==================== reg_bank_write_arbiter
Fig. 1: reg_bank_write_arbiter, the metal 1 layer
Scale bar: 50 um. Supply wires on this layer in gray.
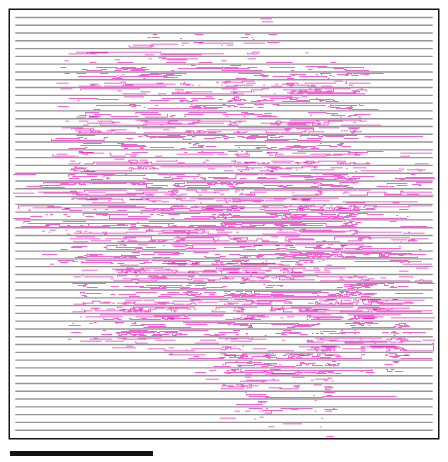

## src/rtl/reg_bank_write_arbiter.sv

```systemverilog
// Round-robin arbiter sharing one write port of a register bank,
// with a bank-wide clear sweep and a registered read port.
//
// Ports:
//   clk_i, rst_i         clock, async active-high reset
//   req_valid_i          per-requester write request
//   req_addr_i           packed addresses, k at [k*AddrW +: AddrW]
//   req_data_i           packed data, k at [k*Width +: Width]
//   req_ready_o          one-hot-or-zero grant (accept on valid&ready)
//   clear_i              start a clear sweep of every entry
//   clear_busy_o         high while the sweep runs
//   rd_addr_i            read address
//   rd_data_o            registered read data (0 when out of range)
module reg_bank_write_arbiter #(
  parameter int NumReq = 4,
  parameter int Width  = 8,
  parameter int Depth  = 16,
  parameter int AddrW  = $clog2(Depth)
) (
  input  logic                    clk_i,
  input  logic                    rst_i,
  input  logic [NumReq-1:0]       req_valid_i,
  input  logic [NumReq*AddrW-1:0] req_addr_i,
  input  logic [NumReq*Width-1:0] req_data_i,
  output logic [NumReq-1:0]       req_ready_o,
  input  logic                    clear_i,
  output logic                    clear_busy_o,
  input  logic [AddrW-1:0]        rd_addr_i,
  output logic [Width-1:0]        rd_data_o
);

  localparam int PtrW = $clog2(NumReq);
  localparam int CndW = PtrW + 1;

  localparam logic [PtrW-1:0] LastReq =
    PtrW'(NumReq - 1);
  localparam logic [AddrW-1:0] LastEnt =
    AddrW'(Depth - 1);
  localparam logic [AddrW:0] DepthW =
    (AddrW + 1)'(Depth);
  localparam logic [CndW-1:0] NumReqW =
    CndW'(NumReq);

  typedef enum logic {
    SERVE,
    CLEAR
  } state_t;

  state_t state_q, state_d;

  logic [PtrW-1:0]  rr_ptr_q, rr_ptr_d;
  logic [AddrW-1:0] clr_cnt_q, clr_cnt_d;
  logic [Width-1:0] bank_q [Depth];

  logic             arb_en;
  logic             clr_act;
  logic             gnt_vld;
  logic [PtrW-1:0]  gnt_idx;
  logic [CndW-1:0]  cand;
  logic [AddrW-1:0] wr_addr;
  logic [Width-1:0] wr_data;
  logic             wr_hit;
  logic             rd_ok;
  logic [Depth-1:0] ent_we;
  logic [Width-1:0] ent_wd;

  // Reset also masks grants so nothing is
  // offered while the bank is being zeroed.
  assign arb_en  = (state_q == SERVE)
                 && !clear_i && !rst_i;
  assign clr_act = (state_q == CLEAR);

  assign clear_busy_o = clr_act;

  // Search from rr_ptr upward, wrapping
  // modulo NumReq; first valid one wins.
  always_comb begin : arb
    gnt_vld = 1'b0;
    gnt_idx = '0;
    cand    = '0;
    for (int i = 0; i < NumReq; i++) begin
      cand = {1'b0, rr_ptr_q} + CndW'(i);
      if (cand >= NumReqW) begin
        cand = cand - NumReqW;
      end
      if (!gnt_vld &&
          req_valid_i[cand[PtrW-1:0]]) begin
        gnt_vld = 1'b1;
        gnt_idx = cand[PtrW-1:0];
      end
    end
    gnt_vld = gnt_vld & arb_en;
  end

  always_comb begin : ready
    req_ready_o = '0;
    if (gnt_vld) begin
      req_ready_o[gnt_idx] = 1'b1;
    end
  end

  always_comb begin : ptr
    rr_ptr_d = rr_ptr_q;
    if (gnt_vld) begin
      rr_ptr_d = (gnt_idx == LastReq)
               ? '0
               : gnt_idx + 1'b1;
    end
  end

  assign wr_addr =
    req_addr_i[32'(gnt_idx)*AddrW +: AddrW];
  assign wr_data =
    req_data_i[32'(gnt_idx)*Width +: Width];

  // Out-of-range writes still take the grant
  // but never reach the bank.
  assign wr_hit = gnt_vld
                && ({1'b0, wr_addr} < DepthW);

  assign rd_ok = {1'b0, rd_addr_i} < DepthW;

  always_comb begin : fsm
    state_d   = state_q;
    clr_cnt_d = clr_cnt_q;
    unique case (state_q)
      SERVE: begin
        if (clear_i) begin
          state_d   = CLEAR;
          clr_cnt_d = '0;
        end
      end
      CLEAR: begin
        if (clr_cnt_q == LastEnt) begin
          state_d   = SERVE;
          clr_cnt_d = '0;
        end else begin
          clr_cnt_d = clr_cnt_q + 1'b1;
        end
      end
      default: begin
        state_d   = SERVE;
        clr_cnt_d = '0;
      end
    endcase
  end

  // Sweep and arbitrated write are mutually
  // exclusive: grants only exist in SERVE.
  always_comb begin : bank_we
    ent_we = '0;
    ent_wd = '0;
    unique case (1'b1)
      clr_act: begin
        for (int e = 0; e < Depth; e++) begin
          ent_we[e] =
            (clr_cnt_q == AddrW'(e));
        end
      end
      wr_hit: begin
        for (int e = 0; e < Depth; e++) begin
          ent_we[e] =
            (wr_addr == AddrW'(e));
        end
        ent_wd = wr_data;
      end
      default: begin
        ent_we = '0;
      end
    endcase
  end

  always_ff @(posedge clk_i or posedge rst_i) begin
    if (rst_i) begin
      state_q   <= SERVE;
      rr_ptr_q  <= '0;
      clr_cnt_q <= '0;
    end else begin
      state_q   <= state_d;
      rr_ptr_q  <= rr_ptr_d;
      clr_cnt_q <= clr_cnt_d;
    end
  end

  // Read samples the pre-write contents, so a
  // same-edge write shows up one edge later.
  always_ff @(posedge clk_i or posedge rst_i) begin
    if (rst_i) begin
      for (int e = 0; e < Depth; e++) begin
        bank_q[e] <= '0;
      end
      rd_data_o <= '0;
    end else begin
      for (int e = 0; e < Depth; e++) begin
        if (ent_we[e]) begin
          bank_q[e] <= ent_wd;
        end
      end
      rd_data_o <= rd_ok
                 ? bank_q[rd_addr_i]
                 : '0;
    end
  end

endmodule

```

## config.mk

```make
export PLATFORM = sky130hd
export DESIGN_NAME = reg_bank_write_arbiter
export DESIGN_NICKNAME = d
export VERILOG_FILES = /design/src/rtl/reg_bank_write_arbiter.sv
export SDC_FILE = /design/constraint.sdc
export NUM_CORES = 1
export LEC_CHECK = 0
export CAP_MARGIN = 20
export CORE_MARGIN = 1.5
export CORE_UTILIZATION = 35
export DETAILED_ROUTE_END_ITERATION = 6
export SETUP_SLACK_MARGIN = 0.2
export SKIP_LAST_GASP = 1
export SYNTH_ARGS = -nofsm -noshare
export SYNTH_HDL_FRONTEND = slang
export SYNTH_SLANG_ARGS = --single-unit
```

## constraint.sdc

```tcl
create_clock -name clk_i -period 5.1 [get_ports clk_i]
set_input_delay 1.02 -clock clk_i [delete_from_list [all_inputs] [get_ports clk_i]]
set_output_delay 1.02 -clock clk_i [all_outputs]
set_load 0.01 [all_outputs]
```

==================== button_event_scheduler
==> src/rtl/button_event_scheduler.sv <==
// Shared-tick debouncer for NUM_BTN pushbuttons. Debounced presses are
// serialised by a round-robin arbiter into a small event FIFO drained over valid/ready.
module button_event_scheduler #(
  parameter int NUM_BTN    = 4,
  parameter int TICK_DIV   = 250000,
  parameter int FIFO_DEPTH = 4,
  parameter int IDW        = $clog2(NUM_BTN)
) (
  input  logic                          clk,
  input  logic                          rst,
  input  logic [NUM_BTN-1:0]            btn_in,
  output logic                          evt_valid,
  output logic [IDW-1:0]                evt_id,
  input  logic                          evt_ready,
  output logic [NUM_BTN-1:0]            btn_level,
  output logic [$clog2(FIFO_DEPTH):0]   fifo_count,
  output logic                          overflow
);

  localparam int CW = $clog2(TICK_DIV);
  localparam int AW = $clog2(FIFO_DEPTH);
  localparam logic [CW-1:0]  TICK_LAST = CW'(TICK_DIV - 1);
  localparam logic [IDW-1:0] LAST_RST  = IDW'(NUM_BTN - 1);
  localparam logic [AW:0]    FULL_CNT  = (AW+1)'(FIFO_DEPTH);

  logic [NUM_BTN-1:0] sync1_q, sync2_q;
  logic [CW-1:0]      cnt_q, cnt_d;
  logic               tick_q, tick_d;
  logic [2:0]         hist_q [NUM_BTN];
  logic [2:0]         hist_d [NUM_BTN];
  logic [NUM_BTN-1:0] level_q, level_d;
  logic [NUM_BTN-1:0] rise;
  logic [NUM_BTN-1:0] pending_q, pending_d;
  logic [NUM_BTN-1:0] gnt_oh;
  logic [IDW-1:0]     last_q, last_d;
  logic               overflow_q, overflow_d;
  logic               gnt_vld;
  logic [IDW-1:0]     gnt_idx;
  logic               fifo_full;
  logic               push, pop;
  logic [IDW-1:0]     mem_q [FIFO_DEPTH];
  logic [AW-1:0]      wr_ptr_q, wr_ptr_d;
  logic [AW-1:0]      rd_ptr_q, rd_ptr_d;
  logic [AW:0]        count_q, count_d;

  // Shared slow-sample tick: registered compare, one pulse every TICK_DIV cycles
  assign cnt_d  = (cnt_q == TICK_LAST) ? '0 : cnt_q + CW'(1);
  assign tick_d = (cnt_q == TICK_LAST);

  // Sample history and hysteresis level; level reacts to the registered history
  always_comb begin
    for (int i = 0; i < NUM_BTN; i++) begin
      hist_d[i]  = tick_q ? {hist_q[i][1:0], sync2_q[i]} : hist_q[i];
      level_d[i] = level_q[i];
      if (hist_q[i] == 3'b111) begin
        level_d[i] = 1'b1;
      end else if (hist_q[i] == 3'b000) begin
        level_d[i] = 1'b0;
      end
    end
  end

  assign rise = level_d & ~level_q;

  // Round-robin search starting just after the last granted index
  assign fifo_full = (count_q == FULL_CNT);

  always_comb begin : arb
    logic [IDW:0]   sum;
    logic [IDW-1:0] cand;
    sum     = '0;
    cand    = '0;
    gnt_vld = 1'b0;
    gnt_idx = '0;
    for (int k = 1; k <= NUM_BTN; k++) begin
      sum = {1'b0, last_q} + (IDW+1)'(k);
      if (sum >= (IDW+1)'(NUM_BTN)) begin
        sum = sum - (IDW+1)'(NUM_BTN);
      end
      cand = sum[IDW-1:0];
      if (!gnt_vld && !fifo_full && pending_q[cand]) begin
        gnt_vld = 1'b1;
        gnt_idx = cand;
      end
    end
  end

  always_comb begin
    gnt_oh = '0;
    if (gnt_vld) begin
      gnt_oh[gnt_idx] = 1'b1;
    end
  end

  // A new press on the granting edge wins over the clear
  assign pending_d  = (pending_q & ~gnt_oh) | rise;
  assign last_d     = gnt_vld ? gnt_idx : last_q;
  assign overflow_d = overflow_q | (|(rise & pending_q));

  // Event FIFO: push only when not full, no bypass
  assign push      = gnt_vld;
  assign evt_valid = (count_q != '0);
  assign pop       = evt_valid & evt_ready;
  assign wr_ptr_d  = push ? wr_ptr_q + AW'(1) : wr_ptr_q;
  assign rd_ptr_d  = pop  ? rd_ptr_q + AW'(1) : rd_ptr_q;

  always_comb begin
    count_d = count_q;
    unique case ({push, pop})
      2'b10:   count_d = count_q + (AW+1)'(1);
      2'b01:   count_d = count_q - (AW+1)'(1);
      default: count_d = count_q;
    endcase
  end

  always_ff @(posedge clk) begin
    if (rst) begin
      sync1_q    <= '0;
      sync2_q    <= '0;
      cnt_q      <= '0;
      tick_q     <= 1'b0;
      level_q    <= '0;
      pending_q  <= '0;
      last_q     <= LAST_RST;
      overflow_q <= 1'b0;
      wr_ptr_q   <= '0;
      rd_ptr_q   <= '0;
      count_q    <= '0;
      for (int i = 0; i < NUM_BTN; i++) begin
        hist_q[i] <= 3'b000;
      end
    end else begin
      sync1_q    <= btn_in;
      sync2_q    <= sync1_q;
      cnt_q      <= cnt_d;
      tick_q     <= tick_d;
      level_q    <= level_d;
      pending_q  <= pending_d;
      last_q     <= last_d;
      overflow_q <= overflow_d;
      wr_ptr_q   <= wr_ptr_d;
      rd_ptr_q   <= rd_ptr_d;
      count_q    <= count_d;
      for (int i = 0; i < NUM_BTN; i++) begin
        hist_q[i] <= hist_d[i];
      end
    end
  end

  // Storage is qualified by the pointers and count, so it carries no reset
  always_ff @(posedge clk) begin
    if (push) begin
      mem_q[wr_ptr_q] <= gnt_idx;
    end
  end

  assign evt_id     = evt_valid ? mem_q[rd_ptr_q] : '0;
  assign btn_level  = level_q;
  assign fifo_count = count_q;
  assign overflow   = overflow_q;

endmodule

==> config.mk <==
export PLATFORM = sky130hd
export DESIGN_NAME = button_event_scheduler
export DESIGN_NICKNAME = d
export VERILOG_FILES = /design/src/rtl/button_event_scheduler.sv
export SDC_FILE = /design/constraint.sdc
export NUM_CORES = 1
export LEC_CHECK = 0
export ABC_AREA = 1
export CAP_MARGIN = 20
export CELL_PAD_IN_SITES_DETAIL_PLACEMENT = 1
export CELL_PAD_IN_SITES_GLOBAL_PLACEMENT = 1
export CORE_MARGIN = 2
export CORE_UTILIZATION = 39
export CTS_CLUSTER_SIZE = 40
export DETAILED_ROUTE_END_ITERATION = 8
export PLACE_DENSITY = 0.74
export RECOVER_POWER = 100
export SYNTH_ARGS = -nofsm -noshare
export SYNTH_HDL_FRONTEND = slang
export SYNTH_SLANG_ARGS = --single-unit
==> constraint.sdc <==
create_clock -name clk -period 2.2 [get_ports clk]
set_input_delay 0.66 -clock clk [delete_from_list [all_inputs] [get_ports clk]]
set_output_delay 0.66 -clock clk [all_outputs]
set_load 0.02 [all_outputs]
==================== seq_multiplier_flat
`config.mk`:
```
export PLATFORM = sky130hd
export DESIGN_NAME = seq_multiplier_flat
export DESIGN_NICKNAME = d
export VERILOG_FILES = /design/src/rtl/mult_pkg.sv /design/src/rtl/seq_multiplier_if.sv /design/src/rtl/seq_multiplier_adder.sv /design/src/rtl/seq_multiplier.sv /design/src/flat_wrapper.sv
export SDC_FILE = /design/constraint.sdc
export NUM_CORES = 1
export LEC_CHECK = 0
export CORE_MARGIN = 2
export CORE_UTILIZATION = 52
export CTS_CLUSTER_DIAMETER = 80
export DETAILED_ROUTE_END_ITERATION = 6
export GPL_ROUTABILITY_DRIVEN = 0
export PLACE_DENSITY = 0.81
export SLEW_MARGIN = 20
export SYNTH_ARGS = -nofsm -noshare
export SYNTH_HDL_FRONTEND = slang
export SYNTH_SLANG_ARGS = --single-unit
```
`constraint.sdc`:
```
create_clock -name clk -period 3.5 [get_ports clk]
set_input_delay 0.7 -clock clk [delete_from_list [all_inputs] [get_ports clk]]
set_output_delay 0.7 -clock clk [all_outputs]
set_load 0.01 [all_outputs]
```
`src/rtl/mult_pkg.sv`:
```
// rtl/mult_pkg.sv - shared types and defaults for the sequential multiplier
package mult_pkg;

  localparam int DEFAULT_WIDTH = 32;

  typedef enum logic [1:0] {
    IDLE = 2'd0,
    RUN  = 2'd1,
    DONE = 2'd2
  } mult_state_t;

endpackage

```
`src/rtl/seq_multiplier_if.sv`:
```
// rtl/seq_multiplier_if.sv - operand/product handshake bundle for seq_multiplier
interface seq_multiplier_if #(
  parameter int WIDTH = 32
);
  logic               in_valid;
  logic               in_ready;
  logic [WIDTH-1:0]   mcand;
  logic [WIDTH-1:0]   mplier;
  logic               out_valid;
  logic               out_ready;
  logic [2*WIDTH-1:0] product;
  logic               busy;

  modport master (
    output in_valid, mcand, mplier, out_ready,
    input  in_ready, out_valid, product, busy
  );

  modport slave (
    input  in_valid, mcand, mplier, out_ready,
    output in_ready, out_valid, product, busy
  );
endinterface

```
`src/rtl/seq_multiplier_adder.sv`:
```
// rtl/seq_multiplier_adder.sv - Kogge-Stone parallel-prefix adder used per iteration
module adder #(
  parameter int WIDTH = 32,
  parameter int DELAY = 50
) (
  input  logic [WIDTH-1:0] a,
  input  logic [WIDTH-1:0] b,
  input  logic             cin,
  output logic [WIDTH-1:0] sum,
  output logic             cout
);
  if (DELAY <= 0) begin : g_bad_delay
    $error("adder: DELAY must be positive");
  end

  // Prefix tree evaluated inside a function so each level is a fresh local vector.
  function automatic logic [WIDTH:0] ks_add(input logic [WIDTH-1:0] x,
                                            input logic [WIDTH-1:0] y,
                                            input logic             ci);
    logic [WIDTH-1:0] g, p, gn, pn, p0;
    logic [WIDTH:0]   c;
    g  = x & y;
    p  = x ^ y;
    p0 = p;
    for (int d = 1; d < WIDTH; d = d * 2) begin
      gn = g;
      pn = p;
      for (int i = d; i < WIDTH; i++) begin
        gn[i] = g[i] | (p[i] & g[i-d]);
        pn[i] = p[i] & p[i-d];
      end
      g = gn;
      p = pn;
    end
    c[0] = ci;
    for (int i = 0; i < WIDTH; i++) begin
      c[i+1] = g[i] | (p[i] & ci);
    end
    return {c[WIDTH], p0 ^ c[WIDTH-1:0]};
  endfunction

  always_comb begin
    {cout, sum} = ks_add(a, b, cin);
  end
endmodule

```
`src/rtl/seq_multiplier.sv`:
```
// rtl/seq_multiplier.sv - iterative unsigned shift-add multiplier, WIDTH x WIDTH -> 2*WIDTH
module seq_multiplier
  import mult_pkg::*;
#(
  parameter int WIDTH = DEFAULT_WIDTH,
  parameter int CNT_W = $clog2(WIDTH) + 1,
  parameter int DELAY = 50
) (
  input logic             clk,
  input logic             rst_n,
  seq_multiplier_if.slave bus
);
  mult_state_t      state, state_nxt;
  logic [CNT_W-1:0] cnt;
  logic [WIDTH-1:0] hi, lo, mcand_r;
  logic [WIDTH-1:0] add_b, add_sum;
  logic             add_cout;
  logic             in_ready_r, out_valid_r, busy_r;

  adder #(.WIDTH(WIDTH), .DELAY(DELAY)) u_add (
    .a   (hi),
    .b   (add_b),
    .cin (1'b0),
    .sum (add_sum),
    .cout(add_cout)
  );

  always_comb begin
    state_nxt = state;
    unique case (state)
      IDLE:    if (bus.in_valid) state_nxt = RUN;
      RUN:     if (cnt == CNT_W'(WIDTH - 1)) state_nxt = DONE;
      DONE:    if (bus.out_ready) state_nxt = IDLE;
      default: state_nxt = IDLE;
    endcase
    add_b = lo[0] ? mcand_r : '0;
  end

  always_ff @(posedge clk or negedge rst_n) begin
    if (!rst_n) begin
      state       <= IDLE;
      cnt         <= '0;
      hi          <= '0;
      lo          <= '0;
      mcand_r     <= '0;
      in_ready_r  <= 1'b1;
      out_valid_r <= 1'b0;
      busy_r      <= 1'b0;
    end else begin
      state       <= state_nxt;
      in_ready_r  <= (state_nxt == IDLE);
      out_valid_r <= (state_nxt == DONE);
      busy_r      <= (state_nxt == RUN);
      unique case (state)
        IDLE: begin
          if (bus.in_valid) begin
            mcand_r <= bus.mcand;
            lo      <= bus.mplier;
            hi      <= '0;
            cnt     <= '0;
          end
        end
        RUN: begin
          // Carry-out lands in hi's MSB; the consumed multiplier bit falls off lo.
          {hi, lo} <= {add_cout, add_sum, lo[WIDTH-1:1]};
          cnt      <= cnt + CNT_W'(1);
        end
        default: ;
      endcase
    end
  end

  assign bus.in_ready  = in_ready_r;
  assign bus.out_valid = out_valid_r;
  assign bus.busy      = busy_r;
  assign bus.product   = {hi, lo};
endmodule
```
`src/flat_wrapper.sv`:
```
// flat-port wrapper written by rule: the top's interface ports become plain ports
module seq_multiplier_flat import mult_pkg::*;
#(
  parameter int WIDTH = DEFAULT_WIDTH,
  parameter int CNT_W = $clog2(WIDTH) + 1,
  parameter int DELAY = 50
)
  (clk, rst_n, bus_in_valid, bus_mcand, bus_mplier, bus_out_ready, bus_in_ready, bus_out_valid, bus_product, bus_busy);
  seq_multiplier_if #(.WIDTH(WIDTH)) bus_i ();
  input logic clk;
  input logic rst_n;
  input wire logic [$bits(bus_i.in_valid)-1:0] bus_in_valid;
  input wire logic [$bits(bus_i.mcand)-1:0] bus_mcand;
  input wire logic [$bits(bus_i.mplier)-1:0] bus_mplier;
  input wire logic [$bits(bus_i.out_ready)-1:0] bus_out_ready;
  output wire logic [$bits(bus_i.in_ready)-1:0] bus_in_ready;
  output wire logic [$bits(bus_i.out_valid)-1:0] bus_out_valid;
  output wire logic [$bits(bus_i.product)-1:0] bus_product;
  output wire logic [$bits(bus_i.busy)-1:0] bus_busy;
  assign bus_i.in_valid = bus_in_valid;
  assign bus_i.mcand = bus_mcand;
  assign bus_i.mplier = bus_mplier;
  assign bus_i.out_ready = bus_out_ready;
  assign bus_in_ready = bus_i.in_ready;
  assign bus_out_valid = bus_i.out_valid;
  assign bus_product = bus_i.product;
  assign bus_busy = bus_i.busy;
  seq_multiplier #(.WIDTH(WIDTH), .CNT_W(CNT_W), .DELAY(DELAY)) u_core (.clk(clk), .rst_n(rst_n), .bus(bus_i));
endmodule
```
Fig. 2: reg_bank_write_arbiter, selected gate families
Scale bar: 50 um.
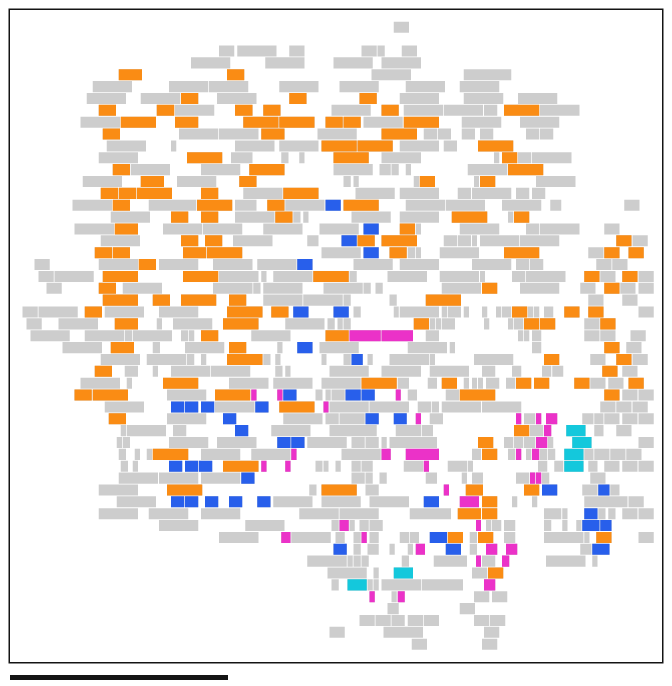
[orange] mux cells | cells: 129
[blue] non-inverting ao/oa cells | cells: 41
[magenta] nor cells | cells: 36
[cyan] fa/ha/maj cells | cells: 6
Comb/total area: 40.56%
fin cells: 934

Notes on Fig. 1 above:
main direction: horizontal
share of all routed wire: 45%
wire length on this layer: 9480 um
nets with wire on the layer: 647
longest straight run: 67.6 um
DR vias: 5366
GR met1 Demand/Resource: 26.95%

==> results.toml, reg_bank_write_arbiter <==
# yosys + openroad results
[final_timing]
skew_ps = 3.671
worst_slack_ps = 710.1
whs_ps = 481.5

[final_layout]
comb.multi_input.count = 391
inv_count = 11
logic_area_um2 = 3684
post-route-cell-area_um2 = 9082
reg_top3 = "bank_q: 128 flops, rd_data_o: 8 flops, clr_cnt_q: 4 flops"
signal_buffers = 83
flop-count = 143

[routing]
wl_um = 21190
avgRoutedWirePerCell_um = 22.69

[worst_setup_path]
cp_slowest_cell = "o221a_2"
worstPathArrival_ps = 3370
crit_path_start = "req_valid_i[2]"

[placement]
place_area_um2 = 8461
preCtsSetupSlack_ps = 714.1

[floorplan]
die_y_um = 149.5
io_pins = 72

[yosys]
simple_gate_share_pct = 8.397
netlist_instances = 581
ff_type = "dfrtp_1"
syn-cell-area_um2 = 7510

[status]
outcome = "finished, final reports clean"

[grt]
grt_pass1_wl_um = 32920
antenna_found_initial = 0

[power_and_ir_drop]
p_leak_uw = 0.003987
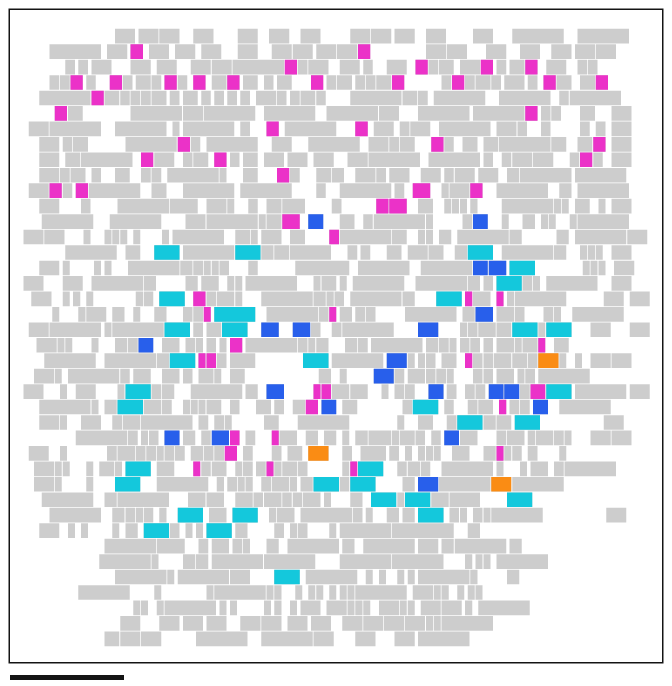
Fig. 3. Selected gate families (seq_multiplier_flat).
Scale bar: 20 um.
[cyan] fa/ha/maj cells | cells: 34
[magenta] nor cells | cells: 58
[orange] mux cells | cells: 3
[blue] non-inverting ao/oa cells | cells: 21
fin cells: 1018
Comb/total area: 42.85%
Top cell excl fill/tap: nand2_1

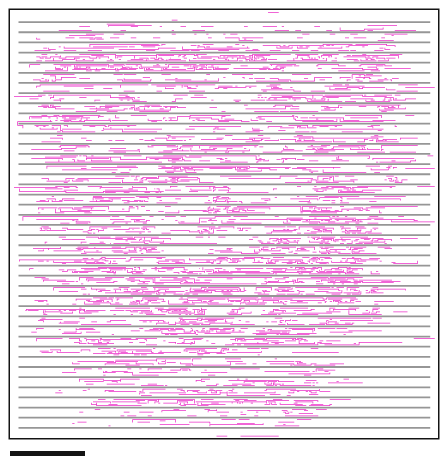
Fig. 4. The metal 1 layer (seq_multiplier_flat).
Scale bar: 20 um. Supply wires on this layer in gray.
main direction: horizontal
nets with wire on the layer: 875
longest straight run: 31.3 um
share of all routed wire: 43%
DR vias: 6031
final WL: 17170 um
GR met1 Demand/Resource: 35.42%

==> results.toml, seq_multiplier_flat <==
# yosys + openroad results
[power_and_ir_drop]
p_leak_uw = 0.003604
pg_comb_uw = 3940
p_total_uw = 7361
combPwrFrac_pct = 53.5
p_seq_share_pct = 32.1

[final_layout]
inv_count = 12
reg_top3 = "u_core.hi: 32 flops, u_core.lo: 32 flops, u_core.mcand_r: 32 flops"
fin_nets = 969
final_cell_mix = "nand2_1, clkdlybuf4s50_1, dfrtp_1, o21ai_0, a21oi_1"
regArea_um2 = 2679
diodes = 0
n_fill_cell = 989
flop-count = 107

[final_timing]
max_freq_mhz = 315.6
worst_slack_ps = 331.6
finalSetupTns_ps = 0

[status]
outcome = "finished, final reports clean"

[grt]
grtUsageTotal_pct = 26.57
grt-ovfl-total = 0

[worst_setup_path]
crit_chain = "buf_12, and2_1, ha_1, a21oi_1, nand2_1, o211ai_1, a21oi_1, o21bai_2, a21oi_1, or3_1, a32o_1"
crit-reg2reg-launch = "u_core.lo[0]$_DFFE_PN0P_"
crit_family = "AND-OR/OR-AND gates"
r2r_slack_ps = 330
worstPathArrival_ps = 3410
cp-end-kind = "flop"

[yosys]
area_leaders = "dfrtp_1, nand2_1, ha_1"
yosys_area_um2 = 6380
post-synth-top-count-cell = "nand2_1"
ys_types = 52
logic_family = "AND-OR/OR-AND gates"
yosys_warnings = 0
ff_type = "dfrtp_1"
ys.flops = 107

[cts]
postCtsSetupBuffers = 0

[min_path]
hp-class = "in -> async"

[routing]
drc = 0
ant_nets = 0
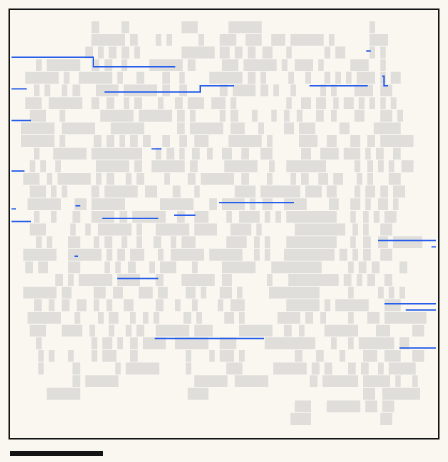
Fig. 5. M3 wires (button_event_scheduler).
Scale bar: 20 um.
nets with wire on the layer: 16
longest straight run: 23.2 um
DR vias: 2592
final WL: 6783 um
met3 GRT Util: 5.094%

==> results.toml, button_event_scheduler <==
# yosys + openroad results
[final_layout]
layout_top_cell = "inv_1"
flop-count = 67

[power_and_ir_drop]
p_total_uw = 4305
pg_comb_uw = 1740
p_int_uw = 2681
combPwrFrac_pct = 40.3

[cts]
cts_buffers = 9
cts_buffer_depth = 2

[worst_setup_path]
cp-end-kind = "flop"
worstSetupEndpoint = "fifo_count[2]$_SDFFE_PP0P_"
path_depth = 15

[floorplan]
taps = 102

[flow_run]
warnings = 31

[final_timing]
finalMaxSlewViolations = 0

[status]
outcome = "finished, final reports clean"

[routing]
via_per_inst = 4.782

[min_path]
min_delay_path_depth = 2

==> layout pictures side by side <==
Routing congestion.
shot_01.png
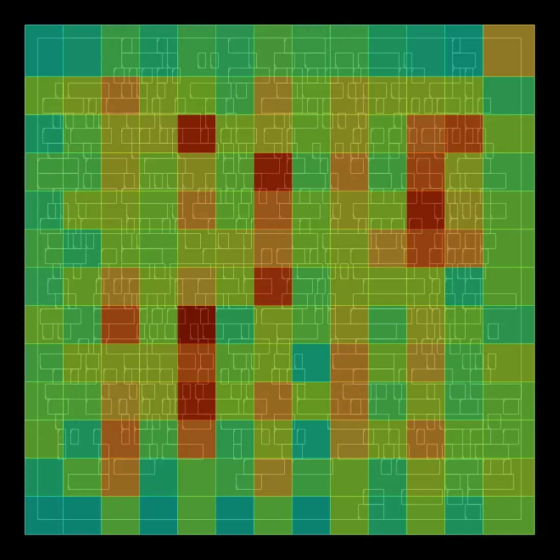
shot_02.png
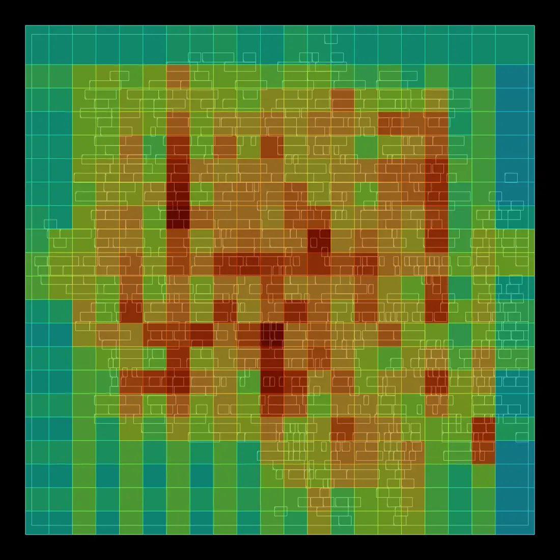
shot_03.png
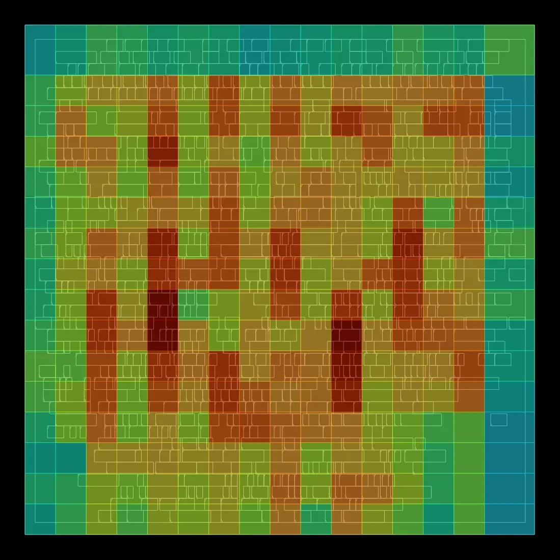
seq_multiplier_flat: shot_03.png
button_event_scheduler: shot_01.png
reg_bank_write_arbiter: shot_02.png


==================== onehot_scan_decoder
===== src/rtl/onehot_scan_decoder_pkg.sv =====
`default_nettype none
// ============================================================================
// Module      : onehot_scan_decoder_pkg
// Description : Shared types and constants for the one-hot scan decoder.
//               Provides the controller state encoding and the mode values.
// Revision    : 1.0 - initial release
// ============================================================================
package onehot_scan_decoder_pkg;

  // Controller state: IDLE drives all-zero, DIRECT follows sel loads,
  // SCAN steps the active index autonomously.
  typedef enum logic [1:0] {
    IDLE   = 2'd0,
    DIRECT = 2'd1,
    SCAN   = 2'd2
  } state_t;

  localparam logic MODE_DIRECT = 1'b0;
  localparam logic MODE_SCAN   = 1'b1;

endpackage
`default_nettype wire


===== src/rtl/onehot_scan_decoder_dec.sv =====
`default_nettype none
// ============================================================================
// Module      : onehot_dec
// Description : Purely combinational index -> one-hot decoder.
// Ports       : idx    in  SEL_W       index to decode
//               onehot out 2**SEL_W    bit idx set, all others clear
// Revision    : 1.0 - initial release
// ============================================================================
module onehot_dec
  import onehot_scan_decoder_pkg::*;
#(
  parameter int SEL_W = 4
) (
  input  logic [SEL_W-1:0]      idx,
  output logic [(1<<SEL_W)-1:0] onehot
);

  always_comb begin
    onehot      = '0;
    onehot[idx] = 1'b1;
  end

endmodule
`default_nettype wire


===== src/rtl/onehot_scan_decoder.sv =====
`default_nettype none
// ============================================================================
// Module      : onehot_scan_decoder
// Description : Registered N-output one-hot decoder (N = 2**SEL_W) with
//               enable. Direct mode decodes a loaded index; scan mode steps
//               the active output through 0..last, dwell+1 cycles per step.
// Ports       : clk       in  1        system clock, rising edge
//               rst_n     in  1        asynchronous active-low reset
//               en        in  1        enable; 0 forces outputs low
//               mode      in  1        0 = direct, 1 = scan
//               sel       in  SEL_W    direct-mode index
//               sel_valid in  1        loads sel in direct mode
//               last      in  SEL_W    highest index visited in scan
//               dwell     in  DWELL_W  cycles per scan position minus one
//               onehot    out N        one-hot of the active index (or 0)
//               idx       out SEL_W    current active index
//               wrap      out 1        one-cycle pulse on scan wrap to 0
// Revision    : 1.0 - initial release
// ============================================================================
module onehot_scan_decoder
  import onehot_scan_decoder_pkg::*;
#(
  parameter int SEL_W   = 4,
  parameter int DWELL_W = 8
) (
  input  logic                  clk,
  input  logic                  rst_n,
  input  logic                  en,
  input  logic                  mode,
  input  logic [SEL_W-1:0]      sel,
  input  logic                  sel_valid,
  input  logic [SEL_W-1:0]      last,
  input  logic [DWELL_W-1:0]    dwell,
  output logic [(1<<SEL_W)-1:0] onehot,
  output logic [SEL_W-1:0]      idx,
  output logic                  wrap
);

  localparam int N = 1 << SEL_W;
  localparam logic [N-1:0] c_FIRST = {{(N-1){1'b0}}, 1'b1};

  state_t             r_state;
  logic [DWELL_W-1:0] r_cnt;

  logic               w_at_end;
  logic [SEL_W-1:0]   w_scan_next;
  logic [SEL_W-1:0]   w_dec_idx;
  logic [N-1:0]       w_dec_onehot;

  // ">=" rather than "==" so a last lowered below the current index still
  // wraps on the next advance instead of running up to the top.
  assign w_at_end    = (idx >= last);
  assign w_scan_next = w_at_end ? '0 : idx + SEL_W'(1);

  // A single decoder serves both modes: in SCAN it decodes the next scan
  // position, otherwise the externally supplied index.
  assign w_dec_idx = (r_state == SCAN) ? w_scan_next : sel;

  onehot_dec #(
    .SEL_W (SEL_W)
  ) u_dec (
    .idx    (w_dec_idx),
    .onehot (w_dec_onehot)
  );

  always_ff @(posedge clk or negedge rst_n) begin
    if (!rst_n) begin
      r_state <= IDLE;
      r_cnt   <= '0;
      onehot  <= '0;
      idx     <= '0;
      wrap    <= 1'b0;
    end else if (!en) begin
      // idx is deliberately held so a later direct entry still reports it.
      r_state <= IDLE;
      r_cnt   <= '0;
      onehot  <= '0;
      wrap    <= 1'b0;
    end else begin
      wrap <= 1'b0;
      case (r_state)
        IDLE, DIRECT: begin
          r_cnt <= '0;
          if (mode == MODE_SCAN) begin
            r_state <= SCAN;
            idx     <= '0;
            onehot  <= c_FIRST;
          end else begin
            // Leaving IDLE the onehot register is already zero, so the
            // outputs stay dark until the first sel_valid.
            r_state <= DIRECT;
            if (sel_valid) begin
              idx    <= sel;
              onehot <= w_dec_onehot;
            end
          end
        end
        SCAN: begin
          if (mode == MODE_DIRECT) begin
            r_state <= DIRECT;
            r_cnt   <= '0;
          end else if (r_cnt >= dwell) begin
            r_cnt  <= '0;
            idx    <= w_scan_next;
            onehot <= w_dec_onehot;
            wrap   <= w_at_end;
          end else begin
            r_cnt <= r_cnt + DWELL_W'(1);
          end
        end
        default: begin
          r_state <= IDLE;
          r_cnt   <= '0;
          onehot  <= '0;
        end
      endcase
    end
  end

endmodule
`default_nettype wire

===== config.mk =====
export PLATFORM = sky130hd
export DESIGN_NAME = onehot_scan_decoder
export DESIGN_NICKNAME = d
export VERILOG_FILES = /design/src/rtl/onehot_scan_decoder_pkg.sv /design/src/rtl/onehot_scan_decoder_dec.sv /design/src/rtl/onehot_scan_decoder.sv
export SDC_FILE = /design/constraint.sdc
export NUM_CORES = 1
export LEC_CHECK = 0
export CORE_AREA = 2 2 58 60
export DETAILED_ROUTE_END_ITERATION = 7
export DIE_AREA = 0 0 60 62
export DONT_BUFFER_PORTS = 1
export GPL_ROUTABILITY_DRIVEN = 0
export PLACE_DENSITY_LB_ADDON = 0.3
export SLEW_MARGIN = 10
export SYNTH_ARGS = -nofsm -noshare
export SYNTH_HDL_FRONTEND = slang
export SYNTH_SLANG_ARGS = --single-unit

===== constraint.sdc =====
create_clock -name clk -period 3.5 [get_ports clk]
set_clock_uncertainty 0.05 [all_clocks]
set_input_delay 0.875 -clock clk [delete_from_list [all_inputs] [get_ports clk]]
set_output_delay 0.875 -clock clk [all_outputs]
set_load 0.01 [all_outputs]

==================== bcd_display_ctrl
==> config.mk <==
export PLATFORM = sky130hd
export DESIGN_NAME = bcd_display_ctrl
export DESIGN_NICKNAME = d
export VERILOG_FILES = /design/src/rtl/bcd_display_ctrl.sv
export SDC_FILE = /design/constraint.sdc
export NUM_CORES = 1
export LEC_CHECK = 0
export ABC_AREA = 0
export CORE_ASPECT_RATIO = 2
export CORE_UTILIZATION = 30
export DETAILED_ROUTE_END_ITERATION = 7
export PLACE_DENSITY_LB_ADDON = 0.25
export SETUP_SLACK_MARGIN = 0.5
export SLEW_MARGIN = 20
export SYNTH_ARGS = -nofsm -noshare
export SYNTH_HDL_FRONTEND = slang
export SYNTH_SLANG_ARGS = --single-unit
==> constraint.sdc <==
create_clock -name clk -period 2.07 [get_ports clk]
set_input_delay 0.621 -clock clk [delete_from_list [all_inputs] [get_ports clk]]
set_output_delay 0.621 -clock clk [all_outputs]
set_load 0.005 [all_outputs]
==> src/rtl/bcd_display_ctrl.sv <==
// Serial shift-and-add-3 binary-to-BCD converter driving a multiplexed 8-digit 7-segment display.
// Optional leading-zero blanking is enabled by defining BCD_DISPLAY_CTRL_LZ_BLANK_EN.
module bcd_display_ctrl #(
  parameter int SCAN_DIV = 50000,
  parameter int NDIG     = 8
) (
  input  logic        clk,
  input  logic        rst_n,
  input  logic        load,
  input  logic [31:0] bin,
  output logic        busy,
  output logic        done,
  output logic        ovf,
  output logic [31:0] bcd_out,
  output logic [7:0]  an,
  output logic [6:0]  seg
);

  localparam int IDX_W = $clog2(NDIG);

  typedef enum logic [1:0] {IDLE, SHIFT, DONE} state_t;

  state_t      state_reg;
  logic [31:0] shreg_reg;
  logic [39:0] scratch_reg;
  logic [4:0]  bit_cnt_reg;
  logic        busy_reg;
  logic        done_reg;
  logic        ovf_reg;
  logic [31:0] bcd_reg;

  logic [39:0] scratch_adj;
  logic [39:0] scratch_next;
  logic [31:0] shreg_next;

  // Add-3 correction on every scratch nibble before the shift.
  generate
    for (genvar gi = 0; gi < 10; gi++) begin : g_adj
      assign scratch_adj[4*gi +: 4] = (scratch_reg[4*gi +: 4] >= 4'd5) ?
                                      scratch_reg[4*gi +: 4] + 4'd3 :
                                      scratch_reg[4*gi +: 4];
    end
  endgenerate

  always_comb begin
    {scratch_next, shreg_next} = {scratch_adj, shreg_reg} << 1;
  end

  always_ff @(posedge clk) begin
    if (!rst_n) begin
      state_reg   <= IDLE;
      shreg_reg   <= '0;
      scratch_reg <= '0;
      bit_cnt_reg <= '0;
      busy_reg    <= 1'b0;
      done_reg    <= 1'b0;
      ovf_reg     <= 1'b0;
      bcd_reg     <= '0;
    end else begin
      case (state_reg)
        IDLE: begin
          done_reg <= 1'b0;
          if (load) begin
            shreg_reg   <= bin;
            scratch_reg <= '0;
            bit_cnt_reg <= '0;
            busy_reg    <= 1'b1;
            state_reg   <= SHIFT;
          end
        end
        SHIFT: begin
          scratch_reg <= scratch_next;
          shreg_reg   <= shreg_next;
          bit_cnt_reg <= bit_cnt_reg + 5'd1;
          // Result is captured from the final shift so done lands in the DONE cycle.
          if (bit_cnt_reg == 5'd31) begin
            state_reg <= DONE;
            busy_reg  <= 1'b0;
            done_reg  <= 1'b1;
            if (scratch_next[39:32] != 8'd0) begin
              bcd_reg <= 32'h9999_9999;
              ovf_reg <= 1'b1;
            end else begin
              bcd_reg <= scratch_next[31:0];
              ovf_reg <= 1'b0;
            end
          end
        end
        DONE: begin
          done_reg  <= 1'b0;
          state_reg <= IDLE;
        end
        default: begin
          state_reg <= IDLE;
          busy_reg  <= 1'b0;
          done_reg  <= 1'b0;
        end
      endcase
    end
  end

  assign busy    = busy_reg;
  assign done    = done_reg;
  assign ovf     = ovf_reg;
  assign bcd_out = bcd_reg;

  function automatic logic [6:0] seg_decode(input logic [3:0] d);
    case (d)
      4'd0:    return 7'h40;
      4'd1:    return 7'h79;
      4'd2:    return 7'h24;
      4'd3:    return 7'h30;
      4'd4:    return 7'h19;
      4'd5:    return 7'h12;
      4'd6:    return 7'h02;
      4'd7:    return 7'h78;
      4'd8:    return 7'h00;
      4'd9:    return 7'h10;
      default: return 7'h7F;
    endcase
  endfunction

  logic [NDIG-1:0] blank_mask;

`ifdef BCD_DISPLAY_CTRL_LZ_BLANK_EN
  // A digit is blank when it and everything above it is zero; digit 0 always shows.
  generate
    for (genvar gi = 0; gi < NDIG; gi++) begin : g_blank
      assign blank_mask[gi] = (gi != 0) && (bcd_reg[31:4*gi] == '0);
    end
  endgenerate
`else
  assign blank_mask = '0;
`endif

  logic [15:0]      scan_cnt_reg;
  logic             wrap_reg;
  logic [IDX_W-1:0] idx_reg;
  logic [7:0]       an_reg;
  logic [6:0]       seg_reg;

  logic [3:0] cur_digit;
  logic [6:0] seg_next;

  assign cur_digit = bcd_reg[4*idx_reg +: 4];
  assign seg_next  = blank_mask[idx_reg] ? 7'h7F : seg_decode(cur_digit);

  // The pins follow one cycle after each counter wrap, then the index advances.
  always_ff @(posedge clk) begin
    if (!rst_n) begin
      scan_cnt_reg <= '0;
      wrap_reg     <= 1'b0;
      idx_reg      <= '0;
      an_reg       <= 8'hFF;
      seg_reg      <= 7'h7F;
    end else begin
      if (scan_cnt_reg == 16'(SCAN_DIV - 1)) begin
        scan_cnt_reg <= '0;
        wrap_reg     <= 1'b1;
      end else begin
        scan_cnt_reg <= scan_cnt_reg + 16'd1;
        wrap_reg     <= 1'b0;
      end
      if (wrap_reg) begin
        an_reg  <= ~(8'b1 << idx_reg);
        seg_reg <= seg_next;
        idx_reg <= idx_reg + 1'b1;
      end
    end
  end

  assign an  = an_reg;
  assign seg = seg_reg;

endmodule

==================== booth_mult_unit
**config.mk**
```make
export PLATFORM = sky130hd
export DESIGN_NAME = booth_mult_unit
export DESIGN_NICKNAME = d
export VERILOG_FILES = /design/src/rtl/booth_mult_unit.sv
export SDC_FILE = /design/constraint.sdc
export NUM_CORES = 1
export LEC_CHECK = 0
export CAP_MARGIN = 20
export CORE_MARGIN = 2
export CORE_UTILIZATION = 55
export CTS_BUF_LIST = sky130_fd_sc_hd__clkbuf_4 sky130_fd_sc_hd__clkbuf_8 sky130_fd_sc_hd__clkbuf_16
export CTS_CLUSTER_SIZE = 12
export DETAILED_ROUTE_END_ITERATION = 10
export PLACE_DENSITY = 0.81
export SETUP_SLACK_MARGIN = 0.02
export SLEW_MARGIN = 20
export SYNTH_ARGS = -nofsm -noshare
export SYNTH_HDL_FRONTEND = slang
export SYNTH_SLANG_ARGS = --single-unit
```
**constraint.sdc**
```tcl
create_clock -name clk -period 4.24 [get_ports clk]
set_input_delay 1.06 -clock clk [delete_from_list [all_inputs] [get_ports clk]]
set_output_delay 1.06 -clock clk [all_outputs]
set_load 0.1 [all_outputs]
```
**src/rtl/booth_mult_unit.sv**
```systemverilog
// Sequential radix-2 Booth multiplier, WIDTH x WIDTH -> 2*WIDTH, signed or unsigned.
// One operation in flight; start/ready/done handshake with hi/lo held until the next result.

// One Booth iteration: conditional add/sub of M into A, then arithmetic shift of {A, Q, q_1}.
module booth_mult_step #(
  parameter int W1 = 33
) (
  input  logic [W1:0]   i_a,
  input  logic [W1-1:0] i_q,
  input  logic          i_q1,
  input  logic [W1-1:0] i_m,
  output logic [W1:0]   o_a,
  output logic [W1-1:0] o_q,
  output logic          o_q1
);
  logic [W1:0] w_m_ext;
  logic [W1:0] w_sum;

  assign w_m_ext = {i_m[W1-1], i_m};

  always_comb begin
    w_sum = i_a;
    unique case ({i_q[0], i_q1})
      2'b01:   w_sum = i_a + w_m_ext;
      2'b10:   w_sum = i_a - w_m_ext;
      default: w_sum = i_a;
    endcase
  end

  assign o_a  = {w_sum[W1], w_sum[W1:1]};
  assign o_q  = {w_sum[0], i_q[W1-1:1]};
  assign o_q1 = i_q[0];
endmodule

module booth_mult_unit #(
  parameter int WIDTH = 32
) (
  input  logic             clk,
  input  logic             Reset,
  input  logic             start,
  input  logic             is_signed,
  input  logic [WIDTH-1:0] op_a,
  input  logic [WIDTH-1:0] op_b,
  output logic             ready,
  output logic             busy,
  output logic             done,
  output logic [WIDTH-1:0] hi,
  output logic [WIDTH-1:0] lo
);
  localparam int W1 = WIDTH + 1;
  localparam int CW = $clog2(W1 + 1);

  typedef enum logic [1:0] {S_IDLE, S_RUN, S_DONE} state_t;

  state_t           r_state;
  state_t           w_state_nxt;
  logic [W1-1:0]    r_m;
  logic [W1-1:0]    r_q;
  logic [W1:0]      r_a;
  logic             r_q1;
  logic [CW-1:0]    r_cnt;
  logic [WIDTH-1:0] r_hi;
  logic [WIDTH-1:0] r_lo;

  logic [W1-1:0]    w_ext_a;
  logic [W1-1:0]    w_ext_b;
  logic [W1:0]      w_a_nxt;
  logic [W1-1:0]    w_q_nxt;
  logic             w_q1_nxt;
  logic             w_last;

  // Extra top bit makes unsigned all-ones operands representable as positive Booth inputs.
  assign w_ext_a = {is_signed & op_a[WIDTH-1], op_a};
  assign w_ext_b = {is_signed & op_b[WIDTH-1], op_b};
  assign w_last  = (r_cnt == CW'(1));

  booth_mult_step #(.W1(W1)) u_step (
    .i_a  (r_a),
    .i_q  (r_q),
    .i_q1 (r_q1),
    .i_m  (r_m),
    .o_a  (w_a_nxt),
    .o_q  (w_q_nxt),
    .o_q1 (w_q1_nxt)
  );

  always_ff @(posedge clk) begin
    if (!Reset) r_state <= S_IDLE;
    else        r_state <= w_state_nxt;
  end

  always_comb begin
    w_state_nxt = r_state;
    unique case (r_state)
      S_IDLE:  if (start) w_state_nxt = S_RUN;
      S_RUN:   if (w_last) w_state_nxt = S_DONE;
      S_DONE:  w_state_nxt = S_IDLE;
      default: w_state_nxt = S_IDLE;
    endcase
  end

  always_ff @(posedge clk) begin
    if (!Reset) begin
      r_m   <= '0;
      r_q   <= '0;
      r_a   <= '0;
      r_q1  <= 1'b0;
      r_cnt <= '0;
      r_hi  <= '0;
      r_lo  <= '0;
    end else begin
      unique case (r_state)
        S_IDLE: if (start) begin
          r_m   <= w_ext_a;
          r_q   <= w_ext_b;
          r_a   <= '0;
          r_q1  <= 1'b0;
          r_cnt <= CW'(W1);
        end
        S_RUN: begin
          r_a   <= w_a_nxt;
          r_q   <= w_q_nxt;
          r_q1  <= w_q1_nxt;
          r_cnt <= r_cnt - CW'(1);
          // Product is the low 2*WIDTH bits of {A[W1-1:0], Q} after the final step.
          if (w_last) begin
            r_lo <= w_q_nxt[WIDTH-1:0];
            r_hi <= {w_a_nxt[WIDTH-2:0], w_q_nxt[WIDTH]};
          end
        end
        default: ;
      endcase
    end
  end

  assign ready = (r_state == S_IDLE);
  assign busy  = (r_state == S_RUN);
  assign done  = (r_state == S_DONE);
  assign hi    = r_hi;
  assign lo    = r_lo;
endmodule

```
==================== mipi_tx_pkt_arbiter
[src/rtl/mipi_tx_pkg.sv]
// Shared types and helpers for the MIPI TX packet arbiter.
//   tx_state_e  : arbiter FSM states
//   DT_*        : DSI data-type codes seen on the TX command path
//   is_long_dt  : long/short packet classification from the data type
package mipi_tx_pkg;

  typedef enum logic [1:0] {
    ST_IDLE    = 2'd0,
    ST_REQ     = 2'd1,
    ST_PAYLOAD = 2'd2
  } tx_state_e;

  localparam logic [5:0] DT_VSS       = 6'h01;
  localparam logic [5:0] DT_VSE       = 6'h11;
  localparam logic [5:0] DT_HSS       = 6'h21;
  localparam logic [5:0] DT_RGB888    = 6'h3E;
  localparam logic [5:0] DT_DCS_LONG  = 6'h39;
  localparam logic [5:0] DT_DCS_SHORT = 6'h05;

  // Width of the host-ack timeout counter.
  localparam int TMO_W = 13;

  // Long packets carry a payload; the low nibble of the data type decides.
  function automatic logic is_long_dt(input logic [5:0] dt);
    logic res;
    case (dt[3:0])
      4'h9, 4'hC, 4'hD, 4'hE: res = 1'b1;
      default:                res = 1'b0;
    endcase
    return res;
  endfunction

endpackage

[src/rtl/mipi_tx_pkt_arbiter_aging.sv]
// Aux aging counter.
// Counts cycles a request is pending without being served, saturating at
// MAX_WAIT. expired is high once the count has reached MAX_WAIT.
//   clktx, rst : clock, async active-high reset
//   req        : request pending
//   clr        : request served / currently being served
//   expired    : wait count >= MAX_WAIT
module mipi_tx_aging_ctr #(
  parameter int unsigned MAX_WAIT = 512
) (
  input  logic clktx,
  input  logic rst,
  input  logic req,
  input  logic clr,
  output logic expired
);

  localparam int W = $clog2(MAX_WAIT + 1);
  localparam logic [W-1:0] MAX_V = W'(MAX_WAIT);

  logic [W-1:0] wait_q, wait_d;

  always_comb begin
    wait_d = wait_q;
    if (!req || clr)          wait_d = '0;
    else if (wait_q != MAX_V) wait_d = wait_q + 1'b1;
  end

  always_ff @(posedge clktx or posedge rst) begin
    if (rst) wait_q <= '0;
    else     wait_q <= wait_d;
  end

  assign expired = (wait_q >= MAX_V);

endmodule

[src/rtl/mipi_tx_pkt_arbiter.sv]
// Two-source arbiter for the MIPI host TX packet interface.
// Video (v_*) has strict priority; aux (a_*) wins a packet boundary once it
// has waited AUX_MAX_WAIT cycles. Packets are atomic: ownership is fixed at
// grant and held through the command handshake and the payload phase.
// Ports:
//   clktx, rst              : clock, async active-high reset
//   v_* / a_*               : requester command fields, ack, payload strobes
//   host_req / host_ack     : command handshake toward the host TX
//   host_tx_cmd_*           : command fields of the current owner
//   host_tx_payload_en/_last: host payload strobes, routed to the owner
//   host_tx_payload         : owner payload word
//   sel_aux, busy           : owner (1 = aux), arbiter not idle
//   ack_timeout_err, clr_err: sticky host-ack timeout flag and its clear
//   aux_grant_cnt           : wrapping number of aux grants
module mipi_tx_pkt_arbiter
  import mipi_tx_pkg::*;
#(
  parameter int unsigned AUX_MAX_WAIT = 512,
  parameter int unsigned ACK_TIMEOUT  = 4096
) (
  input  logic        clktx,
  input  logic        rst,
  // video source
  input  logic        v_req,
  input  logic [1:0]  v_vc,
  input  logic [5:0]  v_dt,
  input  logic [15:0] v_wc,
  input  logic        v_hs,
  output logic        v_ack,
  output logic        v_payload_en,
  output logic        v_payload_en_last,
  input  logic [31:0] v_payload,
  // aux source
  input  logic        a_req,
  input  logic [1:0]  a_vc,
  input  logic [5:0]  a_dt,
  input  logic [15:0] a_wc,
  input  logic        a_hs,
  output logic        a_ack,
  output logic        a_payload_en,
  output logic        a_payload_en_last,
  input  logic [31:0] a_payload,
  // host TX
  output logic        host_req,
  input  logic        host_ack,
  output logic [1:0]  host_tx_cmd_vc,
  output logic [5:0]  host_tx_cmd_data_type,
  output logic [15:0] host_tx_cmd_byte_count,
  output logic        host_tx_hs_mode,
  input  logic        host_tx_payload_en,
  input  logic        host_tx_payload_en_last,
  output logic [31:0] host_tx_payload,
  // status
  output logic        sel_aux,
  output logic        busy,
  output logic        ack_timeout_err,
  input  logic        clr_err,
  output logic [15:0] aux_grant_cnt
);

  localparam logic [TMO_W-1:0] TMO_LAST = TMO_W'(ACK_TIMEOUT - 1);

  tx_state_e         state_q, state_d;
  logic              sel_aux_q, sel_aux_d;
  logic              host_req_q, host_req_d;
  logic              err_q, err_d;
  logic              long_q, long_d;
  logic [15:0]       grant_cnt_q, grant_cnt_d;
  logic [TMO_W-1:0]  tmo_q, tmo_d;

  logic grant_aux, grant_any, aux_expired, aux_age_clr, busy_w;

  assign busy_w    = (state_q != ST_IDLE);
  assign grant_any = v_req | a_req;
  assign grant_aux = a_req & (~v_req | aux_expired);

  // Aux stops aging while it is being granted or already owns the port.
  assign aux_age_clr = ((state_q == ST_IDLE) & grant_aux) | (busy_w & sel_aux_q);

  mipi_tx_aging_ctr #(
    .MAX_WAIT (AUX_MAX_WAIT)
  ) u_aux_age (
    .clktx   (clktx),
    .rst     (rst),
    .req     (a_req),
    .clr     (aux_age_clr),
    .expired (aux_expired)
  );

  always_comb begin
    state_d     = state_q;
    sel_aux_d   = sel_aux_q;
    host_req_d  = host_req_q;
    err_d       = err_q;
    long_d      = long_q;
    grant_cnt_d = grant_cnt_q;
    tmo_d       = tmo_q;

    // A timeout set later in this block overrides the clear.
    if (clr_err) err_d = 1'b0;

    case (state_q)
      ST_IDLE: begin
        if (grant_any) begin
          state_d    = ST_REQ;
          host_req_d = 1'b1;
          sel_aux_d  = grant_aux;
          tmo_d      = '0;
          // Classify from the fields presented at grant; the owner holds
          // them stable until its ack.
          long_d     = grant_aux ? (is_long_dt(a_dt) && (a_wc != 16'd0))
                                 : (is_long_dt(v_dt) && (v_wc != 16'd0));
          if (grant_aux) grant_cnt_d = grant_cnt_q + 16'd1;
        end
      end
      ST_REQ: begin
        if (host_ack) begin
          host_req_d = 1'b0;
          state_d    = long_q ? ST_PAYLOAD : ST_IDLE;
        end else if (tmo_q == TMO_LAST) begin
          host_req_d = 1'b0;
          err_d      = 1'b1;
          state_d    = ST_IDLE;
        end else begin
          tmo_d = tmo_q + 1'b1;
        end
      end
      ST_PAYLOAD: begin
        if (host_tx_payload_en_last) state_d = ST_IDLE;
      end
      default: state_d = ST_IDLE;
    endcase
  end

  always_ff @(posedge clktx or posedge rst) begin
    if (rst) begin
      state_q     <= ST_IDLE;
      sel_aux_q   <= 1'b0;
      host_req_q  <= 1'b0;
      err_q       <= 1'b0;
      long_q      <= 1'b0;
      grant_cnt_q <= '0;
      tmo_q       <= '0;
    end else begin
      state_q     <= state_d;
      sel_aux_q   <= sel_aux_d;
      host_req_q  <= host_req_d;
      err_q       <= err_d;
      long_q      <= long_d;
      grant_cnt_q <= grant_cnt_d;
      tmo_q       <= tmo_d;
    end
  end

  assign host_req        = host_req_q;
  assign sel_aux         = sel_aux_q;
  assign busy            = busy_w;
  assign ack_timeout_err = err_q;
  assign aux_grant_cnt   = grant_cnt_q;

  assign host_tx_cmd_vc         = sel_aux_q ? a_vc : v_vc;
  assign host_tx_cmd_data_type  = sel_aux_q ? a_dt : v_dt;
  assign host_tx_cmd_byte_count = sel_aux_q ? a_wc : v_wc;
  assign host_tx_hs_mode        = sel_aux_q ? a_hs : v_hs;
  assign host_tx_payload        = sel_aux_q ? a_payload : v_payload;

  assign v_ack = host_req_q & host_ack & ~sel_aux_q;
  assign a_ack = host_req_q & host_ack &  sel_aux_q;

  // Strobes reach only the owner, and only while a packet is in flight
  // (an ack-cycle strobe in REQ is forwarded too).
  assign v_payload_en      = host_tx_payload_en      & busy_w & ~sel_aux_q;
  assign v_payload_en_last = host_tx_payload_en_last & busy_w & ~sel_aux_q;
  assign a_payload_en      = host_tx_payload_en      & busy_w &  sel_aux_q;
  assign a_payload_en_last = host_tx_payload_en_last & busy_w &  sel_aux_q;

endmodule
[config.mk]
export PLATFORM = sky130hd
export DESIGN_NAME = mipi_tx_pkt_arbiter
export DESIGN_NICKNAME = d
export VERILOG_FILES = /design/src/rtl/mipi_tx_pkg.sv /design/src/rtl/mipi_tx_pkt_arbiter_aging.sv /design/src/rtl/mipi_tx_pkt_arbiter.sv
export SDC_FILE = /design/constraint.sdc
export NUM_CORES = 1
export LEC_CHECK = 0
export ABC_AREA = 1
export CAP_MARGIN = 10
export CORE_MARGIN = 2
export CORE_UTILIZATION = 35
export CTS_CLUSTER_SIZE = 10
export DETAILED_ROUTE_END_ITERATION = 10
export PLACE_DENSITY = 0.83
export SYNTH_ARGS = -nofsm -noshare
export SYNTH_HDL_FRONTEND = slang
export SYNTH_HIERARCHICAL = 1
export SYNTH_SLANG_ARGS = --single-unit
[constraint.sdc]
create_clock -name clktx -period 1.55 [get_ports clktx]
set_input_delay 0.31 -clock clktx [delete_from_list [all_inputs] [get_ports clktx]]
set_output_delay 0.31 -clock clktx [all_outputs]
set_load 0.01 [all_outputs]
Fig. 6: booth_mult_unit, selected gate families
Scale bar: 50 um.
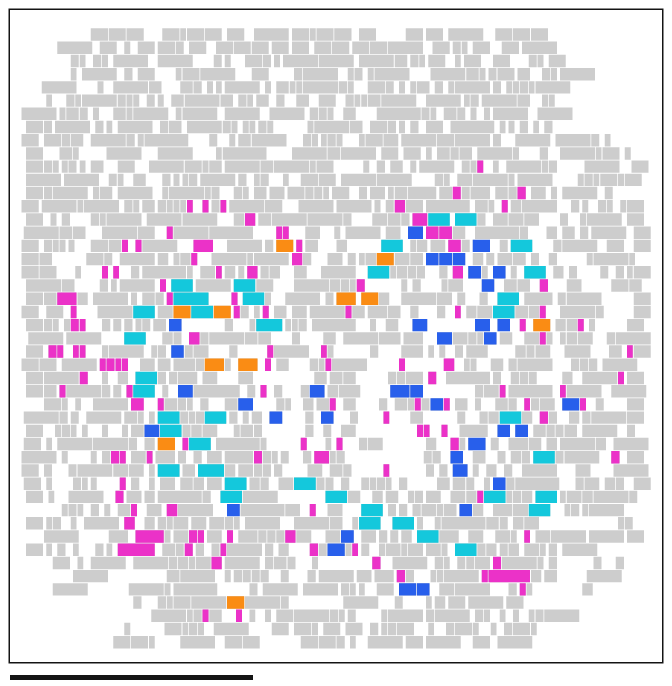
[orange] mux cells | cells: 11
[blue] non-inverting ao/oa cells | cells: 37
[magenta] nor cells | cells: 118
[cyan] fa/ha/maj cells | cells: 38
fin cells: 1546
Top cell excl fill/tap: nand2_1

==> results.toml, booth_mult_unit <==
# yosys + openroad results
[yosys]
area_leaders = "dfxtp_1, a21oi_1, nand2_1"
avgSynthCellArea_um2 = 7.731
syn-cell-area_um2 = 9331
post-synth-top-count-cell = "nand2_1"
synth_top_area_share_pct = 36.90

[cts]
htree_levels = 4
cts.repair.resized = 3
path_clk_slew_ps = 80
cts_tree = "done"

[grt]
grt_util_met2_pct = 48.53
grt-busiest-layer = "met2"
grt_pass1_wl_um = 42980
grt-ovfl-total = 0

[final_layout]
signal_buffers = 166
reg_top3 = "r_a: 33 flops, r_m: 33 flops, r_q: 33 flops"
n_fill_cell = 1367
fin_nets = 1419

[floorplan]
core_um2 = 16580
die_y_um = 134.3

[worst_setup_path]
worstReg2RegEnd = "r_a[29]$_SDFFE_PN0P_"
cp_max_fo = 6
r2r_slack_ps = 200
cp.buffers_inverters = 1

[routing]
route.met3.wl_um = 1405
wl_met2_um = 12710
drc = 0
met1_length_um = 11860

[status]
outcome = "finished, final reports clean"

[min_path]
hp-class = "reg -> reg"
min_delay_path_depth = 2

[power_and_ir_drop]
p_seq_share_pct = 38.3
p_switching_uw = 1669
pg_comb_uw = 1290

[flow_run]
maxCapViolations = 0

[final_timing]
worst_slack_ps = 199.0
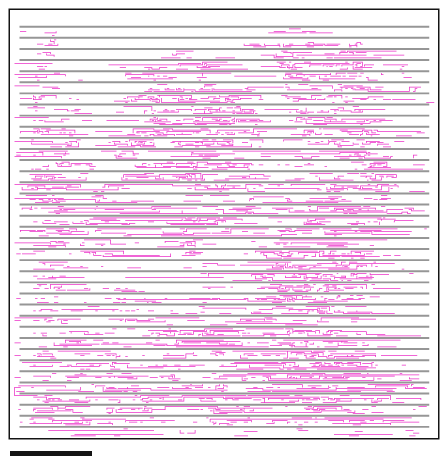
Fig. 7. The metal 1 layer (mipi_tx_pkt_arbiter).
Scale bar: 20 um. Supply wires on this layer in gray.
wire length on this layer: 6160 um
longest straight run: 42.3 um
main direction: horizontal
share of all routed wire: 41%
nets with wire on the layer: 896
final WL: 14940 um
GR met1 Demand/Resource: 30.96%
DR vias: 4905

==> results.toml, mipi_tx_pkt_arbiter <==
# yosys + openroad results
[status]
outcome = "finished, violations left"
violations = "negative setup slack"

[yosys]
netlist_instances = 590
top_area_cell = "dfrtp_1"
yosysCellCount = 590
area_leaders = "dfrtp_1, nand2_1, inv_1"
synth_top_area_share_pct = 31.71
synth.mux.area_fraction_pct = 0.6342
ys.flops = 45
syn-cell-area_um2 = 3551
yosysSeqAreaShare_pct = 31.71

[cts]
cts_buffer_depth = 2
cts_buffers = 5
cts_tree = "done"
cts_root_buf = "clkbuf_8"
path_clk_slew_ps = 90

[power_and_ir_drop]
pg_comb_uw = 6360
p_int_uw = 5110
p_seq_share_pct = 17.4
p_total_uw = 8838
power_density_nw_per_um2 = 1218
ir_drop_mv = 0.8735
p_switching_uw = 3729

[final_timing]
hold_violations = 0
fin_crit_sh_pct = 116.5
finalMaxSlewViolations = 0
skew_ps = 5.327
setup_viol = 65
worst_slack_ps = -255.1

[worst_setup_path]
cp_max_fo = 8
cp-start-kind = "flop"
crit_top_cell = "nand2_1"
crit_path_start = "sel_aux$_DFFE_PP0P_"
crit_family = "buffers and inverters"
slowest_delay_ps = 480

[final_layout]
final_cell_count_no_fill = 1014
signal_buffers = 300
largest_register_ffs = 16
final_cell_mix = "nand2_1, clkdlybuf4s50_1, nand2_2, inv_1, buf_4"
largestClassByArea = "non-clock buffers"
comb-cell-share_pct = 36.36
nonClkBufAreaFrac_pct = 40.76

[flow_run]
maxCapViolations = 0
warnings = 29

[placement]
dpl.hpwl_um = 10040

[grt]
use_met3_pct = 5.677
grt_pass1_vias = 4703
grtUsageTotal_pct = 25.04
grt_pass1_wl_um = 22330

[floorplan]
fp.dieW_um = 104.7
io_pins = 205

[routing]
drt_iter0_markers = 261
ant_nets = 0
avgRoutedWirePerCell_um = 14.73
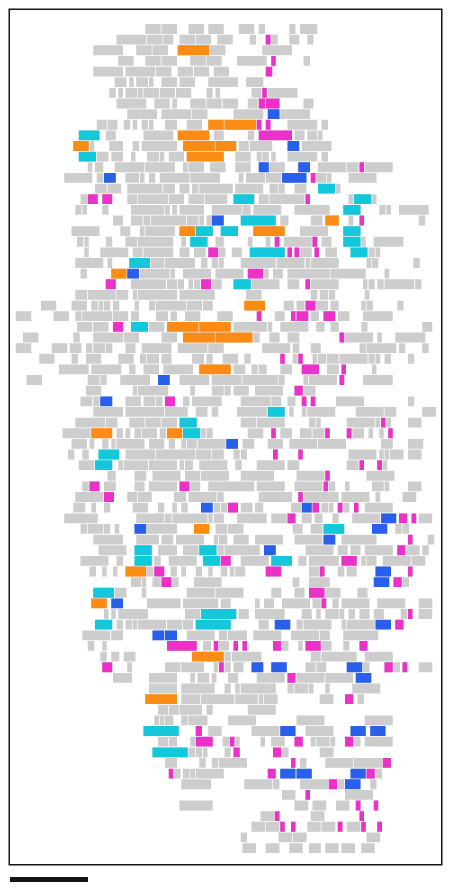
Fig. 8. Selected gate families (bcd_display_ctrl).
Scale bar: 20 um.
[orange] mux cells | cells: 25
[blue] non-inverting ao/oa cells | cells: 36
[magenta] nor cells | cells: 113
[cyan] fa/ha/maj cells | cells: 34
Top cell excl fill/tap: nand2_1
fin cells: 1267
Comb/total area: 40.93%

==> results.toml, bcd_display_ctrl <==
# yosys + openroad results
[status]
outcome = "finished, violations left"
violations = "negative setup slack"

[routing]
drt-pass1-iter-count = 5
avgRoutedWirePerCell_um = 17.61
route.met3.wl_um = 561
drt_iter0_markers = 380
met1_length_um = 8221

[yosys]
netlist_instances = 803
yosys.area_share.xor_xnor_pct = 3.118
yosys_area_um2 = 7023
top_cells_by_count = "dfxtp_1, nand2_1, o21ai_0"
adder_share_pct = 6.057
synth_top_area_share_pct = 42.47
ys.flops = 149

[cts]
cts_buffer_depth = 2

[worst_setup_path]
worstSetupEndpoint = "seg[1]$_SDFFE_PN1P_"
worstReg2RegEnd = "seg[1]$_SDFFE_PN1P_"
cp-end-kind = "flop"
r2r_slack_ps = -8
crit_path_start = "idx_reg[1]$_SDFFE_PN0P_"

[floorplan]
fp.dieW_um = 110.2
io_pins = 85

[final_layout]
fin_nets = 1043
diodes = 0
post-route-cell-area_um2 = 10600
largest_register_ffs = 40
nClkBuffers = 19
flop-count = 149

[placement]
port_buffers = 84
preCtsSetupSlack_ps = -71.52
place_area_um2 = 8668

[final_timing]
fin_crit_sh_pct = 100.4
worst_slack_ps = -7.530
setup_viol = 2

[flow_run]
warnings = 47

[power_and_ir_drop]
clockPowerShare_pct = 46.0
power_leader = "registers"
power_density_nw_per_um2 = 603.6

[min_path]
hp-class = "reg -> reg"
hp-start = "scan_cnt_reg[0]$_SDFF_PP0_"

[grt]
antenna_found_initial = 0
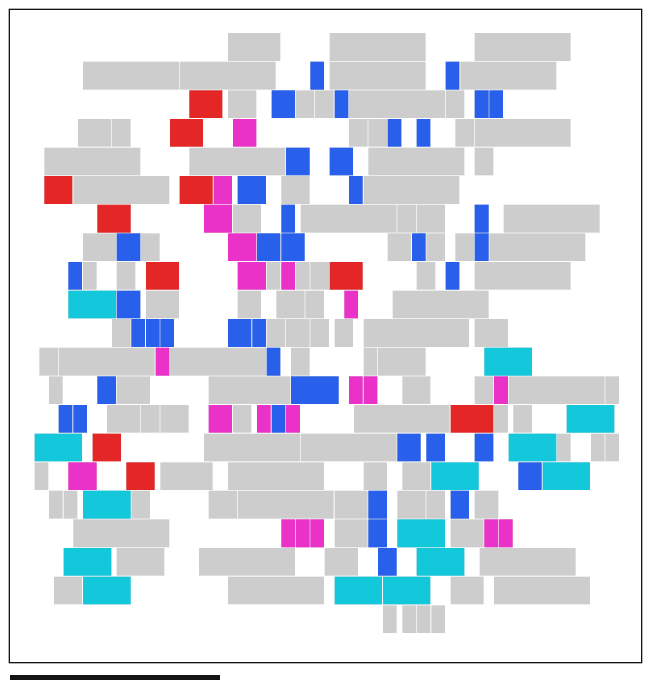
Fig. 9. Selected gate families (onehot_scan_decoder).
Scale bar: 20 um.
[cyan] fa/ha/maj cells | cells: 14
[blue] nand cells | cells: 41
[red] non-inverting ao/oa cells | cells: 10
[magenta] nor cells | cells: 20
Comb/total area: 49.15%
Top cell excl fill/tap: dfrtp_1
fin cells: 240

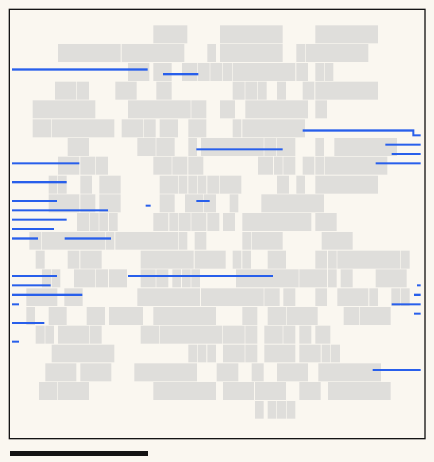
Fig. 10. M3 wires (onehot_scan_decoder).
Scale bar: 20 um.
nets with wire on the layer: 24
longest straight run: 20.7 um
final WL: 3669 um
DR vias: 1353
met3 GRT Util: 6.625%

==> results.toml, onehot_scan_decoder <==
# yosys + openroad results
[grt]
grt-ovfl-total = 0
gr-usage-met1_pct = 26.05

[placement]
dpl.hpwl_um = 2828

[yosys]
syn_nets = 225

[routing]
ant_nets = 0

[power_and_ir_drop]
power_density_nw_per_um2 = 394.6
clockPowerShare_pct = 32.5
p_seq_share_pct = 53.0

[worst_setup_path]
worstReg2RegEnd = "onehot[10]$_DFFE_PN0P_"
required_ps = 3680

[final_timing]
rsz0062_at_grt = "false"
finalSetupTns_ps = 0

[floorplan]
fp-utilization_pct = 56.87

[final_layout]
post-route-cell-area_um2 = 1907
n_fill_cell = 273

[status]
outcome = "finished, final reports clean"

[cts]
insertion_delay_ps = 330
cts_root_buf = "clkbuf_4"
path_clk_slew_ps = 100


==> gallery <==
Routing congestion.
Plate I
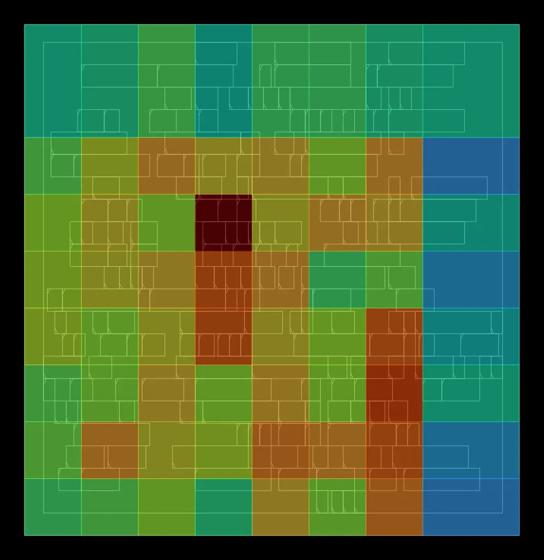
Plate II
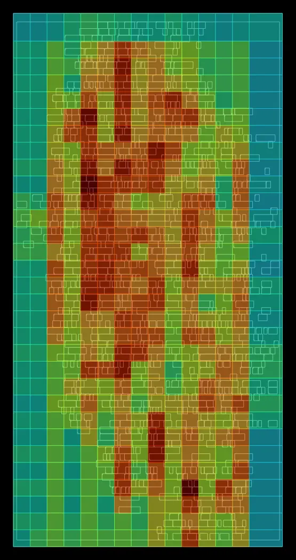
Plate III
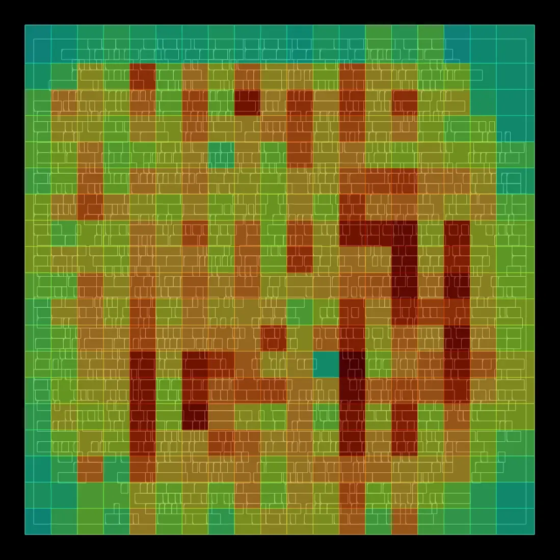
Plate IV
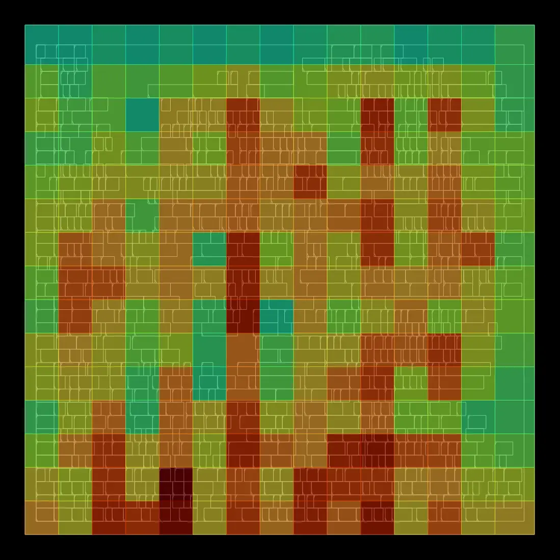
| picture | from |
|---|---|
| Plate III | booth_mult_unit |
| Plate IV | mipi_tx_pkt_arbiter |
| Plate II | bcd_display_ctrl |
| Plate I | onehot_scan_decoder |


## Gallery

M3 wires.
picture 1
Scale bar: 20 um.
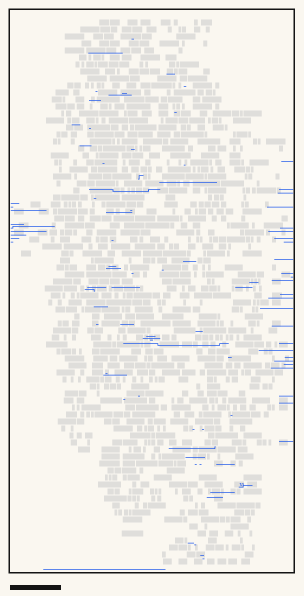
picture 2
Scale bar: 20 um.
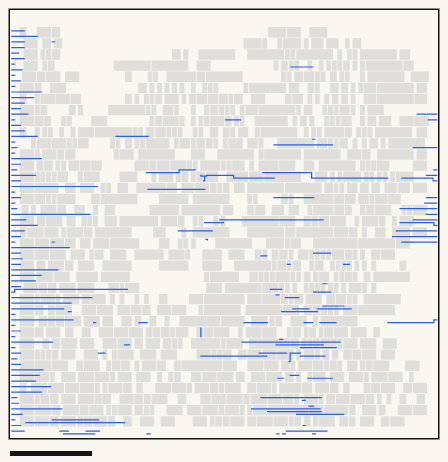
picture 3
Scale bar: 20 um.
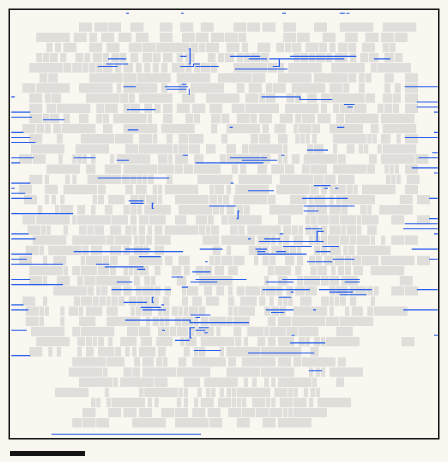
picture 4
Scale bar: 50 um.
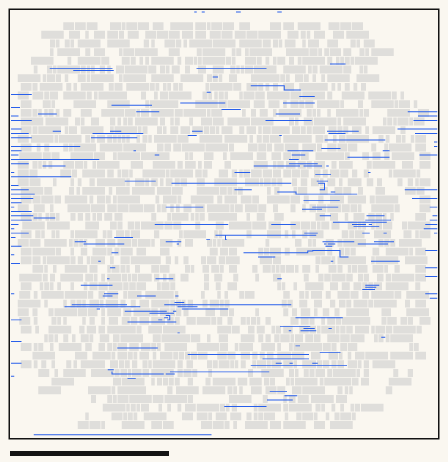
picture 5
Scale bar: 50 um.
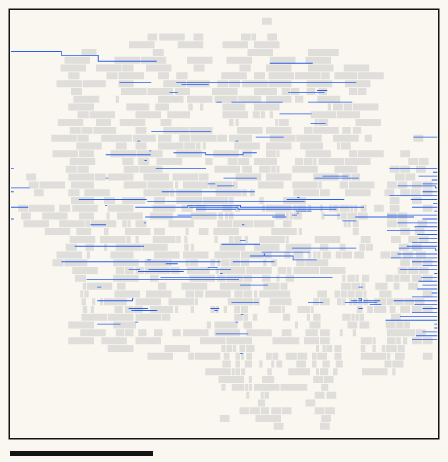
The one with the smallest die is picture 2.
booth_mult_unit: picture 4
mipi_tx_pkt_arbiter: picture 2
reg_bank_write_arbiter: picture 5
seq_multiplier_flat: picture 3
bcd_display_ctrl: picture 1

Key to picture 4:
wire length on this layer: 1410 um
share of all routed wire: 5.3%
nets with wire on the layer: 139
longest straight run: 55.4 um

